# ---- sched_cu ----
**sched_cu: wire density map**

The die is cut into 31 by 22 equal tiles; white is low, dark blue is high, scaled to the fullest tile. Values are wire area over tile area, all layers added.
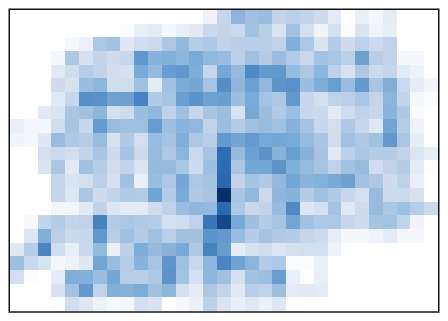
**sched_cu: clock routing**

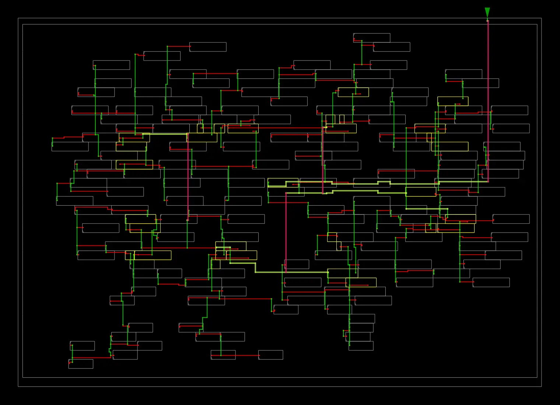
`src/rtl/sched_cu.sv`:
```
// sched_cu: microcoded sequencer for the scheduled FPU datapaths.
// Steps through a writable control-word store and repeats the schedule a
// programmable number of times. Supports stall and abort, and uses a go/done
// handshake.
module sched_cu #(
  parameter int unsigned     STEPS     = 8,
  parameter int unsigned     CW        = 15,
  parameter int unsigned     ITER_W    = 8,
  parameter logic [CW-1:0]   IDLE_CTRL = '0
) (
  input  logic                      clk,
  input  logic                      rst_n,
  input  logic                      go,
  input  logic [ITER_W-1:0]         iters,
  input  logic                      stall,
  input  logic                      abort,
  input  logic                      ucode_we,
  input  logic [$clog2(STEPS)-1:0]  ucode_addr,
  input  logic [CW-1:0]             ucode_data,
  output logic [CW-1:0]             ctrl,
  output logic [$clog2(STEPS)-1:0]  step,
  output logic [ITER_W-1:0]         iter,
  output logic                      busy,
  output logic                      done,
  output logic                      wr_err
);

  localparam int unsigned    AW       = $clog2(STEPS);
  localparam logic [AW-1:0]  LastStep = AW'(STEPS - 1);

  typedef enum logic [1:0] {StIdle, StRun, StDone} state_e;

  state_e              state_q, state_d;
  logic [AW-1:0]       step_q, step_d;
  logic [ITER_W-1:0]   iter_q, iter_d;
  logic [ITER_W-1:0]   last_q, last_d;   // index of the final pass
  logic                wr_err_q, wr_err_d;
  logic [CW-1:0]       store_q [STEPS];
  logic                wr_ok;

  // Store writes are only legal while idle and in range.
  always_comb begin
    wr_ok    = ucode_we && (state_q == StIdle) && (32'(ucode_addr) < STEPS);
    wr_err_d = ucode_we && !wr_ok;
  end

  // Next-state logic for the sequencer.
  always_comb begin
    state_d = state_q;
    step_d  = step_q;
    iter_d  = iter_q;
    last_d  = last_q;
    case (state_q)
      StIdle: begin
        if (go) begin
          state_d = StRun;
          step_d  = '0;
          iter_d  = '0;
          // A zero count runs one pass.
          last_d  = (iters == '0) ? '0 : iters - 1'b1;
        end
      end
      StRun: begin
        if (abort) begin
          state_d = StIdle;
          step_d  = '0;
          iter_d  = '0;
        end else if (!stall) begin
          if (step_q != LastStep) begin
            step_d = step_q + 1'b1;
          end else if (iter_q != last_q) begin
            step_d = '0;
            iter_d = iter_q + 1'b1;
          end else begin
            state_d = StDone;
            step_d  = '0;
            iter_d  = '0;
          end
        end
      end
      StDone: begin
        state_d = StIdle;
      end
      default: begin
        state_d = StIdle;
        step_d  = '0;
        iter_d  = '0;
      end
    endcase
  end

  // Sequencer state register with synchronous reset.
  always_ff @(posedge clk) begin
    if (!rst_n) begin
      state_q  <= StIdle;
      step_q   <= '0;
      iter_q   <= '0;
      last_q   <= '0;
      wr_err_q <= 1'b0;
    end else begin
      state_q  <= state_d;
      step_q   <= step_d;
      iter_q   <= iter_d;
      last_q   <= last_d;
      wr_err_q <= wr_err_d;
    end
  end

  // Control-word store; cleared on reset.
  always_ff @(posedge clk) begin
    if (!rst_n) begin
      for (int i = 0; i < int'(STEPS); i++) begin
        store_q[i] <= '0;
      end
    end else if (wr_ok) begin
      store_q[ucode_addr] <= ucode_data;
    end
  end

  // Outputs decode from registered state and the store only.
  always_comb begin
    ctrl   = (state_q == StRun) ? store_q[step_q] : IDLE_CTRL;
    step   = step_q;
    iter   = iter_q;
    busy   = (state_q != StIdle);
    done   = (state_q == StDone);
    wr_err = wr_err_q;
  end

endmodule

```
`config.mk`:
```
export PLATFORM = sky130hd
export DESIGN_NAME = sched_cu
export DESIGN_NICKNAME = d
export VERILOG_FILES = /design/src/rtl/sched_cu.sv
export SDC_FILE = /design/constraint.sdc
export NUM_CORES = 1
export LEC_CHECK = 0
export CORE_ASPECT_RATIO = 0.7
export CORE_MARGIN = 1
export CORE_UTILIZATION = 40
export CTS_CLUSTER_SIZE = 14
export DETAILED_ROUTE_END_ITERATION = 8
export PLACE_DENSITY = 0.59
export SLEW_MARGIN = 20
export SYNTH_ARGS = -nofsm -noshare
export SYNTH_HDL_FRONTEND = slang
export SYNTH_SLANG_ARGS = --single-unit
```
`constraint.sdc`:
```
create_clock -name clk -period 6.2 [get_ports clk]
set_input_delay 1.24 -clock clk [delete_from_list [all_inputs] [get_ports clk]]
set_output_delay 1.24 -clock clk [all_outputs]
set_load 0.005 [all_outputs]
```
==> metrics.json <==
{
  "flow.area_growth_from_synthesis": {"value": 21.9, "unit": "%"},
  "timing.critical_path.depth": {"value": 4},
  "criticalPathCategory": {"value": "primary input to flop"},
  "power.sequential.fraction": {"value": 47.1, "unit": "%"},
  "grtUsageMet3": {"value": 4.22, "unit": "%"},
  "synth.comb.largest_family": {"value": "simple AND/OR/NAND/NOR gates"},
  "critPathCapture": {"value": "store_q[1][6]"},
  "postSynth.topFlopCell": {"value": "sky130_fd_sc_hd__edfxtp_1"},
  "cp.arrival": {"value": 4260, "unit": "ps"},
  "ys_sh_mux": {"value": 12.4, "unit": "%"},
  "number_of_routed_nets_with_antenna_violations": {"value": 0},
  "outcome": {"value": "complete, no violations"},
  "non_clock_inverter_count": {"value": 3},
  "cts-htree-levels": {"value": 4},
  "netlist_area": {"value": 6750, "unit": "sq um"},
  "finalSetupViolations": {"value": 0},
  "dieWidth": {"value": 157, "unit": "um"},
  "groute.usage.overall": {"value": 19.8, "unit": "%"},
  "yosys.cell_types.count": {"value": 43},
  "fin_setup_tns": {"value": 0, "unit": "ps"},
  "ys.warnings.count": {"value": 0},
  "lay_top_count": {"value": "sky130_fd_sc_hd__and2_1"}
}
Notes on 'wire density map' of sched_cu above:
densest ninth of the die: middle
fullest tile: 0.55
nearly empty tiles: 19%
mean over tiles: 0.14
tiles over half the peak: 11%
emptiest ninth of the die: bottom right

Notes on 'clock routing' of sched_cu above:
skew final: 7.68 ps
clock-net power: 1.08 mW
seq_cells: 145
number of buffers created by CTS: 17
clock buffers: 19


# ---- ntt_mdc_seq ----
**ntt_mdc_seq: logic cells by family**

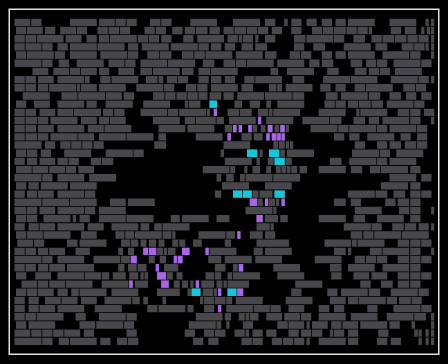
**ntt_mdc_seq: zoomed window**

Bar = 5 um. Window x 61 to 81, y 70 to 90 um. Cells in gray, sequential cells in the stronger gray; small squares are vias.
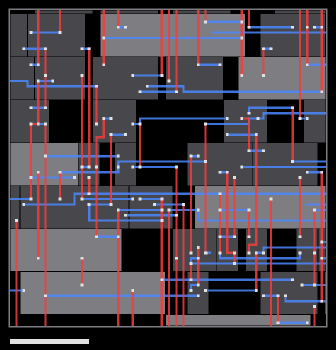
[src/rtl/ntt_mdc_seq.sv]
// ntt_mdc_seq: sequencer wrapped around a multi-path delay-commutator NTT stage chain.
// Frames input beats into polynomials, launches them into the chain with a one-cycle
// registered latency, tracks how many polynomials are inside the chain, and replays
// each finished polynomial on the output port as BEATS consecutive beats.
// Optional feature: define NTT_MDC_SEQ_STATS_EN to get a wrapping count of emitted
// polynomials on poly_cnt; otherwise poly_cnt is tied to zero.
module ntt_mdc_seq #(
   parameter int unsigned LOGQ         = 32,
   parameter int unsigned LOGN         = 10,
   parameter int unsigned LANES        = 2,
   parameter int unsigned MAX_INFLIGHT = 2
) (
   input  logic                  clk,
   input  logic                  rst,
   input  logic                  mode_in,
   input  logic                  s_valid,
   output logic                  s_ready,
   input  logic [LANES*LOGQ-1:0] s_data,
   input  logic                  s_last,
   output logic                  chain_start,
   output logic                  chain_intt,
   output logic [LANES*LOGQ-1:0] chain_din,
   input  logic                  chain_finish,
   input  logic [LANES*LOGQ-1:0] chain_dout,
   output logic                  m_valid,
   output logic [LANES*LOGQ-1:0] m_data,
   output logic                  m_last,
   output logic                  err_len,
   output logic                  err_ovr,
   input  logic                  clr_err,
   output logic                  busy,
   output logic [2:0]            inflight,
   output logic [31:0]           poly_cnt
);

   localparam int unsigned BEATS = (2 ** LOGN) / LANES;
   localparam int unsigned CW    = $clog2(BEATS + 1);

   localparam logic [CW-1:0] BEATS_C  = CW'(BEATS);
   localparam logic [CW-1:0] LAST_IDX = CW'(BEATS - 1);
   localparam logic [CW-1:0] ONE_C    = CW'(1);
   localparam logic [2:0]    MAX_C    = 3'(MAX_INFLIGHT);

   localparam logic [1:0] StIdle = 2'd0;
   localparam logic [1:0] StLoad = 2'd1;
   localparam logic [1:0] StHold = 2'd2;

   logic [1:0]            state_q, state_d;
   logic [CW-1:0]         beat_q, beat_d, beat_idx, beat_inc;
   logic                  mode_q, mode_d;
   logic                  rdy_en_q;
   logic                  start_q;
   logic [LANES*LOGQ-1:0] din_q, mdata_q;
   logic [2:0]            infl_q, infl_d, infl_pend;
   logic [CW-1:0]         out_cnt_q, out_cnt_d;
   logic                  err_len_q, err_ovr_q;
   logic                  idle, idle_ok, accept, beat_done, len_bad, fin_take, ovr_set;

   assign m_valid     = (out_cnt_q != '0);
   assign m_last      = (out_cnt_q == BEATS_C);
   assign chain_start = start_q;
   assign chain_intt  = mode_q;
   assign chain_din   = din_q;
   assign m_data      = mdata_q;
   assign err_len     = err_len_q;
   assign err_ovr     = err_ovr_q;
   assign inflight    = infl_q;
   assign busy        = (state_q != StIdle) || (infl_q != 3'd0) || m_valid;

   // Input handshake, beat indexing and framing check.
   always_comb begin
      idle      = (state_q == StIdle);
      // A launch still on chain_start counts as occupying the chain.
      infl_pend = infl_q + {2'b00, start_q};
      idle_ok   = (infl_pend < MAX_C) && ((infl_pend == 3'd0) || (mode_in == mode_q));
      s_ready   = rdy_en_q && (idle ? idle_ok : 1'b1);
      accept    = s_valid && s_ready;
      beat_idx  = idle ? '0 : beat_q;
      beat_inc  = beat_idx + ONE_C;
      beat_done = (beat_inc == BEATS_C);
      len_bad   = accept && (s_last != (beat_idx == LAST_IDX));
   end

   // Input FSM next state; a one-beat polynomial completes on acceptance and stays idle.
   always_comb begin
      state_d = state_q;
      beat_d  = beat_q;
      mode_d  = mode_q;
      unique case (state_q)
         StIdle: begin
            if (accept) begin
               mode_d  = mode_in;
               beat_d  = beat_done ? '0 : beat_inc;
               state_d = beat_done ? StIdle : StLoad;
            end
         end
         StLoad, StHold: begin
            if (accept) begin
               beat_d  = beat_done ? '0 : beat_inc;
               state_d = beat_done ? StIdle : StLoad;
            end else if (state_q == StLoad) begin
               state_d = StHold;
            end
         end
         default: begin
            state_d = StIdle;
            beat_d  = '0;
         end
      endcase
   end

   // Output replay counter; a finish may overlap only the final beat of the previous run,
   // and only when some polynomial in the chain is not already being drained.
   always_comb begin
      fin_take  = chain_finish && (!m_valid || m_last) && (infl_q > {2'b00, m_valid});
      ovr_set   = chain_finish && !fin_take;
      out_cnt_d = '0;
      if (fin_take) begin
         out_cnt_d = ONE_C;
      end else if (m_valid && !m_last) begin
         out_cnt_d = out_cnt_q + ONE_C;
      end
   end

   // Occupancy: +1 on a launch, -1 on the final output beat, unchanged when both coincide.
   always_comb begin
      infl_d = infl_q;
      if (start_q && !m_last) begin
         infl_d = infl_q + 3'd1;
      end else if (!start_q && m_last && (infl_q != 3'd0)) begin
         infl_d = infl_q - 3'd1;
      end
   end

   // Input-side state: FSM, beat counter, mode, launch pulse and chain data register.
   always_ff @(posedge clk or negedge rst) begin
      if (!rst) begin
         state_q  <= StIdle;
         beat_q   <= '0;
         mode_q   <= 1'b0;
         rdy_en_q <= 1'b0;
         start_q  <= 1'b0;
         din_q    <= '0;
      end else begin
         state_q  <= state_d;
         beat_q   <= beat_d;
         mode_q   <= mode_d;
         rdy_en_q <= 1'b1;
         start_q  <= accept && idle;
         if (accept) begin
            din_q <= s_data;
         end
      end
   end

   // Output-side state: replay counter, output data register and occupancy count.
   always_ff @(posedge clk or negedge rst) begin
      if (!rst) begin
         out_cnt_q <= '0;
         mdata_q   <= '0;
         infl_q    <= 3'd0;
      end else begin
         out_cnt_q <= out_cnt_d;
         infl_q    <= infl_d;
         if (out_cnt_d != '0) begin
            mdata_q <= chain_dout;
         end
      end
   end

   // Sticky error flags; a new error event in the clearing cycle keeps the flag set.
   always_ff @(posedge clk or negedge rst) begin
      if (!rst) begin
         err_len_q <= 1'b0;
         err_ovr_q <= 1'b0;
      end else begin
         err_len_q <= len_bad ? 1'b1 : (clr_err ? 1'b0 : err_len_q);
         err_ovr_q <= ovr_set ? 1'b1 : (clr_err ? 1'b0 : err_ovr_q);
      end
   end

`ifdef NTT_MDC_SEQ_STATS_EN
   logic [31:0] poly_cnt_q;

   // Count of emitted polynomials, wrapping at 2^32.
   always_ff @(posedge clk or negedge rst) begin
      if (!rst) begin
         poly_cnt_q <= 32'd0;
      end else if (m_last) begin
         poly_cnt_q <= poly_cnt_q + 32'd1;
      end
   end

   assign poly_cnt = poly_cnt_q;
`else
   assign poly_cnt = 32'd0;
`endif

endmodule
[config.mk]
export PLATFORM = sky130hd
export DESIGN_NAME = ntt_mdc_seq
export DESIGN_NICKNAME = d
export VERILOG_FILES = /design/src/rtl/ntt_mdc_seq.sv
export SDC_FILE = /design/constraint.sdc
export NUM_CORES = 1
export LEC_CHECK = 0
export CORE_ASPECT_RATIO = 0.8
export CORE_UTILIZATION = 45
export DETAILED_ROUTE_END_ITERATION = 8
export HOLD_SLACK_MARGIN = 0.05
export PLACE_DENSITY = 0.85
export SYNTH_ARGS = -nofsm -noshare
export SYNTH_HDL_FRONTEND = slang
export SYNTH_SLANG_ARGS = --single-unit
[constraint.sdc]
create_clock -name clk -period 6 [get_ports clk]
set_input_delay 0.9 -clock clk [delete_from_list [all_inputs] [get_ports clk]]
set_output_delay 0.9 -clock clk [all_outputs]
set_load 0.05 [all_outputs]
==> metrics.json <==
{
  "min_delay_worst_endpoint": {"value": "chain_din[10]"},
  "dr_wl_met2": {"value": 9250, "unit": "um"},
  "initial_core_util": {"value": 46.6, "unit": "%"},
  "synth-seq-cells": {"value": 158},
  "instances_no_fill": {"value": 997},
  "delay_of_the_slowest_cell_on_the_worst_path": {"value": 810, "unit": "ps"},
  "dpl.hpwl": {"value": 12800, "unit": "um"},
  "via_per_inst": {"value": 4.88},
  "outcome": {"value": "complete, no violations"},
  "numClockSinks": {"value": 158},
  "worstReg2RegStart": {"value": "out_cnt_q[0]"},
  "power.combinational.fraction": {"value": 46.5, "unit": "%"},
  "clock-root-buffer": {"value": "sky130_fd_sc_hd__clkbuf_16"},
  "wl_on_met1": {"value": 6660, "unit": "um"},
  "grt_first_pass_wirelength": {"value": 26800, "unit": "um"}
}
About 'logic cells by family' of ntt_mdc_seq:
| family | color | cells |
|---|---|---|
| NOR gates | purple | 33 |
| AND-OR and OR-AND gates | cyan | 9 |

About 'zoomed window' of ntt_mdc_seq:
| layer | color |
|---|---|
| metal 1 | blue |
| metal 2 | red |
cells with their middle in the window: 25
sequential cells in the window: 5
netlist names of flops here include: `beat_q` (2), `chain_din` (2)
most frequent: nor2_1 (5), mux2_2 (5), dfrtp_1 (5)


# ---- data_mem_arbiter ----
`src/rtl/types_pkg.sv`:
```
// Shared types for the data memory arbiter.
// Build option: DATA_MEM_ARB_CORE_PRIORITY_EN selects fixed core priority
// with a DMA starvation override instead of round-robin.
package types_pkg;

  localparam int XLEN = 32;

  typedef logic [XLEN-1:0]   DATA_BUS;
  typedef logic [XLEN/8-1:0] byte_format;

  // Ownership FSM: IDLE arbitrates normally, OWN_D locks the memory to the DMA port
  typedef enum logic {IDLE = 1'b0, OWN_D = 1'b1} own_state_e;

  // Port identifier, used for the last-winner bit and response routing
  typedef enum logic {PORT_C = 1'b0, PORT_D = 1'b1} port_id_e;

  // One memory access as it sits in the access stage
  typedef struct packed {
    logic       we;
    port_id_e   port;
    DATA_BUS    addr;
    DATA_BUS    wd;
    byte_format bsel;
  } acc_req_t;

`ifdef DATA_MEM_ARB_CORE_PRIORITY_EN
  localparam bit CORE_PRIO_EN = 1'b1;
`else
  localparam bit CORE_PRIO_EN = 1'b0;
`endif

endpackage

```
`src/rtl/mem_arb_pick.sv`:
```
// Combinational winner selection between core and DMA in the IDLE state.
// Round-robin by default; with DATA_MEM_ARB_CORE_PRIORITY_EN the core always
// wins a tie unless the starvation override is raised.
module mem_arb_pick
  import types_pkg::*;
(
  input  logic     c_req_i,
  input  logic     d_req_i,
  input  port_id_e last_i,
  input  logic     starve_i,
  output logic     c_win_o,
  output logic     d_win_o
);

  logic prefer_d;

  // On a tie, d wins if it is starved or (round-robin) the core won last time
  assign prefer_d = starve_i | (!CORE_PRIO_EN && (last_i == PORT_C));

  // A lone requester always wins; ties go to the preferred port
  always_comb begin
    c_win_o = 1'b0;
    d_win_o = 1'b0;
    if (c_req_i && d_req_i) begin
      d_win_o = prefer_d;
      c_win_o = !prefer_d;
    end else begin
      c_win_o = c_req_i;
      d_win_o = d_req_i;
    end
  end

endmodule

```
`src/rtl/data_mem_arbiter.sv`:
```
// Two-port (core / DMA) arbiter in front of a single-port data memory.
// Grant in cycle N, memory access in N+1, read response in N+2.
// Build option: DATA_MEM_ARB_CORE_PRIORITY_EN adds core priority with a
// DMA starvation counter (STARVE_LIMIT losses force one DMA grant).
module data_mem_arbiter
  import types_pkg::*;
#(
  parameter int STARVE_LIMIT = 8
) (
  input  logic       clk,
  input  logic       rst,
  // core port
  input  logic       c_req,
  input  logic       c_we,
  input  DATA_BUS    c_addr,
  input  DATA_BUS    c_wd,
  input  byte_format c_bsel,
  output logic       c_gnt,
  output logic       c_rvalid,
  output DATA_BUS    c_rd,
  // DMA / loader port
  input  logic       d_req,
  input  logic       d_we,
  input  logic       d_lock,
  input  DATA_BUS    d_addr,
  input  DATA_BUS    d_wd,
  input  byte_format d_bsel,
  output logic       d_gnt,
  output logic       d_rvalid,
  output DATA_BUS    d_rd,
  // memory
  output logic       mem_we,
  output DATA_BUS    mem_a,
  output DATA_BUS    mem_wd,
  output byte_format mem_bsel,
  input  DATA_BUS    mem_rd
);

  own_state_e state_q, state_d;
  port_id_e   last_q, last_d;
  logic       c_win, d_win, starve;
  logic       any_gnt;
  acc_req_t   acc_d, acc_q;
  logic       acc_vld_q;
  logic       rsp_vld_q;
  port_id_e   rsp_port_q;
  DATA_BUS    rsp_data_q;

`ifdef DATA_MEM_ARB_CORE_PRIORITY_EN
  localparam int SW = $clog2(STARVE_LIMIT + 1);
  logic [SW-1:0] starve_q;

  assign starve = (starve_q == SW'(STARVE_LIMIT));

  // Count DMA losses; any DMA grant (forced or not) restarts the count
  always_ff @(posedge clk or posedge rst) begin
    if (rst)                        starve_q <= '0;
    else if (d_gnt)                 starve_q <= '0;
    else if (d_req && !starve)      starve_q <= starve_q + SW'(1);
  end
`else
  // Limit only matters under core priority; round-robin never starves
  assign starve = (STARVE_LIMIT < 0);
`endif

  mem_arb_pick u_pick (
    .c_req_i  (c_req),
    .d_req_i  (d_req),
    .last_i   (last_q),
    .starve_i (starve),
    .c_win_o  (c_win),
    .d_win_o  (d_win)
  );

  // Ownership state register
  always_ff @(posedge clk or posedge rst) begin
    if (rst) state_q <= IDLE;
    else     state_q <= state_d;
  end

  // Enter OWN_D on a locked DMA grant, leave on the first cycle lock drops
  always_comb begin
    state_d = state_q;
    case (state_q)
      IDLE:    if (d_gnt && d_lock) state_d = OWN_D;
      OWN_D:   if (!d_lock)         state_d = IDLE;
      default: state_d = IDLE;
    endcase
  end

  // Grants: OWN_D serves only d; nothing is granted while reset is held
  always_comb begin
    c_gnt = 1'b0;
    d_gnt = 1'b0;
    if (!rst) begin
      if (state_q == OWN_D) begin
        d_gnt = d_req;
      end else begin
        c_gnt = c_win;
        d_gnt = d_win;
      end
    end
  end

  assign any_gnt = c_gnt | d_gnt;
  assign last_d  = c_gnt ? PORT_C : (d_gnt ? PORT_D : last_q);

  // Last winner starts at d so the core takes the first tie
  always_ff @(posedge clk or posedge rst) begin
    if (rst) last_q <= PORT_D;
    else     last_q <= last_d;
  end

  // Select the granted port's request for the access stage
  always_comb begin
    acc_d = '{we: c_we, port: PORT_C, addr: c_addr, wd: c_wd, bsel: c_bsel};
    if (d_gnt) acc_d = '{we: d_we, port: PORT_D, addr: d_addr, wd: d_wd, bsel: d_bsel};
  end

  // Access stage; payload only loads on a grant so the memory bus holds when idle
  always_ff @(posedge clk or posedge rst) begin
    if (rst) begin
      acc_vld_q <= 1'b0;
      acc_q     <= '0;
    end else begin
      acc_vld_q <= any_gnt;
      if (any_gnt) acc_q <= acc_d;
    end
  end

  assign mem_we   = acc_vld_q & acc_q.we;
  assign mem_a    = acc_q.addr;
  assign mem_wd   = acc_q.wd;
  assign mem_bsel = acc_q.bsel;

  // Response stage: capture read data and remember which port asked
  always_ff @(posedge clk or posedge rst) begin
    if (rst) begin
      rsp_vld_q  <= 1'b0;
      rsp_port_q <= PORT_C;
      rsp_data_q <= '0;
    end else begin
      rsp_vld_q <= acc_vld_q & !acc_q.we;
      if (acc_vld_q && !acc_q.we) begin
        rsp_port_q <= acc_q.port;
        rsp_data_q <= mem_rd;
      end
    end
  end

  assign c_rvalid = rsp_vld_q && (rsp_port_q == PORT_C);
  assign d_rvalid = rsp_vld_q && (rsp_port_q == PORT_D);
  assign c_rd     = rsp_data_q;
  assign d_rd     = rsp_data_q;

endmodule

```
`config.mk`:
```
export PLATFORM = sky130hd
export DESIGN_NAME = data_mem_arbiter
export DESIGN_NICKNAME = d
export VERILOG_FILES = /design/src/rtl/types_pkg.sv /design/src/rtl/mem_arb_pick.sv /design/src/rtl/data_mem_arbiter.sv
export SDC_FILE = /design/constraint.sdc
export NUM_CORES = 1
export LEC_CHECK = 0
export CORE_ASPECT_RATIO = 1.4
export CORE_MARGIN = 2
export CORE_UTILIZATION = 42
export DETAILED_ROUTE_END_ITERATION = 8
export PLACE_DENSITY = 0.82
export SYNTH_ARGS = -nofsm -noshare
export SYNTH_HDL_FRONTEND = slang
export SYNTH_SLANG_ARGS = --single-unit
```
`constraint.sdc`:
```
create_clock -name clk -period 5.1 [get_ports clk]
set_input_delay 1.02 -clock clk [delete_from_list [all_inputs] [get_ports clk]]
set_output_delay 1.02 -clock clk [all_outputs]
set_load 0.1 [all_outputs]
```
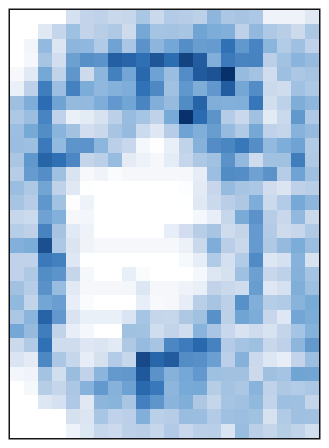
**Above:** data_mem_arbiter (wire density map).
The die is cut into 22 by 30 equal tiles; white is low, dark blue is high, scaled to the fullest tile. Values are wire area over tile area, all layers added.
mean over tiles: 0.19
emptiest ninth of the die: middle
densest ninth of the die: top middle

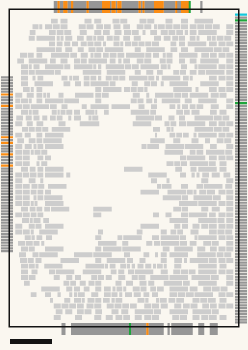
**Above:** data_mem_arbiter (I/O pins on the die edge).
Bar = 20 um. Pins as bars across the die edge, other pins in gray.
| port | color | pins | direction | edge |
|---|---|---|---|---|
| `d_rvalid` | cyan | 1 | output | right |
| `c_bsel` | green | 4 | input | 2 right, 1 top, 1 bottom |
| `mem_wd` | orange | 32 | output | 25 top, 6 left, 1 bottom |

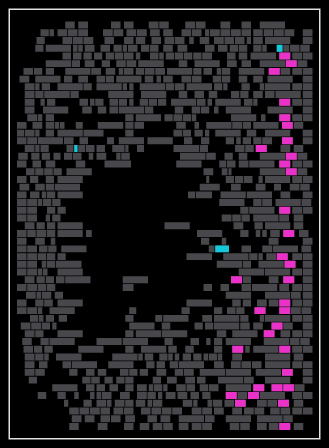
**Above:** data_mem_arbiter (logic cells by family).
| family | color | cells |
|---|---|---|
| multiplexers | magenta | 33 |
| NOR gates | cyan | 3 |

==> metrics.json <==
{
  "cts-htree-levels": {"value": 3},
  "synth.comb.largest_family": {"value": "AND-OR/OR-AND gates"},
  "criticalPathCategory": {"value": "primary input to output pin"},
  "ys_sh_mux": {"value": 5.75, "unit": "%"},
  "maxUsedRoutingLayer": {"value": "met4"},
  "ff_count": {"value": 107},
  "yosys.cell_types.count": {"value": 26},
  "endpoint_type_of_the_worst_setup_path": {"value": "output pin"},
  "maxClockFrequency": {"value": 293, "unit": "MHz"},
  "signal_buffers": {"value": 318},
  "area_share_nonclk_buffers": {"value": 35.0, "unit": "%"},
  "grt_first_pass_wirelength": {"value": 29300, "unit": "um"},
  "groute.usage.overall": {"value": 22.9, "unit": "%"},
  "netlist_top_cells_count": {"value": "sky130_fd_sc_hd__dfrtp_1 (106), sky130_fd_sc_hd__buf_4 (102), sky130_fd_sc_hd__and3b_1 (70), sky130_fd_sc_hd__a221oi_1 (69), sky130_fd_sc_hd__a2bb2oi_1 (69)"},
  "flow.area_growth_from_synthesis": {"value": 39.7, "unit": "%"},
  "max_cap_viol_count": {"value": 0},
  "synthArstFlopShare": {"value": 100, "unit": "%"},
  "outcome": {"value": "complete, no violations"},
  "reg2reg_setup_slack": {"value": 3060, "unit": "ps"},
  "pre_cts_slack": {"value": 1650, "unit": "ps"},
  "r2r-end": {"value": "mem_a[3]"},
  "netlist_area": {"value": 6470, "unit": "sq um"},
  "crit_path_top_delay_cell": {"value": "sky130_fd_sc_hd__clkdlybuf4s50_1"},
  "die_h": {"value": 151, "unit": "um"},
  "fin_total_pwr": {"value": 4.71, "unit": "mW"},
  "non_clock_inverter_count": {"value": 4},
  "seq_cell_power": {"value": 1.15, "unit": "mW"}
}

# ---- sqrt_iter ----
==> src/rtl/sqrt_pkg.sv <==
// sqrt_pkg: shared state encoding and width helpers for the iterative square-root unit
package sqrt_pkg;
  typedef enum logic [1:0] {IDLE, CALC, FIX, DONE} state_t;
  function automatic int root_w(int dw, int fb);
    return (dw + fb) / 2;
  endfunction
  function automatic int rem_w(int dw, int fb);
    return (dw + fb) / 2 + 1;
  endfunction
  function automatic bit width_ok(int dw, int fb);
    return ((dw + fb) % 2 == 0) && (dw + fb >= 4);
  endfunction
endpackage

==> src/rtl/sqrt_step.sv <==
// sqrt_step: one combinational non-restoring square-root iteration (two radicand bits in, one root bit out)
module sqrt_step #(
  parameter int ROOT_W = 16
) (
  input  logic [ROOT_W+1:0] rem,
  input  logic [ROOT_W-1:0] root,
  input  logic [1:0]        bits,
  output logic [ROOT_W+1:0] rem_next,
  output logic              root_bit
);
  logic [ROOT_W+1:0] shifted;
  logic [ROOT_W+1:0] term;
  // a non-negative remainder subtracts root<<2|1, a negative one adds root<<2|3
  assign shifted  = (rem << 2) | {{ROOT_W{1'b0}}, bits};
  assign term     = {root, rem[ROOT_W+1], 1'b1};
  assign rem_next = rem[ROOT_W+1] ? shifted + term : shifted - term;
  assign root_bit = ~rem_next[ROOT_W+1];
endmodule

==> src/rtl/sqrt_iter.sv <==
// sqrt_iter: bit-serial non-restoring square root with valid/ready handshake; SQRT_ITER_ROUND_EN enables round-to-nearest root
module sqrt_iter
  import sqrt_pkg::*;
#(
  parameter  int DATA_WIDTH = 32,
  parameter  int FRAC_BITS  = 0,
  localparam int ROOT_W     = root_w(DATA_WIDTH, FRAC_BITS),
  localparam int REM_W      = rem_w(DATA_WIDTH, FRAC_BITS)
) (
  input  logic                  clk,
  input  logic                  reset,
  input  logic                  in_valid,
  output logic                  in_ready,
  input  logic [DATA_WIDTH-1:0] in_data,
  output logic                  out_valid,
  input  logic                  out_ready,
  output logic [ROOT_W-1:0]     out_root,
  output logic [REM_W-1:0]      out_rem
);
  localparam int CW = $clog2(ROOT_W);
  if (!width_ok(DATA_WIDTH, FRAC_BITS)) begin : g_bad_width
    $error("sqrt_iter: DATA_WIDTH+FRAC_BITS must be even and >= 4");
  end
  state_t            state, state_next;
  logic [2*ROOT_W-1:0] rad;
  logic [REM_W:0]    rem, rem_step, rem_fix;
  logic [ROOT_W-1:0] root, root_fin;
  logic [CW-1:0]     cnt;
  logic              root_bit;
  sqrt_step #(.ROOT_W(ROOT_W)) u_step (
    .rem      (rem),
    .root     (root),
    .bits     (rad[2*ROOT_W-1 -: 2]),
    .rem_next (rem_step),
    .root_bit (root_bit)
  );
  assign rem_fix = rem[REM_W] ? rem + (REM_W+1)'({root, 1'b1}) : rem;
`ifdef SQRT_ITER_ROUND_EN
  assign root_fin = (rem_fix[REM_W-1:0] > REM_W'(root) && root != '1) ? root + 1'b1 : root;
`else
  assign root_fin = root;
`endif
  assign out_root = root;
  assign out_rem  = rem[REM_W-1:0];
  // state register
  always_ff @(posedge clk or posedge reset)
    if (reset) state <= IDLE;
    else state <= state_next;
  // next-state and handshake outputs
  always_comb begin
    in_ready   = state == IDLE;
    out_valid  = state == DONE;
    state_next = (state == IDLE && in_valid) ? CALC :
                 (state == CALC && cnt == '0) ? FIX :
                 (state == FIX) ? DONE :
                 (state == DONE && out_ready) ? IDLE : state;
  end
  // datapath: load operand, iterate one root bit per cycle, then fix up the remainder
  always_ff @(posedge clk or posedge reset)
    if (reset) begin
      rad  <= '0;
      rem  <= '0;
      root <= '0;
      cnt  <= '0;
    end else if (state == IDLE && in_valid) begin
      rad  <= (2*ROOT_W)'(in_data) << FRAC_BITS;
      rem  <= '0;
      root <= '0;
      cnt  <= CW'(ROOT_W - 1);
    end else if (state == CALC) begin
      rad  <= rad << 2;
      rem  <= rem_step;
      root <= {root[ROOT_W-2:0], root_bit};
      cnt  <= cnt - 1'b1;
    end else if (state == FIX) begin
      rem  <= rem_fix;
      root <= root_fin;
    end
endmodule

==> config.mk <==
export PLATFORM = sky130hd
export DESIGN_NAME = sqrt_iter
export DESIGN_NICKNAME = d
export VERILOG_FILES = /design/src/rtl/sqrt_pkg.sv /design/src/rtl/sqrt_step.sv /design/src/rtl/sqrt_iter.sv
export SDC_FILE = /design/constraint.sdc
export NUM_CORES = 1
export LEC_CHECK = 0
export CAP_MARGIN = 40
export CORE_ASPECT_RATIO = 0.6
export CORE_UTILIZATION = 60
export DETAILED_ROUTE_END_ITERATION = 10
export HOLD_SLACK_MARGIN = 0.06
export PLACE_DENSITY = 0.85
export SLEW_MARGIN = 20
export SYNTH_ARGS = -nofsm -noshare
export SYNTH_HDL_FRONTEND = slang
export SYNTH_SLANG_ARGS = --single-unit
==> constraint.sdc <==
create_clock -name clk -period 4.5 [get_ports clk]
set_input_delay 0.9 -clock clk [delete_from_list [all_inputs] [get_ports clk]]
set_output_delay 0.9 -clock clk [all_outputs]
set_load 0.02 [all_outputs]
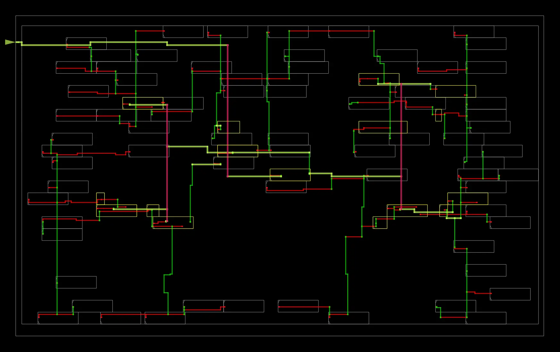
**Above:** sqrt_iter (clock routing).
Skew-Pair Late Insertion Delay: 340 ps
clock net sink count: 72
skew final: 8.27 ps
clock buffers: 11

==> metrics.json <==
{
  "area_share_nonclk_buffers": {"value": 13.4, "unit": "%"},
  "biggestCellCategory": {"value": "multi-input combinational cells"},
  "outcome": {"value": "complete, no violations"},
  "crit_path_top_delay_cell": {"value": "sky130_fd_sc_hd__dfrtp_1"},
  "clockBufferDepth": {"value": 2},
  "io_buffer_count": {"value": 70},
  "worstReg2RegStart": {"value": "rem[17]"},
  "synthAdderAreaFrac": {"value": 8.59, "unit": "%"},
  "number_of_routed_nets_with_antenna_violations": {"value": 0},
  "timing.critical_path.depth": {"value": 9},
  "final_min_period_over_clock_period": {"value": 64.2, "unit": "%"},
  "endpoint_type_of_the_worst_setup_path": {"value": "flop"},
  "ctsResizeCount": {"value": 0},
  "cp.arrival": {"value": 3050, "unit": "ps"},
  "grt_first_pass_wirelength": {"value": 22900, "unit": "um"},
  "drtPass1Iterations": {"value": 6}
}

# ---- mod_n_down_counter ----
===== src/rtl/mod_n_down_counter.sv =====
// -----------------------------------------------------------------------------
// mod_n_down_counter
//
// Programmable modulo-N down counter with an IDLE/RUN control FSM.
// The count runs from a loaded value down to 0. At 0 it either wraps to N-1
// (continuous mode) or stops and returns to IDLE (oneshot mode).
// Every output comes straight from a register.
//
// Ports
//   clk        in   rising-edge clock for all state
//   reset      in   asynchronous, active-high reset
//   load       in   synchronous parallel load strobe (works in IDLE and RUN)
//   load_data  in   [WIDTH]  value to load; clamped to N-1
//   modulus    in   [WIDTH]  count range N; 0 selects 2^WIDTH
//   start      in   leave IDLE and enter RUN (ignored while stop is high)
//   stop       in   return to IDLE; takes priority over start and counting
//   enable     in   count qualifier while in RUN
//   oneshot    in   1 = stop at zero, 0 = wrap to N-1
//   count      out  [WIDTH]  current count
//   busy       out  high while the FSM is in RUN
//   tc         out  one-cycle terminal-count pulse
//   done       out  one-cycle pulse when a oneshot run completes
//   state_dbg  out  FSM state (0 = IDLE, 1 = RUN), for observation only
//
// Control is level-sensitive and sampled at each rising edge. There is no
// valid/ready handshake: a strobe acts on every edge at which it is high.
// -----------------------------------------------------------------------------
module mod_n_down_counter #(
    parameter int WIDTH = 4
) (
    input  logic             clk,
    input  logic             reset,
    input  logic             load,
    input  logic [WIDTH-1:0] load_data,
    input  logic [WIDTH-1:0] modulus,
    input  logic             start,
    input  logic             stop,
    input  logic             enable,
    input  logic             oneshot,
    output logic [WIDTH-1:0] count,
    output logic             busy,
    output logic             tc,
    output logic             done,
    output logic             state_dbg
);

    typedef enum logic {
        IDLE = 1'b0,
        RUN  = 1'b1
    } state_t;

    localparam logic [WIDTH-1:0] ONE = {{(WIDTH-1){1'b0}}, 1'b1};

    state_t           state;
    state_t           state_next;
    logic [WIDTH-1:0] count_next;
    logic             tc_next;
    logic             done_next;

    logic [WIDTH-1:0] nm1;
    logic [WIDTH-1:0] load_val;
    logic             count_step;
    logic             terminal;

    // modulus 0 wraps to all ones here, so it selects the full 2^WIDTH range.
    assign nm1      = modulus - ONE;
    assign load_val = (load_data > nm1) ? nm1 : load_data;

    // A counting step happens only in RUN, with enable high and no stop.
    // A load in the same cycle replaces the step, so it also masks the
    // terminal event at zero.
    assign count_step = (state == RUN) && !stop && enable;
    assign terminal   = count_step && !load && (count == '0);

    always_comb begin
        state_next = state;
        count_next = count;
        tc_next    = 1'b0;
        done_next  = 1'b0;

        case (state)
            IDLE: begin
                if (start && !stop) begin
                    state_next = RUN;
                end
            end
            RUN: begin
                if (stop) begin
                    state_next = IDLE;
                end else if (terminal && oneshot) begin
                    state_next = IDLE;
                end
            end
            default: state_next = IDLE;
        endcase

        if (load) begin
            count_next = load_val;
        end else if (terminal) begin
            // Oneshot mode parks at zero. Continuous mode reloads N-1 using
            // the modulus sampled now, which is where a changed modulus first
            // takes effect.
            count_next = oneshot ? '0 : nm1;
            tc_next    = 1'b1;
            done_next  = oneshot;
        end else if (count_step) begin
            count_next = count - ONE;
        end
    end

    always_ff @(posedge clk or posedge reset) begin
        if (reset) begin
            state <= IDLE;
            count <= '0;
            busy  <= 1'b0;
            tc    <= 1'b0;
            done  <= 1'b0;
        end else begin
            state <= state_next;
            count <= count_next;
            busy  <= (state_next == RUN);
            tc    <= tc_next;
            done  <= done_next;
        end
    end

    assign state_dbg = (state == RUN);

endmodule


===== config.mk =====
export PLATFORM = sky130hd
export DESIGN_NAME = mod_n_down_counter
export DESIGN_NICKNAME = d
export VERILOG_FILES = /design/src/rtl/mod_n_down_counter.sv
export SDC_FILE = /design/constraint.sdc
export NUM_CORES = 1
export LEC_CHECK = 0
export ABC_AREA = 1
export CORE_MARGIN = 1.5
export CORE_UTILIZATION = 25
export CTS_CLUSTER_DIAMETER = 40
export DETAILED_ROUTE_END_ITERATION = 6
export PLACE_DENSITY = 0.49
export SYNTH_ARGS = -nofsm -noshare
export SYNTH_HDL_FRONTEND = slang
export SYNTH_SLANG_ARGS = --single-unit

===== constraint.sdc =====
create_clock -name clk -period 1.4 [get_ports clk]
set_clock_uncertainty 0.15 [all_clocks]
set_input_delay 0.28 -clock clk [delete_from_list [all_inputs] [get_ports clk]]
set_output_delay 0.28 -clock clk [all_outputs]
set_load 0.1 [all_outputs]

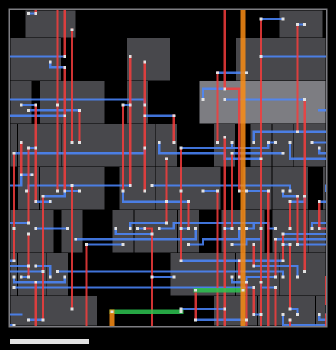
**Above:** mod_n_down_counter (zoomed window).
Bar = 5 um. Window x 17 to 37, y 28 to 48 um. Cells in gray, sequential cells in the stronger gray; small squares are vias.
| layer | color |
|---|---|
| metal 4 | orange |
| metal 1 | blue |
| metal 3 | green |
| metal 2 | red |
most frequent: nand2_1 (10), buf_4 (6), nand2_2 (4)
netlist names of flops here include: `count` (1)
cells with their middle in the window: 39
sequential cells in the window: 1

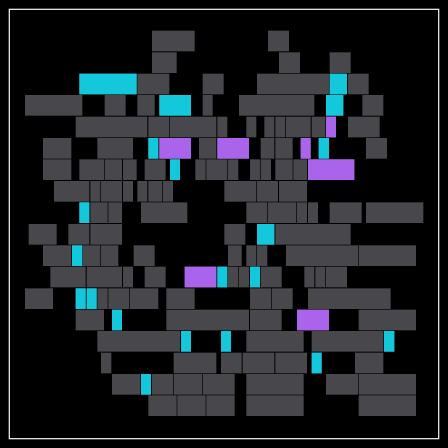
**Above:** mod_n_down_counter (logic cells by family).
| family | color | cells |
|---|---|---|
| inverters | cyan | 20 |
| NOR gates | purple | 7 |

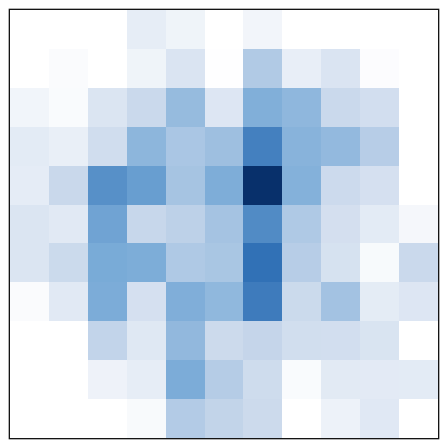
**Above:** mod_n_down_counter (wire density map).
The die is cut into 11 by 11 equal tiles; white is low, dark blue is high, scaled to the fullest tile. Values are wire area over tile area, all layers added.
mean over tiles: 0.098
nearly empty tiles: 22%
densest ninth of the die: middle

==> metrics.json <==
{
  "failed_checks": {"value": "setup timing"},
  "signal_buffers": {"value": 49},
  "finalSetupViolations": {"value": 13},
  "criticalPathCategory": {"value": "flop to flop"},
  "grtUsageMet2": {"value": 25.3, "unit": "%"},
  "worstReg2RegStart": {"value": "count[1]"},
  "area.combinational": {"value": 502, "unit": "sq um"},
  "clock_power": {"value": 208, "unit": "uW"},
  "nWellTaps": {"value": 30},
  "dpl.hpwl": {"value": 1480, "unit": "um"},
  "clock_tree_from_tritoncts": {"value": "done"},
  "lay_top_count": {"value": "sky130_fd_sc_hd__nand2_1"},
  "outcome": {"value": "finished, violations left"},
  "worst-slew-pin-transition": {"value": 280, "unit": "ps"},
  "ctsResizeCount": {"value": 36},
  "gp_routability_congestion": {"value": 0.816},
  "synth.yosys.seq_area_share": {"value": 26.7, "unit": "%"},
  "final-clk-cell-share": {"value": 1.96, "unit": "%"},
  "worstRegToRegCells": {"value": 9},
  "via_count_of_the_first_global_routing_pass": {"value": 694},
  "clk_latency": {"value": 280, "unit": "ps"},
  "largest_register_ff_count": {"value": 4},
  "setup_ws": {"value": -327, "unit": "ps"},
  "grt_start_max_net_pins": {"value": 8}
}

# ---- service_1_countdown ----
**service_1_countdown: zoomed window**

Bar = 5 um. Window x 25 to 45, y 59 to 79 um. Cells in gray, sequential cells in the stronger gray; small squares are vias.
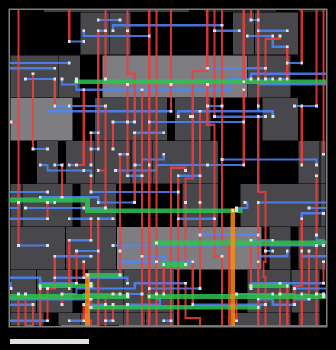
**service_1_countdown: I/O pins on the die edge**

Bar = 20 um. Pins as bars across the die edge, other pins in gray.
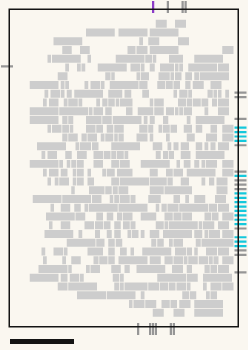
**service_1_countdown: logic cells by family**

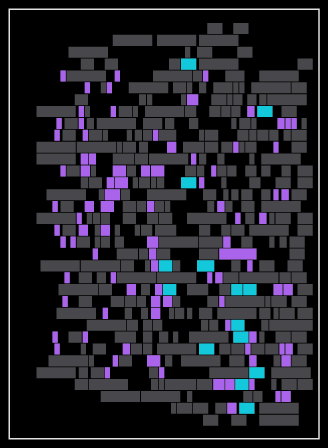
File: src/rtl/service_1_countdown.sv
// ============================================================================
// Module   : service_1_countdown
// Purpose  : Countdown stage fed by the time-set service. Captures a BCD
//            min:sec value on load, counts down once per second under
//            start/pause control and raises an alarm at 00:00.
// Ports    : clk      - system clock, all logic on posedge
//            reset    - asynchronous active-high reset
//            load     - one-cycle capture pulse for num_in
//            num_in   - BCD time {min tens, min ones, sec tens, sec ones}
//            push_c   - one-cycle start/pause toggle / alarm acknowledge
//            num      - remaining time, same BCD layout as num_in
//            running  - high while counting
//            done     - one-cycle pulse on reaching 00:00 while counting
//            alarm    - high from reaching 00:00 until acknowledged
// Revision : 1.0 - initial release
// ============================================================================
`default_nettype none

module service_1_countdown #(
    parameter int TICK_DIV = 100_000_000
) (
    input  logic        clk,
    input  logic        reset,
    input  logic        load,
    input  logic [15:0] num_in,
    input  logic        push_c,
    output logic [15:0] num,
    output logic        running,
    output logic        done,
    output logic        alarm
);

    // A single-cycle divider still needs a 1-bit prescaler to be legal.
    localparam int PW = (TICK_DIV > 1) ? $clog2(TICK_DIV) : 1;

    localparam logic [PW-1:0] c_presc_max = PW'(TICK_DIV - 1);
    localparam logic [PW-1:0] c_presc_one = PW'(1);

    localparam logic [1:0] S_IDLE   = 2'd0;
    localparam logic [1:0] S_PAUSED = 2'd1;
    localparam logic [1:0] S_RUN    = 2'd2;
    localparam logic [1:0] S_ALARM  = 2'd3;

    logic [1:0]    r_state;
    logic [15:0]   r_num;
    logic [PW-1:0] r_presc;
    logic          r_running;
    logic          r_done;
    logic          r_alarm;

    logic [1:0]    w_state_nxt;
    logic [15:0]   w_num_nxt;
    logic [PW-1:0] w_presc_nxt;
    logic          w_done_nxt;
    logic [15:0]   w_load_val;
    logic [15:0]   w_dec_val;
    logic          w_tick;

    // Clamp out-of-range digits so num always holds a valid time.
    function automatic logic [15:0] sanitise(input logic [15:0] v);
        logic [3:0] m10, m1, s10, s1;
        m10 = (v[15:12] > 4'd9) ? 4'd9 : v[15:12];
        m1  = (v[11:8]  > 4'd9) ? 4'd9 : v[11:8];
        s10 = (v[7:4]   > 4'd5) ? 4'd5 : v[7:4];
        s1  = (v[3:0]   > 4'd9) ? 4'd9 : v[3:0];
        return {m10, m1, s10, s1};
    endfunction

    // One-second BCD decrement with borrow ripple; callers never pass 0000.
    function automatic logic [15:0] bcd_dec(input logic [15:0] v);
        logic [3:0] m10, m1, s10, s1;
        {m10, m1, s10, s1} = v;
        if (s1 != 4'd0) begin
            s1 = s1 - 4'd1;
        end else begin
            s1 = 4'd9;
            if (s10 != 4'd0) begin
                s10 = s10 - 4'd1;
            end else begin
                s10 = 4'd5;
                if (m1 != 4'd0) begin
                    m1 = m1 - 4'd1;
                end else begin
                    m1  = 4'd9;
                    m10 = m10 - 4'd1;
                end
            end
        end
        return {m10, m1, s10, s1};
    endfunction

    assign w_load_val = sanitise(num_in);
    assign w_dec_val  = bcd_dec(r_num);
    assign w_tick     = (r_state == S_RUN) && (r_presc == c_presc_max);

    // Next-state logic. Priority: load, then tick, then push_c.
    always_comb begin
        w_state_nxt = r_state;
        w_num_nxt   = r_num;
        w_presc_nxt = r_presc;
        w_done_nxt  = 1'b0;

        if (load) begin
            w_num_nxt   = w_load_val;
            w_presc_nxt = '0;
            w_state_nxt = (w_load_val != 16'h0000) ? S_PAUSED : S_IDLE;
        end else begin
            case (r_state)
                S_RUN: begin
                    if (w_tick) begin
                        w_presc_nxt = '0;
                        if (r_num != 16'h0000) begin
                            w_num_nxt = w_dec_val;
                            if (w_dec_val == 16'h0000) begin
                                // Reaching zero wins over a coincident press.
                                w_state_nxt = S_ALARM;
                                w_done_nxt  = 1'b1;
                            end else if (push_c) begin
                                w_state_nxt = S_PAUSED;
                            end
                        end else begin
                            w_state_nxt = S_IDLE;
                        end
                    end else begin
                        // The pausing cycle still counts as a run cycle.
                        w_presc_nxt = r_presc + c_presc_one;
                        if (push_c) begin
                            w_state_nxt = S_PAUSED;
                        end
                    end
                end
                S_PAUSED: begin
                    if (push_c) begin
                        w_state_nxt = S_RUN;
                    end
                end
                S_ALARM: begin
                    if (push_c) begin
                        w_state_nxt = S_IDLE;
                    end
                end
                default: begin
                    w_state_nxt = S_IDLE;
                end
            endcase
        end
    end

    always_ff @(posedge clk or posedge reset) begin
        if (reset) begin
            r_state   <= S_IDLE;
            r_num     <= 16'h0000;
            r_presc   <= '0;
            r_running <= 1'b0;
            r_done    <= 1'b0;
            r_alarm   <= 1'b0;
        end else begin
            r_state   <= w_state_nxt;
            r_num     <= w_num_nxt;
            r_presc   <= w_presc_nxt;
            r_running <= (w_state_nxt == S_RUN);
            r_done    <= w_done_nxt;
            r_alarm   <= (w_state_nxt == S_ALARM);
        end
    end

    assign num     = r_num;
    assign running = r_running;
    assign done    = r_done;
    assign alarm   = r_alarm;

endmodule

`default_nettype wire

File: config.mk
export PLATFORM = sky130hd
export DESIGN_NAME = service_1_countdown
export DESIGN_NICKNAME = d
export VERILOG_FILES = /design/src/rtl/service_1_countdown.sv
export SDC_FILE = /design/constraint.sdc
export NUM_CORES = 1
export LEC_CHECK = 0
export CAP_MARGIN = 20
export CORE_ASPECT_RATIO = 1.4
export CORE_UTILIZATION = 46
export DETAILED_ROUTE_END_ITERATION = 10
export GPL_TIMING_DRIVEN = 0
export MAX_ROUTING_LAYER = met4
export PLACE_DENSITY = 0.79
export REMOVE_ABC_BUFFERS = 1
export SYNTH_ARGS = -nofsm -noshare
export SYNTH_HDL_FRONTEND = slang
export SYNTH_SLANG_ARGS = --single-unit
File: constraint.sdc
create_clock -name clk -period 4.6 [get_ports clk]
set_input_delay 0.92 -clock clk [delete_from_list [all_inputs] [get_ports clk]]
set_output_delay 0.92 -clock clk [all_outputs]
set_load 0.1 [all_outputs]
==> metrics.json <==
{
  "outcome": {"value": "finished, violations left"},
  "failed_checks": {"value": "DRC"},
  "postSynth.topFlopCell": {"value": "sky130_fd_sc_hd__dfrtp_1"},
  "chip_area": {"value": 6930, "unit": "sq um"},
  "grt_first_pass_wirelength": {"value": 13500, "unit": "um"},
  "synth_area_per_cell": {"value": 8.67, "unit": "sq um"},
  "max_cap_viol_count": {"value": 0},
  "max_flop_register": {"value": "r_presc"},
  "cp.arrival": {"value": 3100, "unit": "ps"},
  "overflow": {"value": 0},
  "timing.critical_path.depth": {"value": 5},
  "critical_path.max_fanout": {"value": 13},
  "yosysTopAreaCell": {"value": "sky130_fd_sc_hd__dfrtp_1"},
  "netlist_area": {"value": 3030, "unit": "sq um"},
  "yosys.cell_types.count": {"value": 54},
  "synth-simple-area-share": {"value": 32.0, "unit": "%"},
  "grtUsageMet3": {"value": 3.30, "unit": "%"},
  "power.sequential.fraction": {"value": 48.8, "unit": "%"},
  "clock-root-buffer": {"value": "sky130_fd_sc_hd__clkbuf_8"},
  "comb-cell-share": {"value": 48.3, "unit": "%"},
  "detail_route.drc_violations": {"value": 12}
}
## Picture notes: 'zoomed window' of service_1_countdown
| layer | color |
|---|---|
| metal 3 | green |
| metal 1 | blue |
| metal 2 | red |
| metal 4 | orange |
netlist names of flops here include: `r_presc` (1), `r_state` (1)
most frequent: nand2_1 (4)
sequential cells in the window: 2
cells with their middle in the window: 33

## Picture notes: 'I/O pins on the die edge' of service_1_countdown
| port | color | pins | direction | edge |
|---|---|---|---|---|
| `num_in` | cyan | 16 | input | right |
| `push_c` | purple | 1 | input | top |
all pins by edge: 28 right, 6 bottom, 4 top, 1 left

## Picture notes: 'logic cells by family' of service_1_countdown
| family | color | cells |
|---|---|---|
| AND-OR and OR-AND gates | cyan | 14 |
| NOR gates | purple | 90 |


# ---- hex7seg_ctrl ----
**hex7seg_ctrl: clock routing**

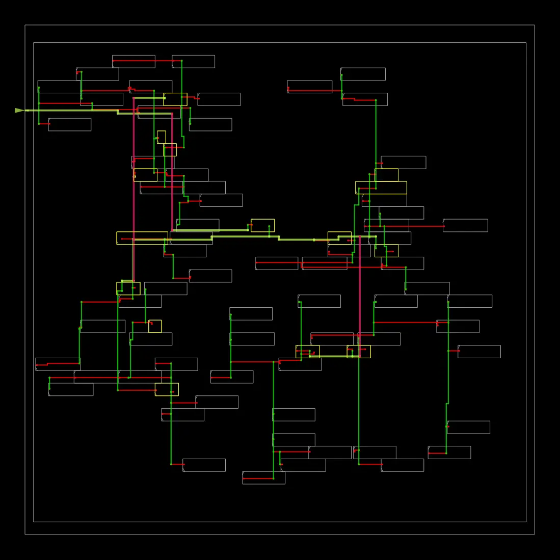
File: src/rtl/hex7seg_pkg.sv
// Shared constants for the 7-segment register window: digit register layout,
// reset value and the raw active-high glyph table.
package hex7seg_pkg;

    // One digit register as seen by the CPU; bit 7 is reserved and reads 0.
    typedef logic [7:0] digit_t;

    // Digit register bit positions.
    localparam int unsigned VAL_LSB   = 0;
    localparam int unsigned VAL_MSB   = 3;
    localparam int unsigned DP_BIT    = 4;
    localparam int unsigned BLANK_BIT = 5;
    localparam int unsigned BLINK_BIT = 6;

    // Digits come out of reset blanked.
    localparam digit_t DIG_RST = 8'h20;

    // Active-high segments {g,f,e,d,c,b,a}; entry 0 is the rightmost element.
    localparam logic [15:0][6:0] FONT_TABLE = {
        7'h71, 7'h79, 7'h5E, 7'h39,  // F E d C
        7'h7C, 7'h77, 7'h6F, 7'h7F,  // b A 9 8
        7'h07, 7'h7D, 7'h6D, 7'h66,  // 7 6 5 4
        7'h4F, 7'h5B, 7'h06, 7'h3F   // 3 2 1 0
    };

endpackage

File: src/rtl/hex7seg_font.sv
// Combinational hex value to active-high 7-segment glyph lookup.
module hex7seg_font
    import hex7seg_pkg::*;
(
    input  logic [3:0] val,
    output logic [6:0] seg
);

    // Plain table lookup; polarity is handled by the caller.
    always_comb begin
        seg = FONT_TABLE[val];
    end

endmodule

File: src/rtl/hex7seg_ctrl.sv
// CPU-side responder for the 7-segment register window. Holds four digit
// registers and drives a multiplexed common-anode display with a dead cycle
// between digits and per-digit blink.
module hex7seg_ctrl
    import hex7seg_pkg::*;
#(
    parameter int unsigned SCAN_DIV     = 50000,
    parameter int unsigned BLINK_FRAMES = 64,
    parameter int unsigned ACTIVE_LOW   = 1
) (
    input  logic        cpu_clk,
    input  logic        rst,
    input  logic        we,
    input  logic [15:0] din,
    input  logic        cs_hex0,
    input  logic        cs_hex1,
    input  logic        cs_hex2,
    input  logic        cs_hex3,
    input  logic        read_hex0,
    input  logic        read_hex1,
    input  logic        read_hex2,
    input  logic        read_hex3,
    output logic [15:0] dout,
    output logic [7:0]  seg,
    output logic [3:0]  an
);

    localparam int unsigned PRESC_W = $clog2(SCAN_DIV);
    localparam int unsigned FRAME_W = (BLINK_FRAMES > 1) ? $clog2(BLINK_FRAMES) : 1;
    localparam bit          INVERT  = (ACTIVE_LOW != 0);
    localparam logic [7:0]  SEG_OFF = INVERT ? 8'hFF : 8'h00;
    localparam logic [3:0]  AN_OFF  = INVERT ? 4'hF : 4'h0;

    // Only bits 6:0 are stored; bit 7 is reserved and always reads 0.
    logic [6:0]         dig_q [4];
    logic [PRESC_W-1:0] presc_q;
    logic [1:0]         scan_idx_q;
    logic [FRAME_W-1:0] frame_q;
    logic               blink_phase_q;
    logic [7:0]         seg_q;
    logic [3:0]         an_q;

    logic [3:0] cs;
    logic       presc_wrap;
    logic       frame_last;
    logic [6:0] cur_dig;
    logic [6:0] glyph;
    logic [7:0] seg_raw;
    logic [3:0] an_raw;

    logic unused_din;
    assign unused_din = ^din[15:7];

    assign cs         = {cs_hex3, cs_hex2, cs_hex1, cs_hex0};
    assign presc_wrap = (presc_q == PRESC_W'(SCAN_DIV - 1));
    assign frame_last = (frame_q == FRAME_W'(BLINK_FRAMES - 1));
    assign cur_dig    = dig_q[scan_idx_q];

    hex7seg_font u_font (
        .val (cur_dig[VAL_MSB:VAL_LSB]),
        .seg (glyph)
    );

    // Digit registers: every selected register takes the write (illegal multi-cs included).
    always_ff @(posedge cpu_clk or posedge rst) begin
        if (rst) begin
            for (int i = 0; i < 4; i++) begin
                dig_q[i] <= DIG_RST[6:0];
            end
        end else if (we) begin
            for (int i = 0; i < 4; i++) begin
                if (cs[i]) begin
                    dig_q[i] <= din[6:0];
                end
            end
        end
    end

    // Read-back mux, lowest-numbered strobe wins.
    always_comb begin
        dout = 16'h0000;
        if (read_hex0) begin
            dout = {9'h000, dig_q[0]};
        end else if (read_hex1) begin
            dout = {9'h000, dig_q[1]};
        end else if (read_hex2) begin
            dout = {9'h000, dig_q[2]};
        end else if (read_hex3) begin
            dout = {9'h000, dig_q[3]};
        end
    end

    // Prescaler, digit scan index, frame counter and blink phase.
    always_ff @(posedge cpu_clk or posedge rst) begin
        if (rst) begin
            presc_q       <= '0;
            scan_idx_q    <= 2'd0;
            frame_q       <= '0;
            blink_phase_q <= 1'b0;
        end else if (presc_wrap) begin
            presc_q    <= '0;
            scan_idx_q <= scan_idx_q + 2'd1;
            if (scan_idx_q == 2'd3) begin
                if (frame_last) begin
                    frame_q       <= '0;
                    blink_phase_q <= ~blink_phase_q;
                end else begin
                    frame_q <= frame_q + FRAME_W'(1);
                end
            end
        end else begin
            presc_q <= presc_q + PRESC_W'(1);
        end
    end

    // Active-high drive for the current slot; prescaler==0 is the anti-ghosting dead cycle.
    always_comb begin
        an_raw  = 4'h0;
        seg_raw = 8'h00;
        if (presc_q != '0) begin
            an_raw  = 4'b0001 << scan_idx_q;
            seg_raw = {cur_dig[DP_BIT], glyph};
            if (cur_dig[BLANK_BIT] || (cur_dig[BLINK_BIT] && blink_phase_q)) begin
                seg_raw = 8'h00;
            end
        end
    end

    // Output registers; polarity is applied only here.
    always_ff @(posedge cpu_clk or posedge rst) begin
        if (rst) begin
            seg_q <= SEG_OFF;
            an_q  <= AN_OFF;
        end else begin
            seg_q <= INVERT ? ~seg_raw : seg_raw;
            an_q  <= INVERT ? ~an_raw : an_raw;
        end
    end

    assign seg = seg_q;
    assign an  = an_q;

endmodule

File: config.mk
export PLATFORM = sky130hd
export DESIGN_NAME = hex7seg_ctrl
export DESIGN_NICKNAME = d
export VERILOG_FILES = /design/src/rtl/hex7seg_pkg.sv /design/src/rtl/hex7seg_font.sv /design/src/rtl/hex7seg_ctrl.sv
export SDC_FILE = /design/constraint.sdc
export NUM_CORES = 1
export LEC_CHECK = 0
export ABC_AREA = 1
export CAP_MARGIN = 40
export CORE_MARGIN = 1.5
export CORE_UTILIZATION = 32
export CTS_BUF_LIST = sky130_fd_sc_hd__clkbuf_4 sky130_fd_sc_hd__clkbuf_8
export DETAILED_ROUTE_END_ITERATION = 16
export GPL_ROUTABILITY_DRIVEN = 0
export SKIP_LAST_GASP = 1
export SLEW_MARGIN = 20
export SYNTH_ARGS = -nofsm -noshare
export SYNTH_HDL_FRONTEND = slang
export SYNTH_SLANG_ARGS = --single-unit
File: constraint.sdc
create_clock -name cpu_clk -period 1.8 [get_ports cpu_clk]
set_clock_uncertainty 0.05 [all_clocks]
set_input_delay 0.27 -clock cpu_clk [delete_from_list [all_inputs] [get_ports cpu_clk]]
set_output_delay 0.27 -clock cpu_clk [all_outputs]
set_load 0.02 [all_outputs]
==> metrics.json <==
{
  "global_route.peak_usage_layer": {"value": "met2"},
  "number_of_cells_in_the_yosys_synthesis_report": {"value": 485},
  "area.combinational": {"value": 1740, "unit": "sq um"},
  "timing.critical_path.max_delay_family": {"value": "flip-flops"},
  "postPlaceCellArea": {"value": 4280, "unit": "sq um"},
  "netlist_top_cells_count": {"value": "sky130_fd_sc_hd__nand2_1 (144), sky130_fd_sc_hd__dfrtp_1 (49), sky130_fd_sc_hd__inv_1 (49), sky130_fd_sc_hd__nor2_1 (49), sky130_fd_sc_hd__nand3_1 (48)"},
  "p_int": {"value": 2.72, "unit": "mW"},
  "detail_route.drc_violations": {"value": 0},
  "antenna_cells": {"value": 0},
  "warnings": {"value": 46},
  "critPathRequiredTime": {"value": 1480, "unit": "ps"},
  "reg2reg_setup_slack": {"value": 200, "unit": "ps"},
  "ctsResizeCount": {"value": 33},
  "post-place-cells": {"value": 670},
  "worstSetupStartpoint": {"value": "dig_q[5]"},
  "number_of_buffer_and_inverter_stages_on_the_critical_path": {"value": 2},
  "critical_path.max_fanout": {"value": 2},
  "outcome": {"value": "complete, no violations"},
  "final_cell_area": {"value": 4530, "unit": "sq um"},
  "switching_share": {"value": 27.7, "unit": "%"},
  "initial_core_util": {"value": 33.3, "unit": "%"},
  "min-delay-path-class": {"value": "primary input to asynchronous set/reset pin"},
  "grt.met1_usage": {"value": 21.3, "unit": "%"},
  "netlist_instances": {"value": 485},
  "via_count_of_the_first_global_routing_pass": {"value": 2915},
  "seq_cell_area": {"value": 1650, "unit": "sq um"},
  "leakage_power_of_the_design": {"value": 2.25, "unit": "nW"},
  "die_h": {"value": 110, "unit": "um"}
}
About 'clock routing' of hex7seg_ctrl:
seq_cells: 65
Skew-Pair Late Insertion Delay: 350 ps
clock-net power: 1.40 mW
clock buffers: 12


# ---- bin2bcd_seq ----
**bin2bcd_seq: clock routing**

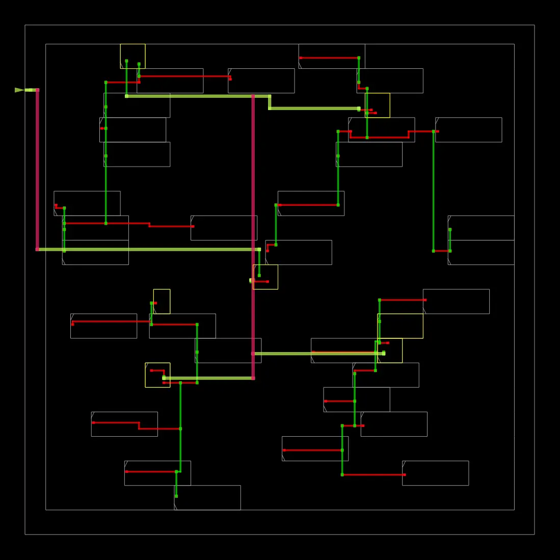
--- src/rtl/bin2bcd_pkg.sv ---
// Shared types and sizing for the sequential sign-magnitude to BCD converter.
package bin2bcd_pkg;

  typedef enum logic [1:0] {
    IDLE,
    CONV,
    DONE
  } state_t;

  localparam int MAG_W   = 5;
  localparam int DIGIT_W = 4;
  localparam int N_ITER  = 5;
  localparam int SHIFT_W = 2 * DIGIT_W + MAG_W;
  localparam int CNT_W   = 3;

endpackage

--- src/rtl/bcd_add3.sv ---
// Double-dabble digit correction: any digit of 5 or more gets 3 added before the shift.
module bcd_add3
  import bin2bcd_pkg::*;
(
  input  logic [DIGIT_W-1:0] d_i,
  output logic [DIGIT_W-1:0] q_o
);

  assign q_o = (d_i >= 4'd5) ? d_i + 4'd3 : d_i;

endmodule

--- src/rtl/bin2bcd_seq.sv ---
// Converts a 6-bit sign-magnitude value to two BCD digits plus sign,
// one double-dabble iteration per clock.
module bin2bcd_seq
  import bin2bcd_pkg::*;
#(
  parameter bit NEG_ZERO_CLEAR = 1'b1
) (
  input  logic               clk,
  input  logic               rst,
  input  logic               start,
  input  logic [MAG_W:0]     bin_in,
  output logic               busy,
  output logic               done,
  output logic [DIGIT_W-1:0] tens,
  output logic [DIGIT_W-1:0] units,
  output logic               neg
);

  state_t               state_q;
  logic [CNT_W-1:0]     cnt_q;
  logic [SHIFT_W-1:0]   shift_q;
  logic [SHIFT_W-1:0]   shift_d;
  logic                 sign_q;
  logic                 nz_q;
  logic                 busy_q;
  logic                 done_q;
  logic [DIGIT_W-1:0]   tens_q;
  logic [DIGIT_W-1:0]   units_q;
  logic                 neg_q;
  logic [DIGIT_W-1:0]   tensAdj;
  logic [DIGIT_W-1:0]   unitsAdj;
  logic                 neg_d;

  bcd_add3 u_addTens (
    .d_i (shift_q[SHIFT_W-1 -: DIGIT_W]),
    .q_o (tensAdj)
  );

  bcd_add3 u_addUnits (
    .d_i (shift_q[MAG_W+DIGIT_W-1 -: DIGIT_W]),
    .q_o (unitsAdj)
  );

  assign shift_d = {tensAdj, unitsAdj, shift_q[MAG_W-1:0]} << 1;

  // A magnitude of zero keeps the sign only when negative zero is to be shown.
  assign neg_d = sign_q & (nz_q | ~NEG_ZERO_CLEAR);

  always_ff @(posedge clk) begin
    if (rst) begin
      state_q <= IDLE;
      cnt_q   <= '0;
      shift_q <= '0;
      sign_q  <= 1'b0;
      nz_q    <= 1'b0;
      busy_q  <= 1'b0;
      done_q  <= 1'b0;
      tens_q  <= '0;
      units_q <= '0;
      neg_q   <= 1'b0;
    end else begin
      case (state_q)
        IDLE: begin
          if (start) begin
            state_q <= CONV;
            cnt_q   <= '0;
            shift_q <= {{(SHIFT_W-MAG_W){1'b0}}, bin_in[MAG_W-1:0]};
            sign_q  <= bin_in[MAG_W];
            nz_q    <= |bin_in[MAG_W-1:0];
            busy_q  <= 1'b1;
          end
        end
        CONV: begin
          shift_q <= shift_d;
          cnt_q   <= cnt_q + 3'd1;
          if (cnt_q == CNT_W'(N_ITER - 1)) begin
            state_q <= DONE;
            done_q  <= 1'b1;
            tens_q  <= shift_d[SHIFT_W-1 -: DIGIT_W];
            units_q <= shift_d[MAG_W+DIGIT_W-1 -: DIGIT_W];
            neg_q   <= neg_d;
          end
        end
        DONE: begin
          state_q <= IDLE;
          done_q  <= 1'b0;
          busy_q  <= 1'b0;
        end
        default: begin
          state_q <= IDLE;
          done_q  <= 1'b0;
          busy_q  <= 1'b0;
        end
      endcase
    end
  end

  assign busy  = busy_q;
  assign done  = done_q;
  assign tens  = tens_q;
  assign units = units_q;
  assign neg   = neg_q;

endmodule

--- config.mk ---
export PLATFORM = sky130hd
export DESIGN_NAME = bin2bcd_seq
export DESIGN_NICKNAME = d
export VERILOG_FILES = /design/src/rtl/bin2bcd_pkg.sv /design/src/rtl/bcd_add3.sv /design/src/rtl/bin2bcd_seq.sv
export SDC_FILE = /design/constraint.sdc
export NUM_CORES = 1
export LEC_CHECK = 0
export CORE_MARGIN = 2
export CORE_UTILIZATION = 50
export DETAILED_ROUTE_END_ITERATION = 8
export PLACE_DENSITY = 0.74
export SYNTH_ARGS = -nofsm -noshare
export SYNTH_HDL_FRONTEND = slang
export SYNTH_SLANG_ARGS = --single-unit
--- constraint.sdc ---
create_clock -name clk -period 1.85 [get_ports clk]
set_input_delay 0.37 -clock clk [delete_from_list [all_inputs] [get_ports clk]]
set_output_delay 0.37 -clock clk [all_outputs]
set_load 0.05 [all_outputs]
==> metrics.json <==
{
  "crit_path_top_delay_cell": {"value": "sky130_fd_sc_hd__mux2_2"},
  "clock_tree_from_tritoncts": {"value": "done"},
  "cellPowerDensity": {"value": 729, "unit": "nW/um^2"},
  "endpoint_type_of_the_worst_setup_path": {"value": "flop"},
  "netlist_area": {"value": 1380, "unit": "sq um"},
  "fin_setup_tns": {"value": 0, "unit": "ps"},
  "dieWidth": {"value": 56.5, "unit": "um"},
  "outcome": {"value": "complete, no violations"},
  "r2r-end": {"value": "shift_q[7]"},
  "min_delay_worst_endpoint": {"value": "neg"},
  "netlist_top_cells_count": {"value": "sky130_fd_sc_hd__dfxtp_1 (31), sky130_fd_sc_hd__nor2_1 (18), sky130_fd_sc_hd__nand2_1 (14), sky130_fd_sc_hd__a21oi_1 (9), sky130_fd_sc_hd__inv_1 (9)"},
  "cts_hold_buffers": {"value": 0},
  "delay_of_the_slowest_cell_on_the_worst_path": {"value": 370, "unit": "ps"},
  "power.sequential.fraction": {"value": 57.6, "unit": "%"},
  "ys.warnings.count": {"value": 0},
  "dpl.hpwl": {"value": 2180, "unit": "um"},
  "worst_setup_path_start_kind": {"value": "flop"},
  "grt_first_pass_wirelength": {"value": 5130, "unit": "um"},
  "sw_pwr": {"value": 298, "unit": "uW"},
  "finalWorstPathRequiredPeriod": {"value": 1620, "unit": "ps"},
  "initial_core_util": {"value": 51.3, "unit": "%"},
  "yosysTopAreaCellShare": {"value": 45.0, "unit": "%"},
  "maxClockFrequency": {"value": 618, "unit": "MHz"},
  "io_buffer_count": {"value": 19},
  "synth-simple-area-share": {"value": 22.7, "unit": "%"},
  "max_flop_register": {"value": "shift_q"},
  "met3_wirelength": {"value": 122, "unit": "um"},
  "maxUsedRoutingLayer": {"value": "met4"}
}
About 'clock routing' of bin2bcd_seq:
seq_cells: 31
clock-net power: 394 uW
clock net sink count: 31
number of buffers created by CTS: 5


# ---- meas_gate_sched_flat ----
**meas_gate_sched_flat: zoomed window**

Bar = 5 um. Window x 70 to 90, y 101 to 121 um. Cells in gray, sequential cells in the stronger gray; small squares are vias.
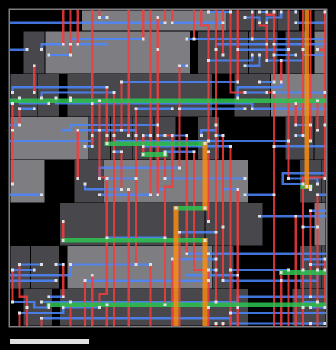
<file path="config.mk">
export PLATFORM = sky130hd
export DESIGN_NAME = meas_gate_sched_flat
export DESIGN_NICKNAME = d
export VERILOG_FILES = /design/src/rtl/meas_gate_sched_if.sv /design/src/rtl/meas_gate_sched.sv /design/src/flat_wrapper.sv
export SDC_FILE = /design/constraint.sdc
export NUM_CORES = 1
export LEC_CHECK = 0
export ABC_AREA = 0
export CORE_MARGIN = 4
export CORE_UTILIZATION = 62
export DETAILED_ROUTE_END_ITERATION = 10
export MAX_ROUTING_LAYER = met4
export PLACE_DENSITY = 0.86
export SYNTH_ARGS = -nofsm -noshare
export SYNTH_HDL_FRONTEND = slang
export SYNTH_SLANG_ARGS = --single-unit
</file>
<file path="constraint.sdc">
create_clock -name clk -period 5.3 [get_ports clk]
set_input_delay 1.06 -clock clk [delete_from_list [all_inputs] [get_ports clk]]
set_output_delay 1.06 -clock clk [all_outputs]
set_load 0.005 [all_outputs]
</file>
<file path="src/rtl/meas_gate_sched_if.sv">
// rtl/meas_gate_sched_if.sv - host control/result bundle for the measurement gate sequencer
interface meas_gate_sched_if #(
  parameter int CNT_W = 32
);
  logic             start;
  logic             abort;
  logic [CNT_W-1:0] gate_len;
  logic [CNT_W-1:0] timeout_len;
  logic             busy;
  logic             done;
  logic             timeout;
  logic [CNT_W-1:0] ref_cnt;
  logic [CNT_W-1:0] sig_cnt;

  modport master (
    output start, abort, gate_len, timeout_len,
    input  busy, done, timeout, ref_cnt, sig_cnt
  );

  modport slave (
    input  start, abort, gate_len, timeout_len,
    output busy, done, timeout, ref_cnt, sig_cnt
  );
endinterface

</file>
<file path="src/rtl/meas_gate_sched.sv">
// rtl/meas_gate_sched.sv - equal-precision gate sequencer: opens/closes fgate on sig_in rising edges
// and counts clk cycles and signal periods over whole signal periods.
module meas_gate_sched #(
  parameter int CNT_W = 32
) (
  input  logic                clk,
  input  logic                rst_n,
  meas_gate_sched_if.slave    host,
  input  logic                sig_in,
  output logic                fgate
);

  typedef enum logic [2:0] {
    IDLE  = 3'd0,
    ARM   = 3'd1,
    GATE  = 3'd2,
    CLOSE = 3'd3,
    DONE  = 3'd4
  } state_t;

  localparam logic [CNT_W-1:0] ONE      = CNT_W'(1);
  localparam logic [CNT_W-1:0] ALL_ONES = '1;

  function automatic logic [CNT_W-1:0] sat_inc(input logic [CNT_W-1:0] v);
    return (v == ALL_ONES) ? v : v + ONE;
  endfunction

  state_t           state_q, state_d;
  logic             s1, s2, s3;
  logic             rise_det;
  logic [CNT_W-1:0] ref_acc, ref_d;
  logic [CNT_W-1:0] sig_acc, sig_d;
  logic [CNT_W-1:0] gate_tmr, gate_d;
  logic [CNT_W-1:0] to_tmr, to_d;
  logic [CNT_W-1:0] glen_q, glen_d;
  logic [CNT_W-1:0] tlen_q, tlen_d;
  logic             to_en, to_hit, gate_hit;
  logic             fin_ok, fin_to;

  assign rise_det = s2 & ~s3;
  assign to_en    = (tlen_q != '0);
  assign to_hit   = to_en && (to_tmr == tlen_q - ONE);
  assign gate_hit = (gate_tmr == glen_q - ONE);

  always_comb begin
    state_d = state_q;
    ref_d   = ref_acc;
    sig_d   = sig_acc;
    gate_d  = gate_tmr;
    to_d    = to_tmr;
    glen_d  = glen_q;
    tlen_d  = tlen_q;
    fin_ok  = 1'b0;
    fin_to  = 1'b0;
    case (state_q)
      IDLE: begin
        if (host.start) begin
          glen_d  = (host.gate_len == '0) ? ONE : host.gate_len;
          tlen_d  = host.timeout_len;
          to_d    = '0;
          state_d = ARM;
        end
      end
      ARM: begin
        to_d = to_tmr + ONE;
        if (rise_det) begin
          ref_d   = '0;
          sig_d   = '0;
          gate_d  = '0;
          state_d = GATE;
        end else if (to_hit) begin
          fin_to  = 1'b1;
          state_d = DONE;
        end
      end
      GATE: begin
        ref_d  = sat_inc(ref_acc);
        gate_d = gate_tmr + ONE;
        if (rise_det) sig_d = sat_inc(sig_acc);
        if (gate_hit) begin
          // An edge landing on the expiry cycle is itself the closing edge.
          if (rise_det) begin
            fin_ok  = 1'b1;
            state_d = DONE;
          end else begin
            to_d    = '0;
            state_d = CLOSE;
          end
        end
      end
      CLOSE: begin
        ref_d = sat_inc(ref_acc);
        to_d  = to_tmr + ONE;
        if (rise_det) begin
          sig_d   = sat_inc(sig_acc);
          fin_ok  = 1'b1;
          state_d = DONE;
        end else if (to_hit) begin
          fin_to  = 1'b1;
          state_d = DONE;
        end
      end
      DONE:    state_d = IDLE;
      default: state_d = IDLE;
    endcase
    if (host.abort) begin
      state_d = IDLE;
      fin_ok  = 1'b0;
      fin_to  = 1'b0;
    end
  end

  always_ff @(posedge clk or negedge rst_n) begin
    if (!rst_n) begin
      state_q  <= IDLE;
      s1       <= 1'b0;
      s2       <= 1'b0;
      s3       <= 1'b0;
      ref_acc  <= '0;
      sig_acc  <= '0;
      gate_tmr <= '0;
      to_tmr   <= '0;
      glen_q   <= '0;
      tlen_q   <= '0;
    end else begin
      state_q  <= state_d;
      s1       <= sig_in;
      s2       <= s1;
      s3       <= s2;
      ref_acc  <= ref_d;
      sig_acc  <= sig_d;
      gate_tmr <= gate_d;
      to_tmr   <= to_d;
      glen_q   <= glen_d;
      tlen_q   <= tlen_d;
    end
  end

  // Outputs are decoded from the next state so they change on the same edge as the state.
  always_ff @(posedge clk or negedge rst_n) begin
    if (!rst_n) begin
      fgate        <= 1'b0;
      host.busy    <= 1'b0;
      host.done    <= 1'b0;
      host.timeout <= 1'b0;
      host.ref_cnt <= '0;
      host.sig_cnt <= '0;
    end else begin
      fgate     <= (state_d == GATE) || (state_d == CLOSE);
      host.busy <= (state_d != IDLE);
      host.done <= (state_d == DONE);
      if (fin_ok) begin
        host.ref_cnt <= ref_d;
        host.sig_cnt <= sig_d;
        host.timeout <= 1'b0;
      end else if (fin_to) begin
        host.ref_cnt <= '0;
        host.sig_cnt <= '0;
        host.timeout <= 1'b1;
      end
    end
  end

endmodule

</file>
<file path="src/flat_wrapper.sv">
// flat-port wrapper written by rule: the top's interface ports become plain ports
module meas_gate_sched_flat 
#(
  parameter int CNT_W = 32
)
  (clk, rst_n, sig_in, fgate, host_start, host_abort, host_gate_len, host_timeout_len, host_busy, host_done, host_timeout, host_ref_cnt, host_sig_cnt);
  meas_gate_sched_if #(.CNT_W(CNT_W)) host_i ();
  input  logic clk;
  input  logic rst_n;
  input  logic sig_in;
  output logic fgate;
  input wire logic [$bits(host_i.start)-1:0] host_start;
  input wire logic [$bits(host_i.abort)-1:0] host_abort;
  input wire logic [$bits(host_i.gate_len)-1:0] host_gate_len;
  input wire logic [$bits(host_i.timeout_len)-1:0] host_timeout_len;
  output wire logic [$bits(host_i.busy)-1:0] host_busy;
  output wire logic [$bits(host_i.done)-1:0] host_done;
  output wire logic [$bits(host_i.timeout)-1:0] host_timeout;
  output wire logic [$bits(host_i.ref_cnt)-1:0] host_ref_cnt;
  output wire logic [$bits(host_i.sig_cnt)-1:0] host_sig_cnt;
  assign host_i.start = host_start;
  assign host_i.abort = host_abort;
  assign host_i.gate_len = host_gate_len;
  assign host_i.timeout_len = host_timeout_len;
  assign host_busy = host_i.busy;
  assign host_done = host_i.done;
  assign host_timeout = host_i.timeout;
  assign host_ref_cnt = host_i.ref_cnt;
  assign host_sig_cnt = host_i.sig_cnt;
  meas_gate_sched #(.CNT_W(CNT_W)) u_core (.clk(clk), .rst_n(rst_n), .host(host_i), .sig_in(sig_in), .fgate(fgate));
endmodule
</file>
==> metrics.json <==
{
  "antenna_found_initial": {"value": 1},
  "nFillCells": {"value": 1597},
  "clkTransAtPathRegs": {"value": 60, "unit": "ps"},
  "number_of_buffer_and_inverter_stages_on_the_critical_path": {"value": 1},
  "outcome": {"value": "complete, no violations"},
  "instances_no_fill": {"value": 1859},
  "fin_setup_tns": {"value": 0, "unit": "ps"},
  "pg_comb": {"value": 712, "unit": "uW"},
  "area.combinational": {"value": 7060, "unit": "sq um"},
  "power.sequential.fraction": {"value": 46.3, "unit": "%"},
  "area_share_nonclk_buffers": {"value": 9.04, "unit": "%"},
  "chip_area": {"value": 25300, "unit": "sq um"},
  "core-area": {"value": 22600, "unit": "sq um"},
  "flow.area_growth_from_synthesis": {"value": 17.6, "unit": "%"},
  "postPlaceCellArea": {"value": 15700, "unit": "sq um"},
  "synthAdderAreaFrac": {"value": 0.530, "unit": "%"},
  "r2r-end": {"value": "u_core.host.sig_cnt[3]"},
  "groute.usage.overall": {"value": 28.8, "unit": "%"},
  "min_from": {"value": "u_core.s1"},
  "min_delay_worst_endpoint": {"value": "u_core.s2"},
  "synth-seq-cells": {"value": 266},
  "clock_power": {"value": 2.05, "unit": "mW"}
}
## Picture notes: 'zoomed window' of meas_gate_sched_flat
| layer | color |
|---|---|
| metal 1 | blue |
| metal 3 | green |
| metal 4 | orange |
| metal 2 | red |
cells with their middle in the window: 29
netlist names of flops here include: `u_core.gate_tmr` (4)
most frequent: nand2_1 (8), o21ai_0 (5), dfrtp_1 (4)
sequential cells in the window: 4


# ---- instr_sequencer ----
**instr_sequencer: logic cells by family**

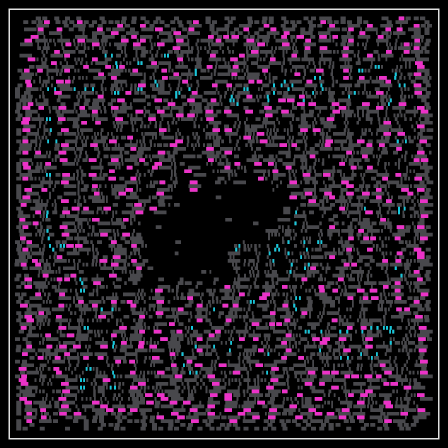
**instr_sequencer: wire density map**

The die is cut into 31 by 31 equal tiles; white is low, dark blue is high, scaled to the fullest tile. Values are wire area over tile area, all layers added.
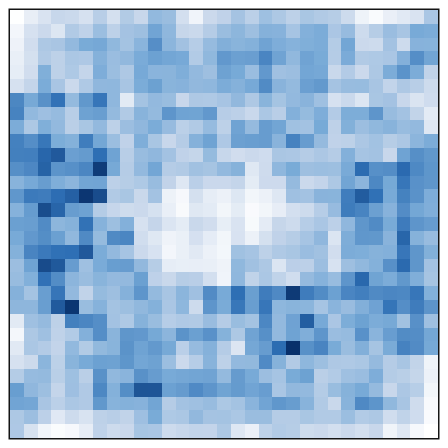
<file path="src/rtl/isa_pkg.sv">
// Shared ISA definitions for the instruction sequencer: opcodes, error codes
// and the bit offsets of the fields inside one packed program slot.
package isa_pkg;

  localparam int OP_NOP = 0;
  localparam int OP_LD  = 1;
  localparam int OP_STR = 2;
  localparam int OP_BRA = 3;
  localparam int OP_XOR = 4;
  localparam int OP_ADD = 5;
  localparam int OP_ROT = 6;
  localparam int OP_SHF = 7;
  localparam int OP_HLT = 8;
  localparam int OP_CMP = 9;

  typedef enum logic [1:0] {
    ERR_NONE       = 2'd0,
    ERR_OVERRUN    = 2'd1,
    ERR_BAD_TARGET = 2'd2,
    ERR_WATCHDOG   = 2'd3
  } err_e;

  // Slot layout, LSB first: lit, src, dst, op.
  function automatic int lit_lsb();
    return 0;
  endfunction

  function automatic int src_lsb();
    return 1;
  endfunction

  function automatic int dst_lsb(input int busw);
    return busw + 1;
  endfunction

  function automatic int op_lsb(input int busw);
    return 2 * busw + 1;
  endfunction

  function automatic int slot_bits(input int opw, input int busw);
    return opw + 2 * busw + 1;
  endfunction

endpackage

</file>
<file path="src/rtl/instr_slot_decode.sv">
// Picks program slot pc out of a packed program image and splits it into
// op/dst/src/lit. Slots past the end of the program read as all zero.
module instr_slot_decode
  import isa_pkg::*;
#(
  parameter int BUSW    = 32,
  parameter int OPW     = 4,
  parameter int PROGLEN = 8,
  parameter int PLLEN   = OPW + 2 * BUSW + 1,
  parameter int PCW     = $clog2(PROGLEN + 1)
) (
  input  logic [PLLEN*PROGLEN-1:0] image,
  input  logic [PCW-1:0]           pc,
  output logic [OPW-1:0]           op,
  output logic [BUSW-1:0]          dst,
  output logic [BUSW-1:0]          src,
  output logic                     lit
);

  logic [PLLEN-1:0] slot;

  // NOTE: every variable written here gets a default first, so no path leaves it unassigned and no latch is inferred.
  always_comb begin
    slot = '0;
    if (pc < PCW'(PROGLEN)) slot = image[int'(pc) * PLLEN +: PLLEN];
  end

  assign lit = slot[lit_lsb()];
  assign src = slot[src_lsb() +: BUSW];
  assign dst = slot[dst_lsb(BUSW) +: BUSW];
  assign op  = slot[op_lsb(BUSW) +: OPW];

endmodule

</file>
<file path="src/rtl/instr_sequencer.sv">
// Program sequencer: snapshots a packed program and issues one instruction per
// valid/ready handshake. Optional stall watchdog: define INSTR_SEQ_WATCHDOG_EN.
module instr_sequencer
  import isa_pkg::*;
#(
  parameter int BUSW        = 32,
  parameter int OPW         = 4,
  parameter int PROGLEN     = 8,
  parameter int PLLEN       = OPW + 2 * BUSW + 1,
  parameter int PCW         = $clog2(PROGLEN + 1),
  parameter int WDOG_CYCLES = 64
) (
  input  logic                     clk,
  input  logic                     rst,
  input  logic                     start,
  input  logic [PLLEN*PROGLEN-1:0] program_in,
  output logic                     instr_valid,
  input  logic                     instr_ready,
  output logic [OPW-1:0]           instr_op,
  output logic [BUSW-1:0]          instr_dst,
  output logic [BUSW-1:0]          instr_src,
  output logic                     instr_lit,
  output logic [PCW-1:0]           instr_pc,
  input  logic                     br_valid,
  input  logic                     br_taken,
  input  logic [PCW-1:0]           br_target,
  output logic                     busy,
  output logic                     done,
  output logic [1:0]               err
);

  typedef enum logic [1:0] {IDLE, ISSUE, BR_WAIT, HALTED} state_e;

  state_e                   state_q, state_d;
  logic [PCW-1:0]           pc_q, pc_d, pc_inc;
  logic                     done_q, done_d;
  err_e                     err_q, err_d;
  logic                     load;
  logic                     last_slot;
  logic [PLLEN*PROGLEN-1:0] image_q;

  assign pc_inc    = pc_q + PCW'(1);
  assign last_slot = (pc_inc == PCW'(PROGLEN));

`ifdef INSTR_SEQ_WATCHDOG_EN
  localparam int SW = $clog2(WDOG_CYCLES + 1);
  logic [SW-1:0] stall_q;
  logic          wdog_trip;

  assign wdog_trip = (state_q == ISSUE) && !instr_ready && (stall_q == SW'(WDOG_CYCLES - 1));

  always_ff @(posedge clk or posedge rst) begin
    if (rst)                                   stall_q <= '0;
    else if ((state_q == ISSUE) && !instr_ready) stall_q <= stall_q + SW'(1);
    else                                       stall_q <= '0;
  end
`else
  logic wdog_trip;
  assign wdog_trip = 1'b0;
`endif

  always_comb begin
    state_d     = state_q;
    pc_d        = pc_q;
    done_d      = done_q;
    err_d       = err_q;
    load        = 1'b0;
    instr_valid = 1'b0;
    case (state_q)
      IDLE, HALTED: begin
        if (start) begin
          load    = 1'b1;
          pc_d    = '0;
          done_d  = 1'b0;
          err_d   = ERR_NONE;
          state_d = ISSUE;
        end
      end
      ISSUE: begin
        instr_valid = 1'b1;
        if (instr_ready) begin
          if (instr_op == OPW'(OP_HLT)) begin
            state_d = HALTED;
            done_d  = 1'b1;
          end else if (instr_op == OPW'(OP_BRA)) begin
            state_d = BR_WAIT;
          end else if (last_slot) begin
            state_d = HALTED;
            done_d  = 1'b1;
            err_d   = ERR_OVERRUN;
          end else begin
            pc_d = pc_inc;
          end
        end else if (wdog_trip) begin
          state_d = HALTED;
          done_d  = 1'b1;
          err_d   = ERR_WATCHDOG;
        end
      end
      BR_WAIT: begin
        if (br_valid) begin
          if (!br_taken) begin
            if (last_slot) begin
              state_d = HALTED;
              done_d  = 1'b1;
              err_d   = ERR_OVERRUN;
            end else begin
              pc_d    = pc_inc;
              state_d = ISSUE;
            end
          end else if (br_target >= PCW'(PROGLEN)) begin
            state_d = HALTED;
            done_d  = 1'b1;
            err_d   = ERR_BAD_TARGET;
          end else begin
            pc_d    = br_target;
            state_d = ISSUE;
          end
        end
      end
      default: state_d = IDLE;
    endcase
  end

  // NOTE: sequential state uses non-blocking assignments so every register samples pre-edge values.
  always_ff @(posedge clk or posedge rst) begin
    if (rst) begin
      state_q <= IDLE;
      pc_q    <= '0;
      done_q  <= 1'b0;
      err_q   <= ERR_NONE;
    end else begin
      state_q <= state_d;
      pc_q    <= pc_d;
      done_q  <= done_d;
      err_q   <= err_d;
    end
  end

  // NOTE: the snapshot is a flop bank, not a RAM, and is reset so decoded fields read zero after reset.
  always_ff @(posedge clk or posedge rst) begin
    if (rst)       image_q <= '0;
    else if (load) image_q <= program_in;
  end

  instr_slot_decode #(
    .BUSW(BUSW), .OPW(OPW), .PROGLEN(PROGLEN), .PLLEN(PLLEN), .PCW(PCW)
  ) u_decode (
    .image (image_q),
    .pc    (pc_q),
    .op    (instr_op),
    .dst   (instr_dst),
    .src   (instr_src),
    .lit   (instr_lit)
  );

  assign instr_pc = pc_q;
  assign busy     = (state_q == ISSUE) || (state_q == BR_WAIT);
  assign done     = done_q;
  assign err      = err_q;

endmodule
</file>
<file path="config.mk">
export PLATFORM = sky130hd
export DESIGN_NAME = instr_sequencer
export DESIGN_NICKNAME = d
export VERILOG_FILES = /design/src/rtl/isa_pkg.sv /design/src/rtl/instr_slot_decode.sv /design/src/rtl/instr_sequencer.sv
export SDC_FILE = /design/constraint.sdc
export NUM_CORES = 1
export LEC_CHECK = 0
export ABC_AREA = 1
export CELL_PAD_IN_SITES_DETAIL_PLACEMENT = 1
export CELL_PAD_IN_SITES_GLOBAL_PLACEMENT = 2
export CORE_MARGIN = 3
export CORE_UTILIZATION = 32
export CTS_BUF_LIST = sky130_fd_sc_hd__clkbuf_4 sky130_fd_sc_hd__clkbuf_8
export CTS_CLUSTER_SIZE = 20
export DETAILED_ROUTE_END_ITERATION = 8
export GPL_TIMING_DRIVEN = 0
export PLACE_DENSITY_LB_ADDON = 0.1
export SLEW_MARGIN = 20
export SYNTH_ARGS = -nofsm -noshare
export SYNTH_HDL_FRONTEND = slang
export SYNTH_HIERARCHICAL = 1
export SYNTH_SLANG_ARGS = --single-unit
export TNS_END_PERCENT = 100
</file>
<file path="constraint.sdc">
create_clock -name clk -period 29.1 [get_ports clk]
set_input_delay 8.73 -clock clk [delete_from_list [all_inputs] [get_ports clk]]
set_output_delay 8.73 -clock clk [all_outputs]
set_load 0.005 [all_outputs]
</file>
==> metrics.json <==
{
  "outcome": {"value": "complete, no violations"},
  "io_buffer_count": {"value": 639},
  "maxClockFrequency": {"value": 80.5, "unit": "MHz"},
  "critical_path.max_fanout": {"value": 12},
  "netlist_top_cells_count": {"value": "sky130_fd_sc_hd__nand2_1 (740), sky130_fd_sc_hd__inv_1 (581), sky130_fd_sc_hd__dfrtp_1 (561), sky130_fd_sc_hd__nand3_1 (354), sky130_fd_sc_hd__mux2_4 (280)"},
  "grtUsageMet3": {"value": 7.51, "unit": "%"},
  "cts_hold_buffers": {"value": 0},
  "switching_share": {"value": 37.5, "unit": "%"},
  "instances_no_fill": {"value": 5249},
  "postPlaceCellArea": {"value": 38100, "unit": "sq um"},
  "seq_cell_power": {"value": 1.40, "unit": "mW"},
  "global_route.peak_usage_layer": {"value": "met2"},
  "routed_wire_length_per_instance": {"value": 22.0, "unit": "um"},
  "chip_area": {"value": 97400, "unit": "sq um"},
  "p_int": {"value": 2.82, "unit": "mW"},
  "yosysTopAreaCellShare": {"value": 46.8, "unit": "%"},
  "synth-seq-cells": {"value": 561},
  "whs": {"value": 489, "unit": "ps"},
  "seq_share": {"value": 34.7, "unit": "%"},
  "clkbuf_count": {"value": 172},
  "ff_count": {"value": 561},
  "nWellTaps": {"value": 1243},
  "timing.critical_path.depth": {"value": 7},
  "cp.arrival": {"value": 3700, "unit": "ps"},
  "final_cell_area": {"value": 40500, "unit": "sq um"},
  "initialDrtViolationCount": {"value": 1040},
  "synthMostInstantiatedCell": {"value": "sky130_fd_sc_hd__nand2_1"},
  "post-place-cells": {"value": 5031}
}
Notes on 'logic cells by family' of instr_sequencer above:
| family | color | cells | where |
|---|---|---|---|
| multiplexers | magenta | 552 | widely spread |
| NOR gates | cyan | 158 | widely spread |

Notes on 'wire density map' of instr_sequencer above:
tiles over half the peak: 28%
fullest tile: 0.48
nearly empty tiles: 0.20%
mean over tiles: 0.19
emptiest ninth of the die: middle


# ---- src_conv_scheduler ----
**src_conv_scheduler: I/O pins on the die edge**

Bar = 20 um. Pins as bars across the die edge, other pins in gray.
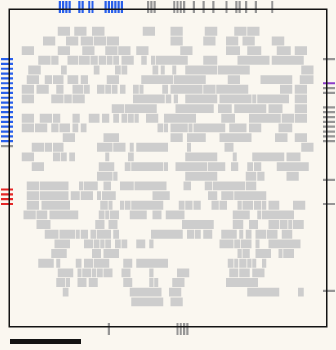
**src_conv_scheduler: logic cells by family**

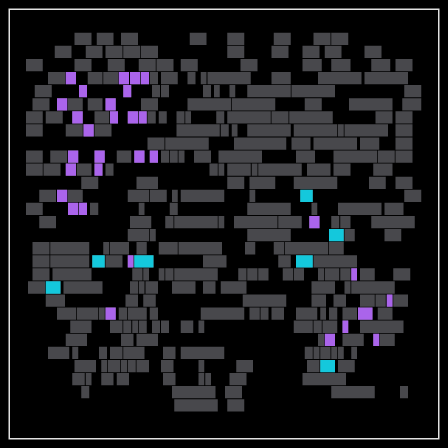
<file path="config.mk">
export PLATFORM = sky130hd
export DESIGN_NAME = src_conv_scheduler
export DESIGN_NICKNAME = d
export VERILOG_FILES = /design/src/rtl/conv_pkg.sv /design/src/rtl/rr_arbiter4.sv /design/src/rtl/src_conv_scheduler.sv
export SDC_FILE = /design/constraint.sdc
export NUM_CORES = 1
export LEC_CHECK = 0
export CAP_MARGIN = 20
export CELL_PAD_IN_SITES_DETAIL_PLACEMENT = 0
export CELL_PAD_IN_SITES_GLOBAL_PLACEMENT = 1
export CORE_MARGIN = 3
export CORE_UTILIZATION = 36
export DETAILED_ROUTE_END_ITERATION = 6
export PLACE_DENSITY_LB_ADDON = 0.1
export SLEW_MARGIN = 20
export SYNTH_ARGS = -nofsm -noshare
export SYNTH_HDL_FRONTEND = slang
export SYNTH_SLANG_ARGS = --single-unit
export TNS_END_PERCENT = 50
</file>
<file path="constraint.sdc">
create_clock -name clk -period 4.53 [get_ports clk]
set_input_delay 0.6795 -clock clk [delete_from_list [all_inputs] [get_ports clk]]
set_output_delay 0.6795 -clock clk [all_outputs]
set_load 0.02 [all_outputs]
</file>
<file path="src/rtl/conv_pkg.sv">
// Shared definitions for the energy-source conversion scheduler:
// FSM state encoding, requester count and small helpers.
package conv_pkg;

    localparam int NSRC     = 4;
    localparam int SAMPLE_W = 8;
    localparam int IDX_W    = 2;

    typedef enum logic [1:0] {
        ST_IDLE    = 2'd0,
        ST_ISSUE   = 2'd1,
        ST_WAIT    = 2'd2,
        ST_PUBLISH = 2'd3
    } state_t;

    // Round-robin pointer following a winner; wraps naturally in IDX_W bits.
    function automatic logic [IDX_W-1:0] next_ptr(input logic [IDX_W-1:0] winner);
        return winner + 2'd1;
    endfunction

endpackage

</file>
<file path="src/rtl/rr_arbiter4.sv">
// Combinational 4-way round-robin arbiter: the first requester at or after
// ptr (wrapping) wins; outputs one-hot grant, its index and a valid flag.
module rr_arbiter4 (
    input  logic [3:0] req,
    input  logic [1:0] ptr,
    output logic [3:0] gnt,
    output logic [1:0] idx,
    output logic       valid
);

    logic [1:0] cand_s;

    // Scan requesters in priority order starting at ptr; first hit wins.
    always_comb begin
        gnt    = 4'b0000;
        idx    = 2'd0;
        valid  = 1'b0;
        cand_s = ptr;
        for (int i = 0; i < 4; i++) begin
            cand_s = ptr + 2'(i);
            if (!valid && req[cand_s]) begin
                valid = 1'b1;
                idx   = cand_s;
                gnt   = 4'b0001 << cand_s;
            end else begin
                valid = valid;
            end
        end
    end

endmodule

</file>
<file path="src/rtl/src_conv_scheduler.sv">
// Shares a single converter among four energy-source requesters: round-robin
// grant, start pulse, bounded wait for the result, then a one-cycle publish.
module src_conv_scheduler #(
    parameter int TIMEOUT_CYCLES = 15,
    parameter int NSRC           = conv_pkg::NSRC
) (
    input  logic        clk,
    input  logic        rst_n,
    input  logic [3:0]  src_req,
    input  logic [31:0] src_data,
    output logic [3:0]  grant,
    output logic        conv_start,
    output logic [7:0]  conv_din,
    input  logic        conv_done,
    input  logic [7:0]  conv_dout,
    output logic        res_valid,
    output logic [1:0]  res_src,
    output logic [7:0]  res_data,
    output logic        busy,
    output logic        timeout_err
);

    import conv_pkg::*;

    localparam logic [7:0] TMO_LAST = 8'(TIMEOUT_CYCLES - 1);

    state_t      state_r, state_nx;
    logic [1:0]  rr_ptr_r, rr_ptr_nx;
    logic [1:0]  owner_r, owner_nx;
    logic [7:0]  timer_r, timer_nx;
    logic [3:0]  grant_r, grant_nx;
    logic        conv_start_r, conv_start_nx;
    logic [7:0]  conv_din_r, conv_din_nx;
    logic        res_valid_r, res_valid_nx;
    logic [1:0]  res_src_r, res_src_nx;
    logic [7:0]  res_data_r, res_data_nx;
    logic        busy_r, busy_nx;
    logic        timeout_err_r, timeout_err_nx;

    logic [3:0]  arb_gnt_s;
    logic [1:0]  arb_idx_s;
    logic        arb_valid_s;
    logic [7:0]  sample_s;

    rr_arbiter4 u_arb (
        .req   (src_req),
        .ptr   (rr_ptr_r),
        .gnt   (arb_gnt_s),
        .idx   (arb_idx_s),
        .valid (arb_valid_s)
    );

    // Select the winning source's byte lane from the packed sample bus.
    always_comb begin
        sample_s = 8'h00;
        for (int i = 0; i < NSRC; i++) begin
            if (arb_idx_s == 2'(i)) begin
                sample_s = src_data[8*i +: 8];
            end else begin
                sample_s = sample_s;
            end
        end
    end

    // Next-state and next-output logic; every output is computed one edge early.
    always_comb begin
        state_nx       = state_r;
        rr_ptr_nx      = rr_ptr_r;
        owner_nx       = owner_r;
        timer_nx       = timer_r;
        grant_nx       = grant_r;
        conv_start_nx  = 1'b0;
        conv_din_nx    = conv_din_r;
        res_valid_nx   = 1'b0;
        res_src_nx     = res_src_r;
        res_data_nx    = res_data_r;
        timeout_err_nx = timeout_err_r;

        case (state_r)
            ST_IDLE: begin
                if (arb_valid_s) begin
                    state_nx      = ST_ISSUE;
                    grant_nx      = arb_gnt_s;
                    owner_nx      = arb_idx_s;
                    rr_ptr_nx     = next_ptr(arb_idx_s);
                    conv_din_nx   = sample_s;
                    conv_start_nx = 1'b1;
                end else begin
                    state_nx = ST_IDLE;
                end
            end
            ST_ISSUE: begin
                state_nx = ST_WAIT;
                timer_nx = 8'd0;
            end
            ST_WAIT: begin
                // A done on the last allowed WAIT cycle still wins over the timeout.
                if (conv_done) begin
                    state_nx     = ST_PUBLISH;
                    res_data_nx  = conv_dout;
                    res_src_nx   = owner_r;
                    res_valid_nx = 1'b1;
                end else if (timer_r == TMO_LAST) begin
                    state_nx       = ST_IDLE;
                    grant_nx       = 4'b0000;
                    timeout_err_nx = 1'b1;
                end else begin
                    timer_nx = timer_r + 8'd1;
                end
            end
            ST_PUBLISH: begin
                state_nx = ST_IDLE;
                grant_nx = 4'b0000;
            end
            default: begin
                state_nx = ST_IDLE;
                grant_nx = 4'b0000;
            end
        endcase

        busy_nx = (state_nx != ST_IDLE);
    end

    // State, bookkeeping and registered outputs.
    always_ff @(posedge clk or negedge rst_n) begin
        if (!rst_n) begin
            state_r       <= ST_IDLE;
            rr_ptr_r      <= 2'd0;
            owner_r       <= 2'd0;
            timer_r       <= 8'd0;
            grant_r       <= 4'b0000;
            conv_start_r  <= 1'b0;
            conv_din_r    <= 8'h00;
            res_valid_r   <= 1'b0;
            res_src_r     <= 2'd0;
            res_data_r    <= 8'h00;
            busy_r        <= 1'b0;
            timeout_err_r <= 1'b0;
        end else begin
            state_r       <= state_nx;
            rr_ptr_r      <= rr_ptr_nx;
            owner_r       <= owner_nx;
            timer_r       <= timer_nx;
            grant_r       <= grant_nx;
            conv_start_r  <= conv_start_nx;
            conv_din_r    <= conv_din_nx;
            res_valid_r   <= res_valid_nx;
            res_src_r     <= res_src_nx;
            res_data_r    <= res_data_nx;
            busy_r        <= busy_nx;
            timeout_err_r <= timeout_err_nx;
        end
    end

    assign grant       = grant_r;
    assign conv_start  = conv_start_r;
    assign conv_din    = conv_din_r;
    assign res_valid   = res_valid_r;
    assign res_src     = res_src_r;
    assign res_data    = res_data_r;
    assign busy        = busy_r;
    assign timeout_err = timeout_err_r;

endmodule
</file>
==> metrics.json <==
{
  "outcome": {"value": "complete, no violations"},
  "non_clock_inverter_count": {"value": 10},
  "synth-seq-cells": {"value": 40},
  "crit_path_top_delay_cell": {"value": "sky130_fd_sc_hd__dfrtp_1"},
  "biggestCellCategory": {"value": "multi-input combinational cells"},
  "min_from": {"value": "timeout_err"},
  "switching_share": {"value": 43.6, "unit": "%"},
  "flow.area_growth_from_synthesis": {"value": 35.2, "unit": "%"},
  "clock_power": {"value": 295, "unit": "uW"},
  "number_of_buffer_and_inverter_stages_on_the_critical_path": {"value": 1},
  "number_of_cells_in_the_yosys_synthesis_report": {"value": 250},
  "synth.yosys.seq_area_share": {"value": 40.4, "unit": "%"},
  "report.final.hold_viol_count": {"value": 0},
  "worst-slew-pin-transition": {"value": 863, "unit": "ps"},
  "yosysTopAreaCellShare": {"value": 40.4, "unit": "%"}
}
About 'I/O pins on the die edge' of src_conv_scheduler:
| port | color | pins | direction | edge |
|---|---|---|---|---|
| `res_valid` | purple | 1 | output | right |
| `src_data` | blue | 32 | input | 18 left, 14 top |
| `src_req` | red | 4 | input | left |
all pins by edge: 30 top, 23 left, 15 right, 5 bottom

About 'logic cells by family' of src_conv_scheduler:
| family | color | cells |
|---|---|---|
| NOR gates | purple | 31 |
| AND-OR and OR-AND gates | cyan | 7 |


# ---- button_bank_flat ----
===== config.mk =====
export PLATFORM = sky130hd
export DESIGN_NAME = button_bank_flat
export DESIGN_NICKNAME = d
export VERILOG_FILES = /design/src/rtl/button_bank_if.sv /design/src/rtl/button_bank.sv /design/src/flat_wrapper.sv
export SDC_FILE = /design/constraint.sdc
export NUM_CORES = 1
export LEC_CHECK = 0
export CAP_MARGIN = 30
export CORE_MARGIN = 3
export CORE_UTILIZATION = 56
export CTS_BUF_LIST = sky130_fd_sc_hd__clkbuf_4
export CTS_CLUSTER_SIZE = 30
export DETAILED_ROUTE_END_ITERATION = 8
export GPL_TIMING_DRIVEN = 0
export PLACE_DENSITY_LB_ADDON = 0.1
export SETUP_SLACK_MARGIN = 0.15
export SLEW_MARGIN = 40
export SYNTH_ARGS = -nofsm -noshare
export SYNTH_HDL_FRONTEND = slang
export SYNTH_SLANG_ARGS = --single-unit

===== constraint.sdc =====
create_clock -name clk -period 2.4 [get_ports clk]
set_input_delay 0.6 -clock clk [delete_from_list [all_inputs] [get_ports clk]]
set_output_delay 0.6 -clock clk [all_outputs]
set_load 0.02 [all_outputs]

===== src/rtl/button_bank_if.sv =====
// Signal bundle between the button conditioner and its user: raw inputs and
// repeat enables in, debounced levels and event pulses out.
interface button_bank_if #(
    parameter int CHANNELS = 4
);
    logic [CHANNELS-1:0] btn_in;
    logic [CHANNELS-1:0] repeat_en;
    logic [CHANNELS-1:0] btn_level;
    logic [CHANNELS-1:0] btn_press;
    logic [CHANNELS-1:0] btn_release;
    logic [CHANNELS-1:0] btn_held;
    logic [CHANNELS-1:0] btn_hold;
    logic [CHANNELS-1:0] btn_repeat;

    modport master (
        output btn_in, repeat_en,
        input  btn_level, btn_press, btn_release, btn_held, btn_hold, btn_repeat
    );

    modport slave (
        input  btn_in, repeat_en,
        output btn_level, btn_press, btn_release, btn_held, btn_hold, btn_repeat
    );
endinterface


===== src/rtl/button_bank.sv =====
// Multi-channel push-button conditioner: 2-flop sync, tick-based debounce,
// press/release edge pulses, long-press detection and auto-repeat.
module button_bank #(
    parameter int CHANNELS       = 4,
    parameter int CLK_DIV        = 250000,
    parameter int DEBOUNCE_TICKS = 4,
    parameter int HOLD_TICKS     = 200,
    parameter int REPEAT_TICKS   = 40
) (
    input  logic         clk,
    input  logic         rst,
    button_bank_if.slave bus
);
    localparam int DIV_W  = $clog2(CLK_DIV) + 1;
    localparam int DB_W   = $clog2(DEBOUNCE_TICKS) + 1;
    localparam int HOLD_W = $clog2(HOLD_TICKS) + 1;
    localparam int RPT_W  = $clog2(REPEAT_TICKS) + 1;

    typedef enum logic [1:0] {
        IDLE    = 2'd0,
        PRESSED = 2'd1,
        HELD    = 2'd2
    } state_e;

    logic [CHANNELS-1:0]             sync1_q, sync2_q;
    logic [DIV_W-1:0]                div_q, div_d;
    logic                            tick;

    state_e                          state_q [CHANNELS];
    state_e                          state_d [CHANNELS];
    logic [CHANNELS-1:0][DB_W-1:0]   db_cnt_q, db_cnt_d;
    logic [CHANNELS-1:0][HOLD_W-1:0] hold_cnt_q, hold_cnt_d;
    logic [CHANNELS-1:0][RPT_W-1:0]  rpt_cnt_q, rpt_cnt_d;

    logic [CHANNELS-1:0]             level_q, level_d;
    logic [CHANNELS-1:0]             press_q, press_d;
    logic [CHANNELS-1:0]             release_q, release_d;
    logic [CHANNELS-1:0]             hold_q, hold_d;
    logic [CHANNELS-1:0]             repeat_q, repeat_d;
    logic [CHANNELS-1:0]             rise_c, fall_c;
    logic [CHANNELS-1:0]             held_c;

    assign tick  = (div_q == DIV_W'(CLK_DIV - 1));
    assign div_d = tick ? '0 : div_q + 1'b1;

    always_comb begin
        rise_c     = '0;
        fall_c     = '0;
        level_d    = level_q;
        db_cnt_d   = db_cnt_q;
        hold_cnt_d = hold_cnt_q;
        rpt_cnt_d  = rpt_cnt_q;
        hold_d     = '0;
        repeat_d   = '0;
        for (int i = 0; i < CHANNELS; i++) begin
            state_d[i] = state_q[i];

            if (tick) begin
                if (sync2_q[i] != level_q[i]) begin
                    if (db_cnt_q[i] == DB_W'(DEBOUNCE_TICKS - 1)) begin
                        level_d[i]  = ~level_q[i];
                        db_cnt_d[i] = '0;
                        rise_c[i]   = sync2_q[i];
                        fall_c[i]   = ~sync2_q[i];
                    end else begin
                        db_cnt_d[i] = db_cnt_q[i] + 1'b1;
                    end
                end else begin
                    db_cnt_d[i] = '0;
                end
            end

            // A debounced fall always takes priority over hold/repeat thresholds.
            case (state_q[i])
                IDLE: begin
                    hold_cnt_d[i] = '0;
                    rpt_cnt_d[i]  = '0;
                    if (rise_c[i]) begin
                        state_d[i] = PRESSED;
                    end
                end
                PRESSED: begin
                    if (fall_c[i]) begin
                        state_d[i]    = IDLE;
                        hold_cnt_d[i] = '0;
                        rpt_cnt_d[i]  = '0;
                    end else if (tick) begin
                        if (hold_cnt_q[i] == HOLD_W'(HOLD_TICKS - 1)) begin
                            state_d[i]    = HELD;
                            hold_d[i]     = 1'b1;
                            hold_cnt_d[i] = '0;
                            rpt_cnt_d[i]  = '0;
                        end else begin
                            hold_cnt_d[i] = hold_cnt_q[i] + 1'b1;
                        end
                    end
                end
                HELD: begin
                    if (fall_c[i]) begin
                        state_d[i]    = IDLE;
                        hold_cnt_d[i] = '0;
                        rpt_cnt_d[i]  = '0;
                    end else if (!bus.repeat_en[i]) begin
                        rpt_cnt_d[i] = '0;
                    end else if (tick) begin
                        if (rpt_cnt_q[i] == RPT_W'(REPEAT_TICKS - 1)) begin
                            repeat_d[i]  = 1'b1;
                            rpt_cnt_d[i] = '0;
                        end else begin
                            rpt_cnt_d[i] = rpt_cnt_q[i] + 1'b1;
                        end
                    end
                end
                default: begin
                    state_d[i]    = IDLE;
                    hold_cnt_d[i] = '0;
                    rpt_cnt_d[i]  = '0;
                end
            endcase
        end
        press_d   = rise_c;
        release_d = fall_c;
    end

    always_ff @(posedge clk) begin
        if (!rst) begin
            sync1_q    <= '0;
            sync2_q    <= '0;
            div_q      <= '0;
            db_cnt_q   <= '0;
            hold_cnt_q <= '0;
            rpt_cnt_q  <= '0;
            level_q    <= '0;
            press_q    <= '0;
            release_q  <= '0;
            hold_q     <= '0;
            repeat_q   <= '0;
            for (int i = 0; i < CHANNELS; i++) begin
                state_q[i] <= IDLE;
            end
        end else begin
            sync1_q    <= bus.btn_in;
            sync2_q    <= sync1_q;
            div_q      <= div_d;
            db_cnt_q   <= db_cnt_d;
            hold_cnt_q <= hold_cnt_d;
            rpt_cnt_q  <= rpt_cnt_d;
            level_q    <= level_d;
            press_q    <= press_d;
            release_q  <= release_d;
            hold_q     <= hold_d;
            repeat_q   <= repeat_d;
            for (int i = 0; i < CHANNELS; i++) begin
                state_q[i] <= state_d[i];
            end
        end
    end

    always_comb begin
        held_c = '0;
        for (int i = 0; i < CHANNELS; i++) begin
            held_c[i] = (state_q[i] == HELD);
        end
    end

    assign bus.btn_level   = level_q;
    assign bus.btn_press   = press_q;
    assign bus.btn_release = release_q;
    assign bus.btn_held    = held_c;
    assign bus.btn_hold    = hold_q;
    assign bus.btn_repeat  = repeat_q;
endmodule


===== src/flat_wrapper.sv =====
// flat-port wrapper written by rule: the top's interface ports become plain ports
module button_bank_flat 
#(
    parameter int CHANNELS       = 4,
    parameter int CLK_DIV        = 250000,
    parameter int DEBOUNCE_TICKS = 4,
    parameter int HOLD_TICKS     = 200,
    parameter int REPEAT_TICKS   = 40
)
  (clk, rst, bus_btn_in, bus_repeat_en, bus_btn_level, bus_btn_press, bus_btn_release, bus_btn_held, bus_btn_hold, bus_btn_repeat);
  button_bank_if #(.CHANNELS(CHANNELS)) bus_i ();
  input  logic clk;
  input  logic rst;
  input wire logic [$bits(bus_i.btn_in)-1:0] bus_btn_in;
  input wire logic [$bits(bus_i.repeat_en)-1:0] bus_repeat_en;
  output wire logic [$bits(bus_i.btn_level)-1:0] bus_btn_level;
  output wire logic [$bits(bus_i.btn_press)-1:0] bus_btn_press;
  output wire logic [$bits(bus_i.btn_release)-1:0] bus_btn_release;
  output wire logic [$bits(bus_i.btn_held)-1:0] bus_btn_held;
  output wire logic [$bits(bus_i.btn_hold)-1:0] bus_btn_hold;
  output wire logic [$bits(bus_i.btn_repeat)-1:0] bus_btn_repeat;
  assign bus_i.btn_in = bus_btn_in;
  assign bus_i.repeat_en = bus_repeat_en;
  assign bus_btn_level = bus_i.btn_level;
  assign bus_btn_press = bus_i.btn_press;
  assign bus_btn_release = bus_i.btn_release;
  assign bus_btn_held = bus_i.btn_held;
  assign bus_btn_hold = bus_i.btn_hold;
  assign bus_btn_repeat = bus_i.btn_repeat;
  button_bank #(.CHANNELS(CHANNELS), .CLK_DIV(CLK_DIV), .DEBOUNCE_TICKS(DEBOUNCE_TICKS), .HOLD_TICKS(HOLD_TICKS), .REPEAT_TICKS(REPEAT_TICKS)) u_core (.clk(clk), .rst(rst), .bus(bus_i));
endmodule

==> metrics.json <==
{
  "outcome": {"value": "complete, no violations"},
  "endpoint_type_of_the_worst_setup_path": {"value": "flop"},
  "area_share_nonclk_buffers": {"value": 7.88, "unit": "%"},
  "comb-cell-share": {"value": 50.6, "unit": "%"},
  "ys.warnings.count": {"value": 0},
  "critPathCapture": {"value": "u_core.rpt_cnt_q[0]"},
  "number_of_routed_nets_with_antenna_violations": {"value": 0},
  "grt_first_pass_wirelength": {"value": 26300, "unit": "um"},
  "synthesis.nets": {"value": 752},
  "chip_area": {"value": 12500, "unit": "sq um"},
  "wl_on_met1": {"value": 6810, "unit": "um"},
  "power.sequential.fraction": {"value": 59.7, "unit": "%"},
  "top_power_group": {"value": "registers"},
  "relSlewSlack": {"value": 57.8, "unit": "%"},
  "ys_sh_mux": {"value": 0.820, "unit": "%"},
  "io_buffer_count": {"value": 33},
  "synth-seq-cells": {"value": 131},
  "seq_share": {"value": 35.6, "unit": "%"},
  "criticalPathCategory": {"value": "flop to flop"},
  "nFillCells": {"value": 869},
  "nWellTaps": {"value": 136},
  "initialDrtViolationCount": {"value": 524}
}
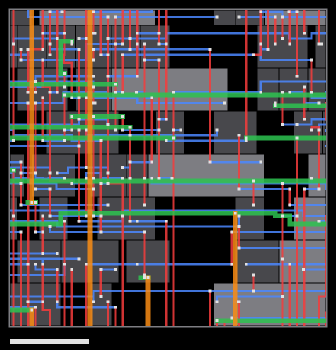
**Above:** button_bank_flat (zoomed window).
Bar = 5 um. Window x 46 to 66, y 68 to 88 um. Cells in gray, sequential cells in the stronger gray; small squares are vias.
| layer | color |
|---|---|
| metal 4 | orange |
| metal 1 | blue |
| metal 2 | red |
| metal 3 | green |
most frequent: o21ai_0 (3), dfxtp_1 (3)
cells with their middle in the window: 31
netlist names of flops here include: `u_core.rpt_cnt_q` (2), `u_core.db_cnt_q` (1)
sequential cells in the window: 3


# ---- spike_classifier ----
==> src/rtl/spike_cls_pkg.sv <==
// -----------------------------------------------------------------------------
// spike_cls_pkg
// Shared definitions for the spike classifier output stage.
//   state_t    : window FSM states (IDLE, RUN, DONE)
//   NO_CLASS   : class code meaning "no decision"
//   width_for  : bits needed to hold the value max_val (at least 1)
// No ports; imported by spike_classifier and spike_argmax.
// -----------------------------------------------------------------------------
package spike_cls_pkg;

   typedef enum logic [1:0] {
      IDLE = 2'd0,
      RUN  = 2'd1,
      DONE = 2'd2
   } state_t;

   localparam int NO_CLASS = 0;

   function automatic int width_for(input int max_val);
      return (max_val < 2) ? 1 : $clog2(max_val + 1);
   endfunction

endpackage

==> src/rtl/spike_argmax.sv <==
// -----------------------------------------------------------------------------
// spike_argmax
// Combinational selector returning the 1-based index of the largest class
// count. Ties resolve to the lowest class index; all-zero counts give NO_CLASS.
// Only compiled when SPIKE_CLASSIFIER_MAJORITY_EN is defined, so the default
// build carries no argmax logic at all.
// Ports:
//   counts    in  NUM_CLASSES*CNT_W  packed counts, class 1 in the LSBs
//   class_sel out CLASS_W            selected class code (0 = none)
// -----------------------------------------------------------------------------
`ifdef SPIKE_CLASSIFIER_MAJORITY_EN
module spike_argmax
   import spike_cls_pkg::*;
#(
   parameter int NUM_CLASSES = 3,
   parameter int CNT_W       = 9,
   parameter int CLASS_W     = 2
) (
   input  logic [NUM_CLASSES*CNT_W-1:0] counts,
   output logic [CLASS_W-1:0]           class_sel
);

   logic [CNT_W-1:0]   best_val_s;
   logic [CLASS_W-1:0] best_cls_s;

   // Linear scan; strict '>' keeps the earliest class on ties and leaves
   // NO_CLASS selected when every count is zero.
   always_comb begin
      best_val_s = {CNT_W{1'b0}};
      best_cls_s = CLASS_W'(NO_CLASS);
      for (int c = 0; c < NUM_CLASSES; c++) begin
         best_cls_s = (counts[c*CNT_W +: CNT_W] > best_val_s) ? CLASS_W'(c + 1) : best_cls_s;
         best_val_s = (counts[c*CNT_W +: CNT_W] > best_val_s) ? counts[c*CNT_W +: CNT_W] : best_val_s;
      end
   end

   assign class_sel = best_cls_s;

endmodule
`endif

==> src/rtl/spike_classifier.sv <==
// -----------------------------------------------------------------------------
// spike_classifier
// Output-layer decision unit: accumulates saturating per-class spike counts
// over a window of network timesteps and decides a class either when a count
// first reaches THRESH or when the window expires.
// Optional feature macro: SPIKE_CLASSIFIER_MAJORITY_EN -- when defined, an
// expired window reports the majority (argmax) class instead of 0.
// Ports:
//   clk        in   clock
//   resetn     in   synchronous active-low reset
//   start      in   begin a window (ignored while a window runs)
//   step_en    in   timestep strobe; spikes_in sampled only when high
//   spikes_in  in   one spike bit per output neuron
//   busy       out  window in progress
//   done       out  one-cycle pulse on decision
//   valid      out  class_out holds a decision
//   timed_out  out  decision came from window expiry
//   class_out  out  decided class, 0 = none
// -----------------------------------------------------------------------------
module spike_classifier
   import spike_cls_pkg::*;
#(
   parameter int NUM_NEURONS = 6,
   parameter int NUM_CLASSES = 3,
   parameter int CLASS_W     = 2,
   parameter int WINDOW      = 300,
   parameter int CNT_W       = 9,
   parameter int THRESH      = 1
) (
   input  logic                   clk,
   input  logic                   resetn,
   input  logic                   start,
   input  logic                   step_en,
   input  logic [NUM_NEURONS-1:0] spikes_in,
   output logic                   busy,
   output logic                   done,
   output logic                   valid,
   output logic                   timed_out,
   output logic [CLASS_W-1:0]     class_out
);

   localparam int               INC_W      = width_for(NUM_NEURONS);
   localparam logic [CNT_W:0]   CNT_MAX_C  = {1'b0, {CNT_W{1'b1}}};
   localparam logic [CNT_W-1:0] THRESH_C   = CNT_W'(THRESH);
   localparam logic [CNT_W-1:0] WINDOW_C   = CNT_W'(WINDOW);
   localparam logic [CNT_W-1:0] ONE_C      = CNT_W'(1);

   state_t             state_r;
   logic [CNT_W-1:0]   cnt_r [NUM_CLASSES];
   logic [CNT_W-1:0]   steps_left_r;
   logic               busy_r;
   logic               done_r;
   logic               valid_r;
   logic               timed_out_r;
   logic [CLASS_W-1:0] class_r;

   logic [INC_W-1:0]   inc_s      [NUM_CLASSES];
   logic [CNT_W:0]     sum_s      [NUM_CLASSES];
   logic [CNT_W-1:0]   cnt_next_s [NUM_CLASSES];
   logic               hit_s;
   logic [CLASS_W-1:0] hit_cls_s;
   logic [CLASS_W-1:0] expiry_cls_s;

   // Per-class popcount of this timestep's spikes (neuron i -> class i mod N).
   always_comb begin
      for (int c = 0; c < NUM_CLASSES; c++) begin
         inc_s[c] = {INC_W{1'b0}};
         for (int i = 0; i < NUM_NEURONS; i++) begin
            inc_s[c] = inc_s[c] + (((i % NUM_CLASSES) == c) ? INC_W'(spikes_in[i]) : {INC_W{1'b0}});
         end
      end
   end

   // Saturating next counts; one extra bit on the sum detects overflow.
   always_comb begin
      for (int c = 0; c < NUM_CLASSES; c++) begin
         sum_s[c]      = {1'b0, cnt_r[c]} + (CNT_W+1)'(inc_s[c]);
         cnt_next_s[c] = (sum_s[c] > CNT_MAX_C) ? {CNT_W{1'b1}} : sum_s[c][CNT_W-1:0];
      end
   end

   // Threshold search runs from the top class down so the lowest index wins.
   always_comb begin
      hit_s     = 1'b0;
      hit_cls_s = CLASS_W'(NO_CLASS);
      for (int c = NUM_CLASSES - 1; c >= 0; c--) begin
         hit_cls_s = (cnt_next_s[c] >= THRESH_C) ? CLASS_W'(c + 1) : hit_cls_s;
         hit_s     = hit_s | (cnt_next_s[c] >= THRESH_C);
      end
   end

`ifdef SPIKE_CLASSIFIER_MAJORITY_EN
   logic [NUM_CLASSES*CNT_W-1:0] counts_flat_s;

   // Pack the post-step counts for the argmax selector.
   always_comb begin
      counts_flat_s = {(NUM_CLASSES*CNT_W){1'b0}};
      for (int c = 0; c < NUM_CLASSES; c++) begin
         counts_flat_s[c*CNT_W +: CNT_W] = cnt_next_s[c];
      end
   end

   spike_argmax #(
      .NUM_CLASSES (NUM_CLASSES),
      .CNT_W       (CNT_W),
      .CLASS_W     (CLASS_W)
   ) u_argmax (
      .counts    (counts_flat_s),
      .class_sel (expiry_cls_s)
   );
`else
   // Without majority voting an expired window reports no class.
   assign expiry_cls_s = CLASS_W'(NO_CLASS);
`endif

   // Window FSM with all outputs registered.
   always_ff @(posedge clk) begin
      if (!resetn) begin
         state_r      <= IDLE;
         steps_left_r <= {CNT_W{1'b0}};
         busy_r       <= 1'b0;
         done_r       <= 1'b0;
         valid_r      <= 1'b0;
         timed_out_r  <= 1'b0;
         class_r      <= CLASS_W'(NO_CLASS);
         for (int c = 0; c < NUM_CLASSES; c++) begin
            cnt_r[c] <= {CNT_W{1'b0}};
         end
      end else begin
         done_r <= 1'b0;
         case (state_r)
            IDLE, DONE: begin
               if (start) begin
                  for (int c = 0; c < NUM_CLASSES; c++) begin
                     cnt_r[c] <= {CNT_W{1'b0}};
                  end
                  steps_left_r <= WINDOW_C;
                  busy_r       <= 1'b1;
                  valid_r      <= 1'b0;
                  timed_out_r  <= 1'b0;
                  class_r      <= CLASS_W'(NO_CLASS);
                  state_r      <= RUN;
               end else begin
                  state_r <= state_r;
               end
            end
            RUN: begin
               if (step_en) begin
                  for (int c = 0; c < NUM_CLASSES; c++) begin
                     cnt_r[c] <= cnt_next_s[c];
                  end
                  steps_left_r <= steps_left_r - ONE_C;
                  if (hit_s) begin
                     class_r     <= hit_cls_s;
                     timed_out_r <= 1'b0;
                     valid_r     <= 1'b1;
                     done_r      <= 1'b1;
                     busy_r      <= 1'b0;
                     state_r     <= DONE;
                  end else if (steps_left_r == ONE_C) begin
                     class_r     <= expiry_cls_s;
                     timed_out_r <= 1'b1;
                     valid_r     <= 1'b1;
                     done_r      <= 1'b1;
                     busy_r      <= 1'b0;
                     state_r     <= DONE;
                  end else begin
                     state_r <= RUN;
                  end
               end else begin
                  state_r <= RUN;
               end
            end
            default: begin
               busy_r  <= 1'b0;
               state_r <= IDLE;
            end
         endcase
      end
   end

   assign busy      = busy_r;
   assign done      = done_r;
   assign valid     = valid_r;
   assign timed_out = timed_out_r;
   assign class_out = class_r;

endmodule

==> config.mk <==
export PLATFORM = sky130hd
export DESIGN_NAME = spike_classifier
export DESIGN_NICKNAME = d
export VERILOG_FILES = /design/src/rtl/spike_cls_pkg.sv /design/src/rtl/spike_argmax.sv /design/src/rtl/spike_classifier.sv
export SDC_FILE = /design/constraint.sdc
export NUM_CORES = 1
export LEC_CHECK = 0
export CELL_PAD_IN_SITES_DETAIL_PLACEMENT = 1
export CELL_PAD_IN_SITES_GLOBAL_PLACEMENT = 2
export CORE_ASPECT_RATIO = 0.75
export CORE_UTILIZATION = 42
export CTS_BUF_LIST = sky130_fd_sc_hd__clkbuf_8
export CTS_CLUSTER_SIZE = 24
export DETAILED_ROUTE_END_ITERATION = 7
export HOLD_SLACK_MARGIN = 0.02
export PLACE_DENSITY_LB_ADDON = 0.1
export RECOVER_POWER = 50
export SLEW_MARGIN = 5
export SYNTH_ARGS = -nofsm -noshare
export SYNTH_HDL_FRONTEND = slang
export SYNTH_HIERARCHICAL = 1
export SYNTH_SLANG_ARGS = --single-unit
==> constraint.sdc <==
create_clock -name clk -period 4 [get_ports clk]
set_input_delay 0.4 -clock clk [delete_from_list [all_inputs] [get_ports clk]]
set_output_delay 0.4 -clock clk [all_outputs]
set_load 0.02 [all_outputs]
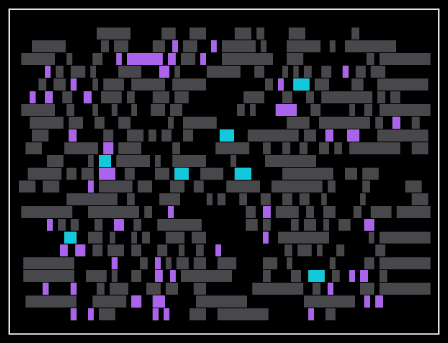
**Above:** spike_classifier (logic cells by family).
| family | color | cells |
|---|---|---|
| NOR gates | purple | 49 |
| AND-OR and OR-AND gates | cyan | 7 |

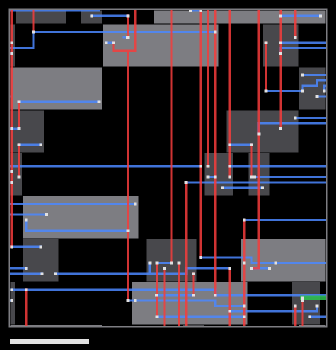
**Above:** spike_classifier (zoomed window).
Bar = 5 um. Window x 36 to 56, y 38 to 58 um. Cells in gray, sequential cells in the stronger gray; small squares are vias.
| layer | color |
|---|---|
| metal 3 | green |
| metal 2 | red |
| metal 1 | blue |
most frequent: dfxtp_1 (4), a21oi_1 (2)
netlist names of flops here include: `steps_left_r` (2)
sequential cells in the window: 4
cells with their middle in the window: 13

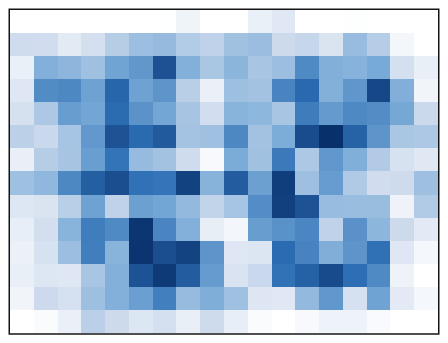
**Above:** spike_classifier (wire density map).
The die is cut into 18 by 14 equal tiles; white is low, dark blue is high, scaled to the fullest tile. Values are wire area over tile area, all layers added.
nearly empty tiles: 8.3%
fullest tile: 0.37
tiles over half the peak: 33%

==> metrics.json <==
{
  "outcome": {"value": "complete, no violations"},
  "synth.comb.largest_family": {"value": "simple AND/OR/NAND/NOR gates"},
  "netlist_top_cells_count": {"value": "sky130_fd_sc_hd__edfxtp_1 (27), sky130_fd_sc_hd__nor2_1 (27), sky130_fd_sc_hd__a21oi_1 (22), sky130_fd_sc_hd__nand2_1 (19), sky130_fd_sc_hd__dfxtp_1 (17)"},
  "worstReg2RegStart": {"value": "cnt_r[0][9]"},
  "critical_path.max_fanout": {"value": 4},
  "synthArstFlopShare": {"value": 0, "unit": "%"},
  "finalWorstPathRequiredPeriod": {"value": 3040, "unit": "ps"},
  "cp_cell_sequence": {"value": "dlygate4sd3_1 -> fa_1 -> ha_1 -> xor2_1 -> nor4_1 -> o21ai_1 -> a221oi_4 -> and3_1 -> a21oi_2 -> or2_1"},
  "routed-via-count": {"value": 2045},
  "clkTransAtPathRegs": {"value": 90, "unit": "ps"},
  "number_of_buffer_and_inverter_stages_on_the_critical_path": {"value": 1},
  "finalSetupViolations": {"value": 0},
  "detail_route.drc_violations": {"value": 0},
  "drtPass1Iterations": {"value": 5},
  "biggestCellCategory": {"value": "multi-input combinational cells"},
  "wl_on_met1": {"value": 3170, "unit": "um"},
  "min_delay_worst_endpoint": {"value": "valid"},
  "antenna_cells": {"value": 0},
  "signal_buffers": {"value": 16},
  "power.sequential.fraction": {"value": 52.6, "unit": "%"},
  "maxClockFrequency": {"value": 329, "unit": "MHz"}
}


==> gallery <==
Zoomed window.
image #1
Bar = 5 um. Window x 18 to 38, y 30 to 50 um. Cells in gray, sequential cells in the stronger gray; small squares are vias.
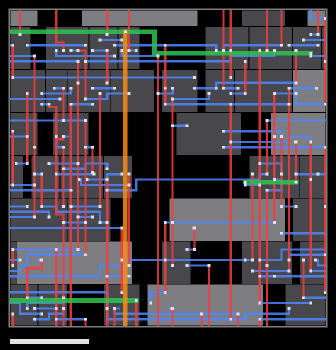
image #2
Bar = 5 um. Window x 146 to 166, y 208 to 228 um. Cells in gray, sequential cells in the stronger gray; small squares are vias.
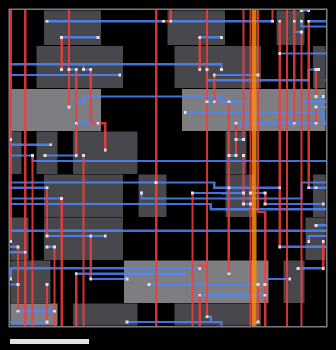
image #3
Bar = 5 um. Window x 34 to 54, y 52 to 72 um. Cells in gray, sequential cells in the stronger gray; small squares are vias.
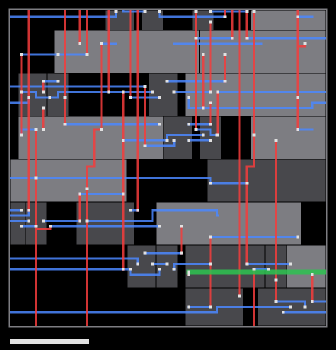
image #4
Bar = 5 um. Window x 50 to 70, y 41 to 61 um. Cells in gray, sequential cells in the stronger gray; small squares are vias.
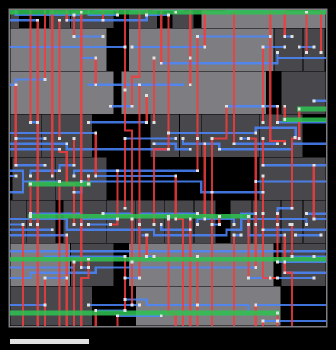
image #5
Bar = 5 um. Window x 45 to 65, y 67 to 87 um. Cells in gray, sequential cells in the stronger gray; small squares are vias.
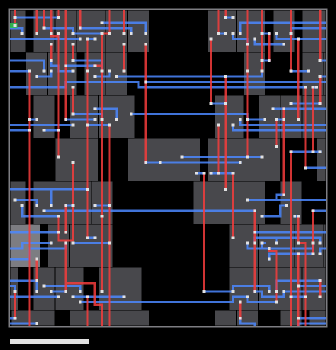
image #6
Bar = 5 um. Window x 69 to 89, y 67 to 87 um. Cells in gray, sequential cells in the stronger gray; small squares are vias.
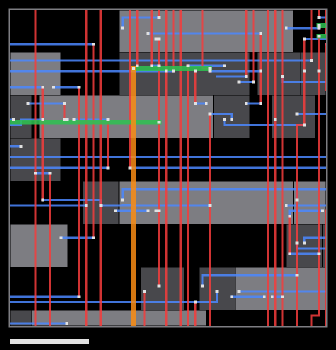
image #2: instr_sequencer
image #1: bin2bcd_seq
image #5: hex7seg_ctrl
image #3: src_conv_scheduler
image #4: sqrt_iter
image #6: sched_cu


## Gallery

Wire density map.
(a)
The die is cut into 22 by 22 equal tiles; white is low, dark blue is high, scaled to the fullest tile. Values are wire area over tile area, all layers added.
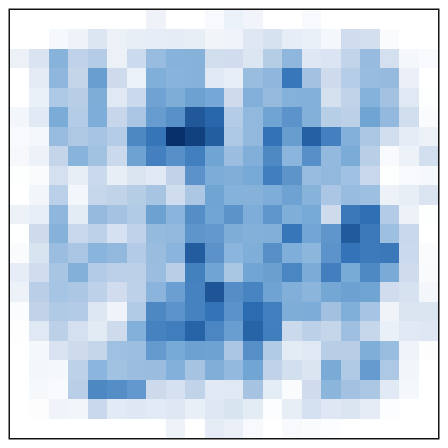
(b)
The die is cut into 11 by 11 equal tiles; white is low, dark blue is high, scaled to the fullest tile. Values are wire area over tile area, all layers added.
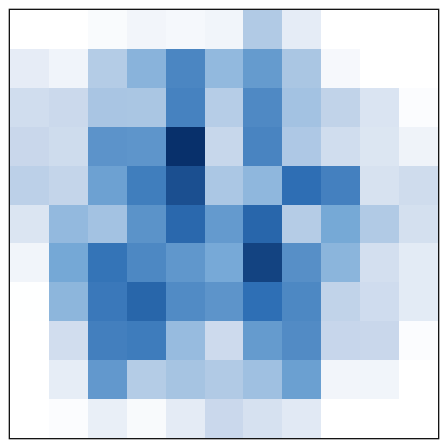
(c)
The die is cut into 24 by 15 equal tiles; white is low, dark blue is high, scaled to the fullest tile. Values are wire area over tile area, all layers added.
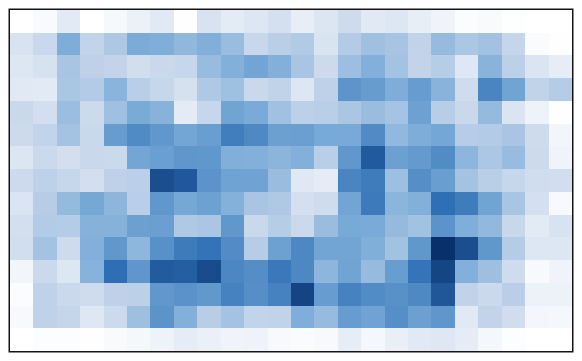
(d)
The die is cut into 18 by 18 equal tiles; white is low, dark blue is high, scaled to the fullest tile. Values are wire area over tile area, all layers added.
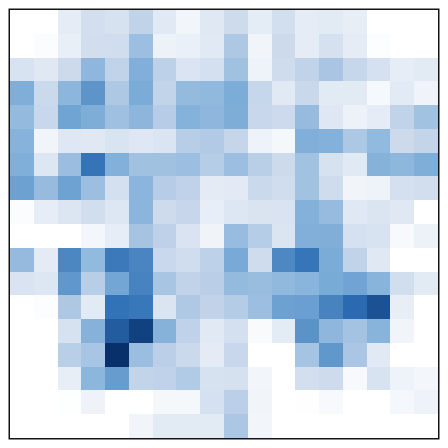
(e)
The die is cut into 22 by 22 equal tiles; white is low, dark blue is high, scaled to the fullest tile. Values are wire area over tile area, all layers added.
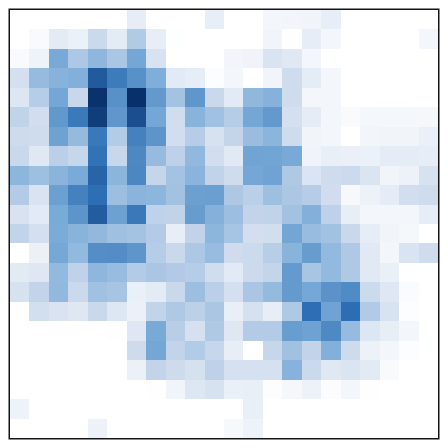
(f)
The die is cut into 32 by 32 equal tiles; white is low, dark blue is high, scaled to the fullest tile. Values are wire area over tile area, all layers added.
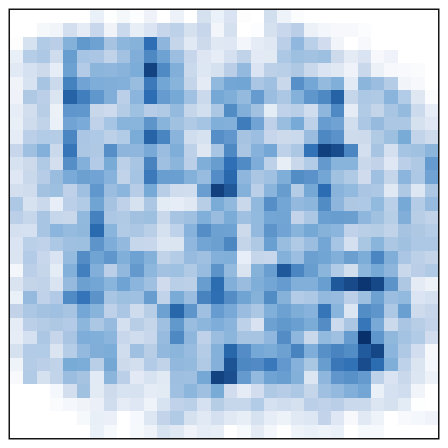
- button_bank_flat = (a)
- src_conv_scheduler = (d)
- sqrt_iter = (c)
- bin2bcd_seq = (b)
- meas_gate_sched_flat = (f)
- hex7seg_ctrl = (e)

Power figures rest on the tool's default switching activity, not on a simulated workload.
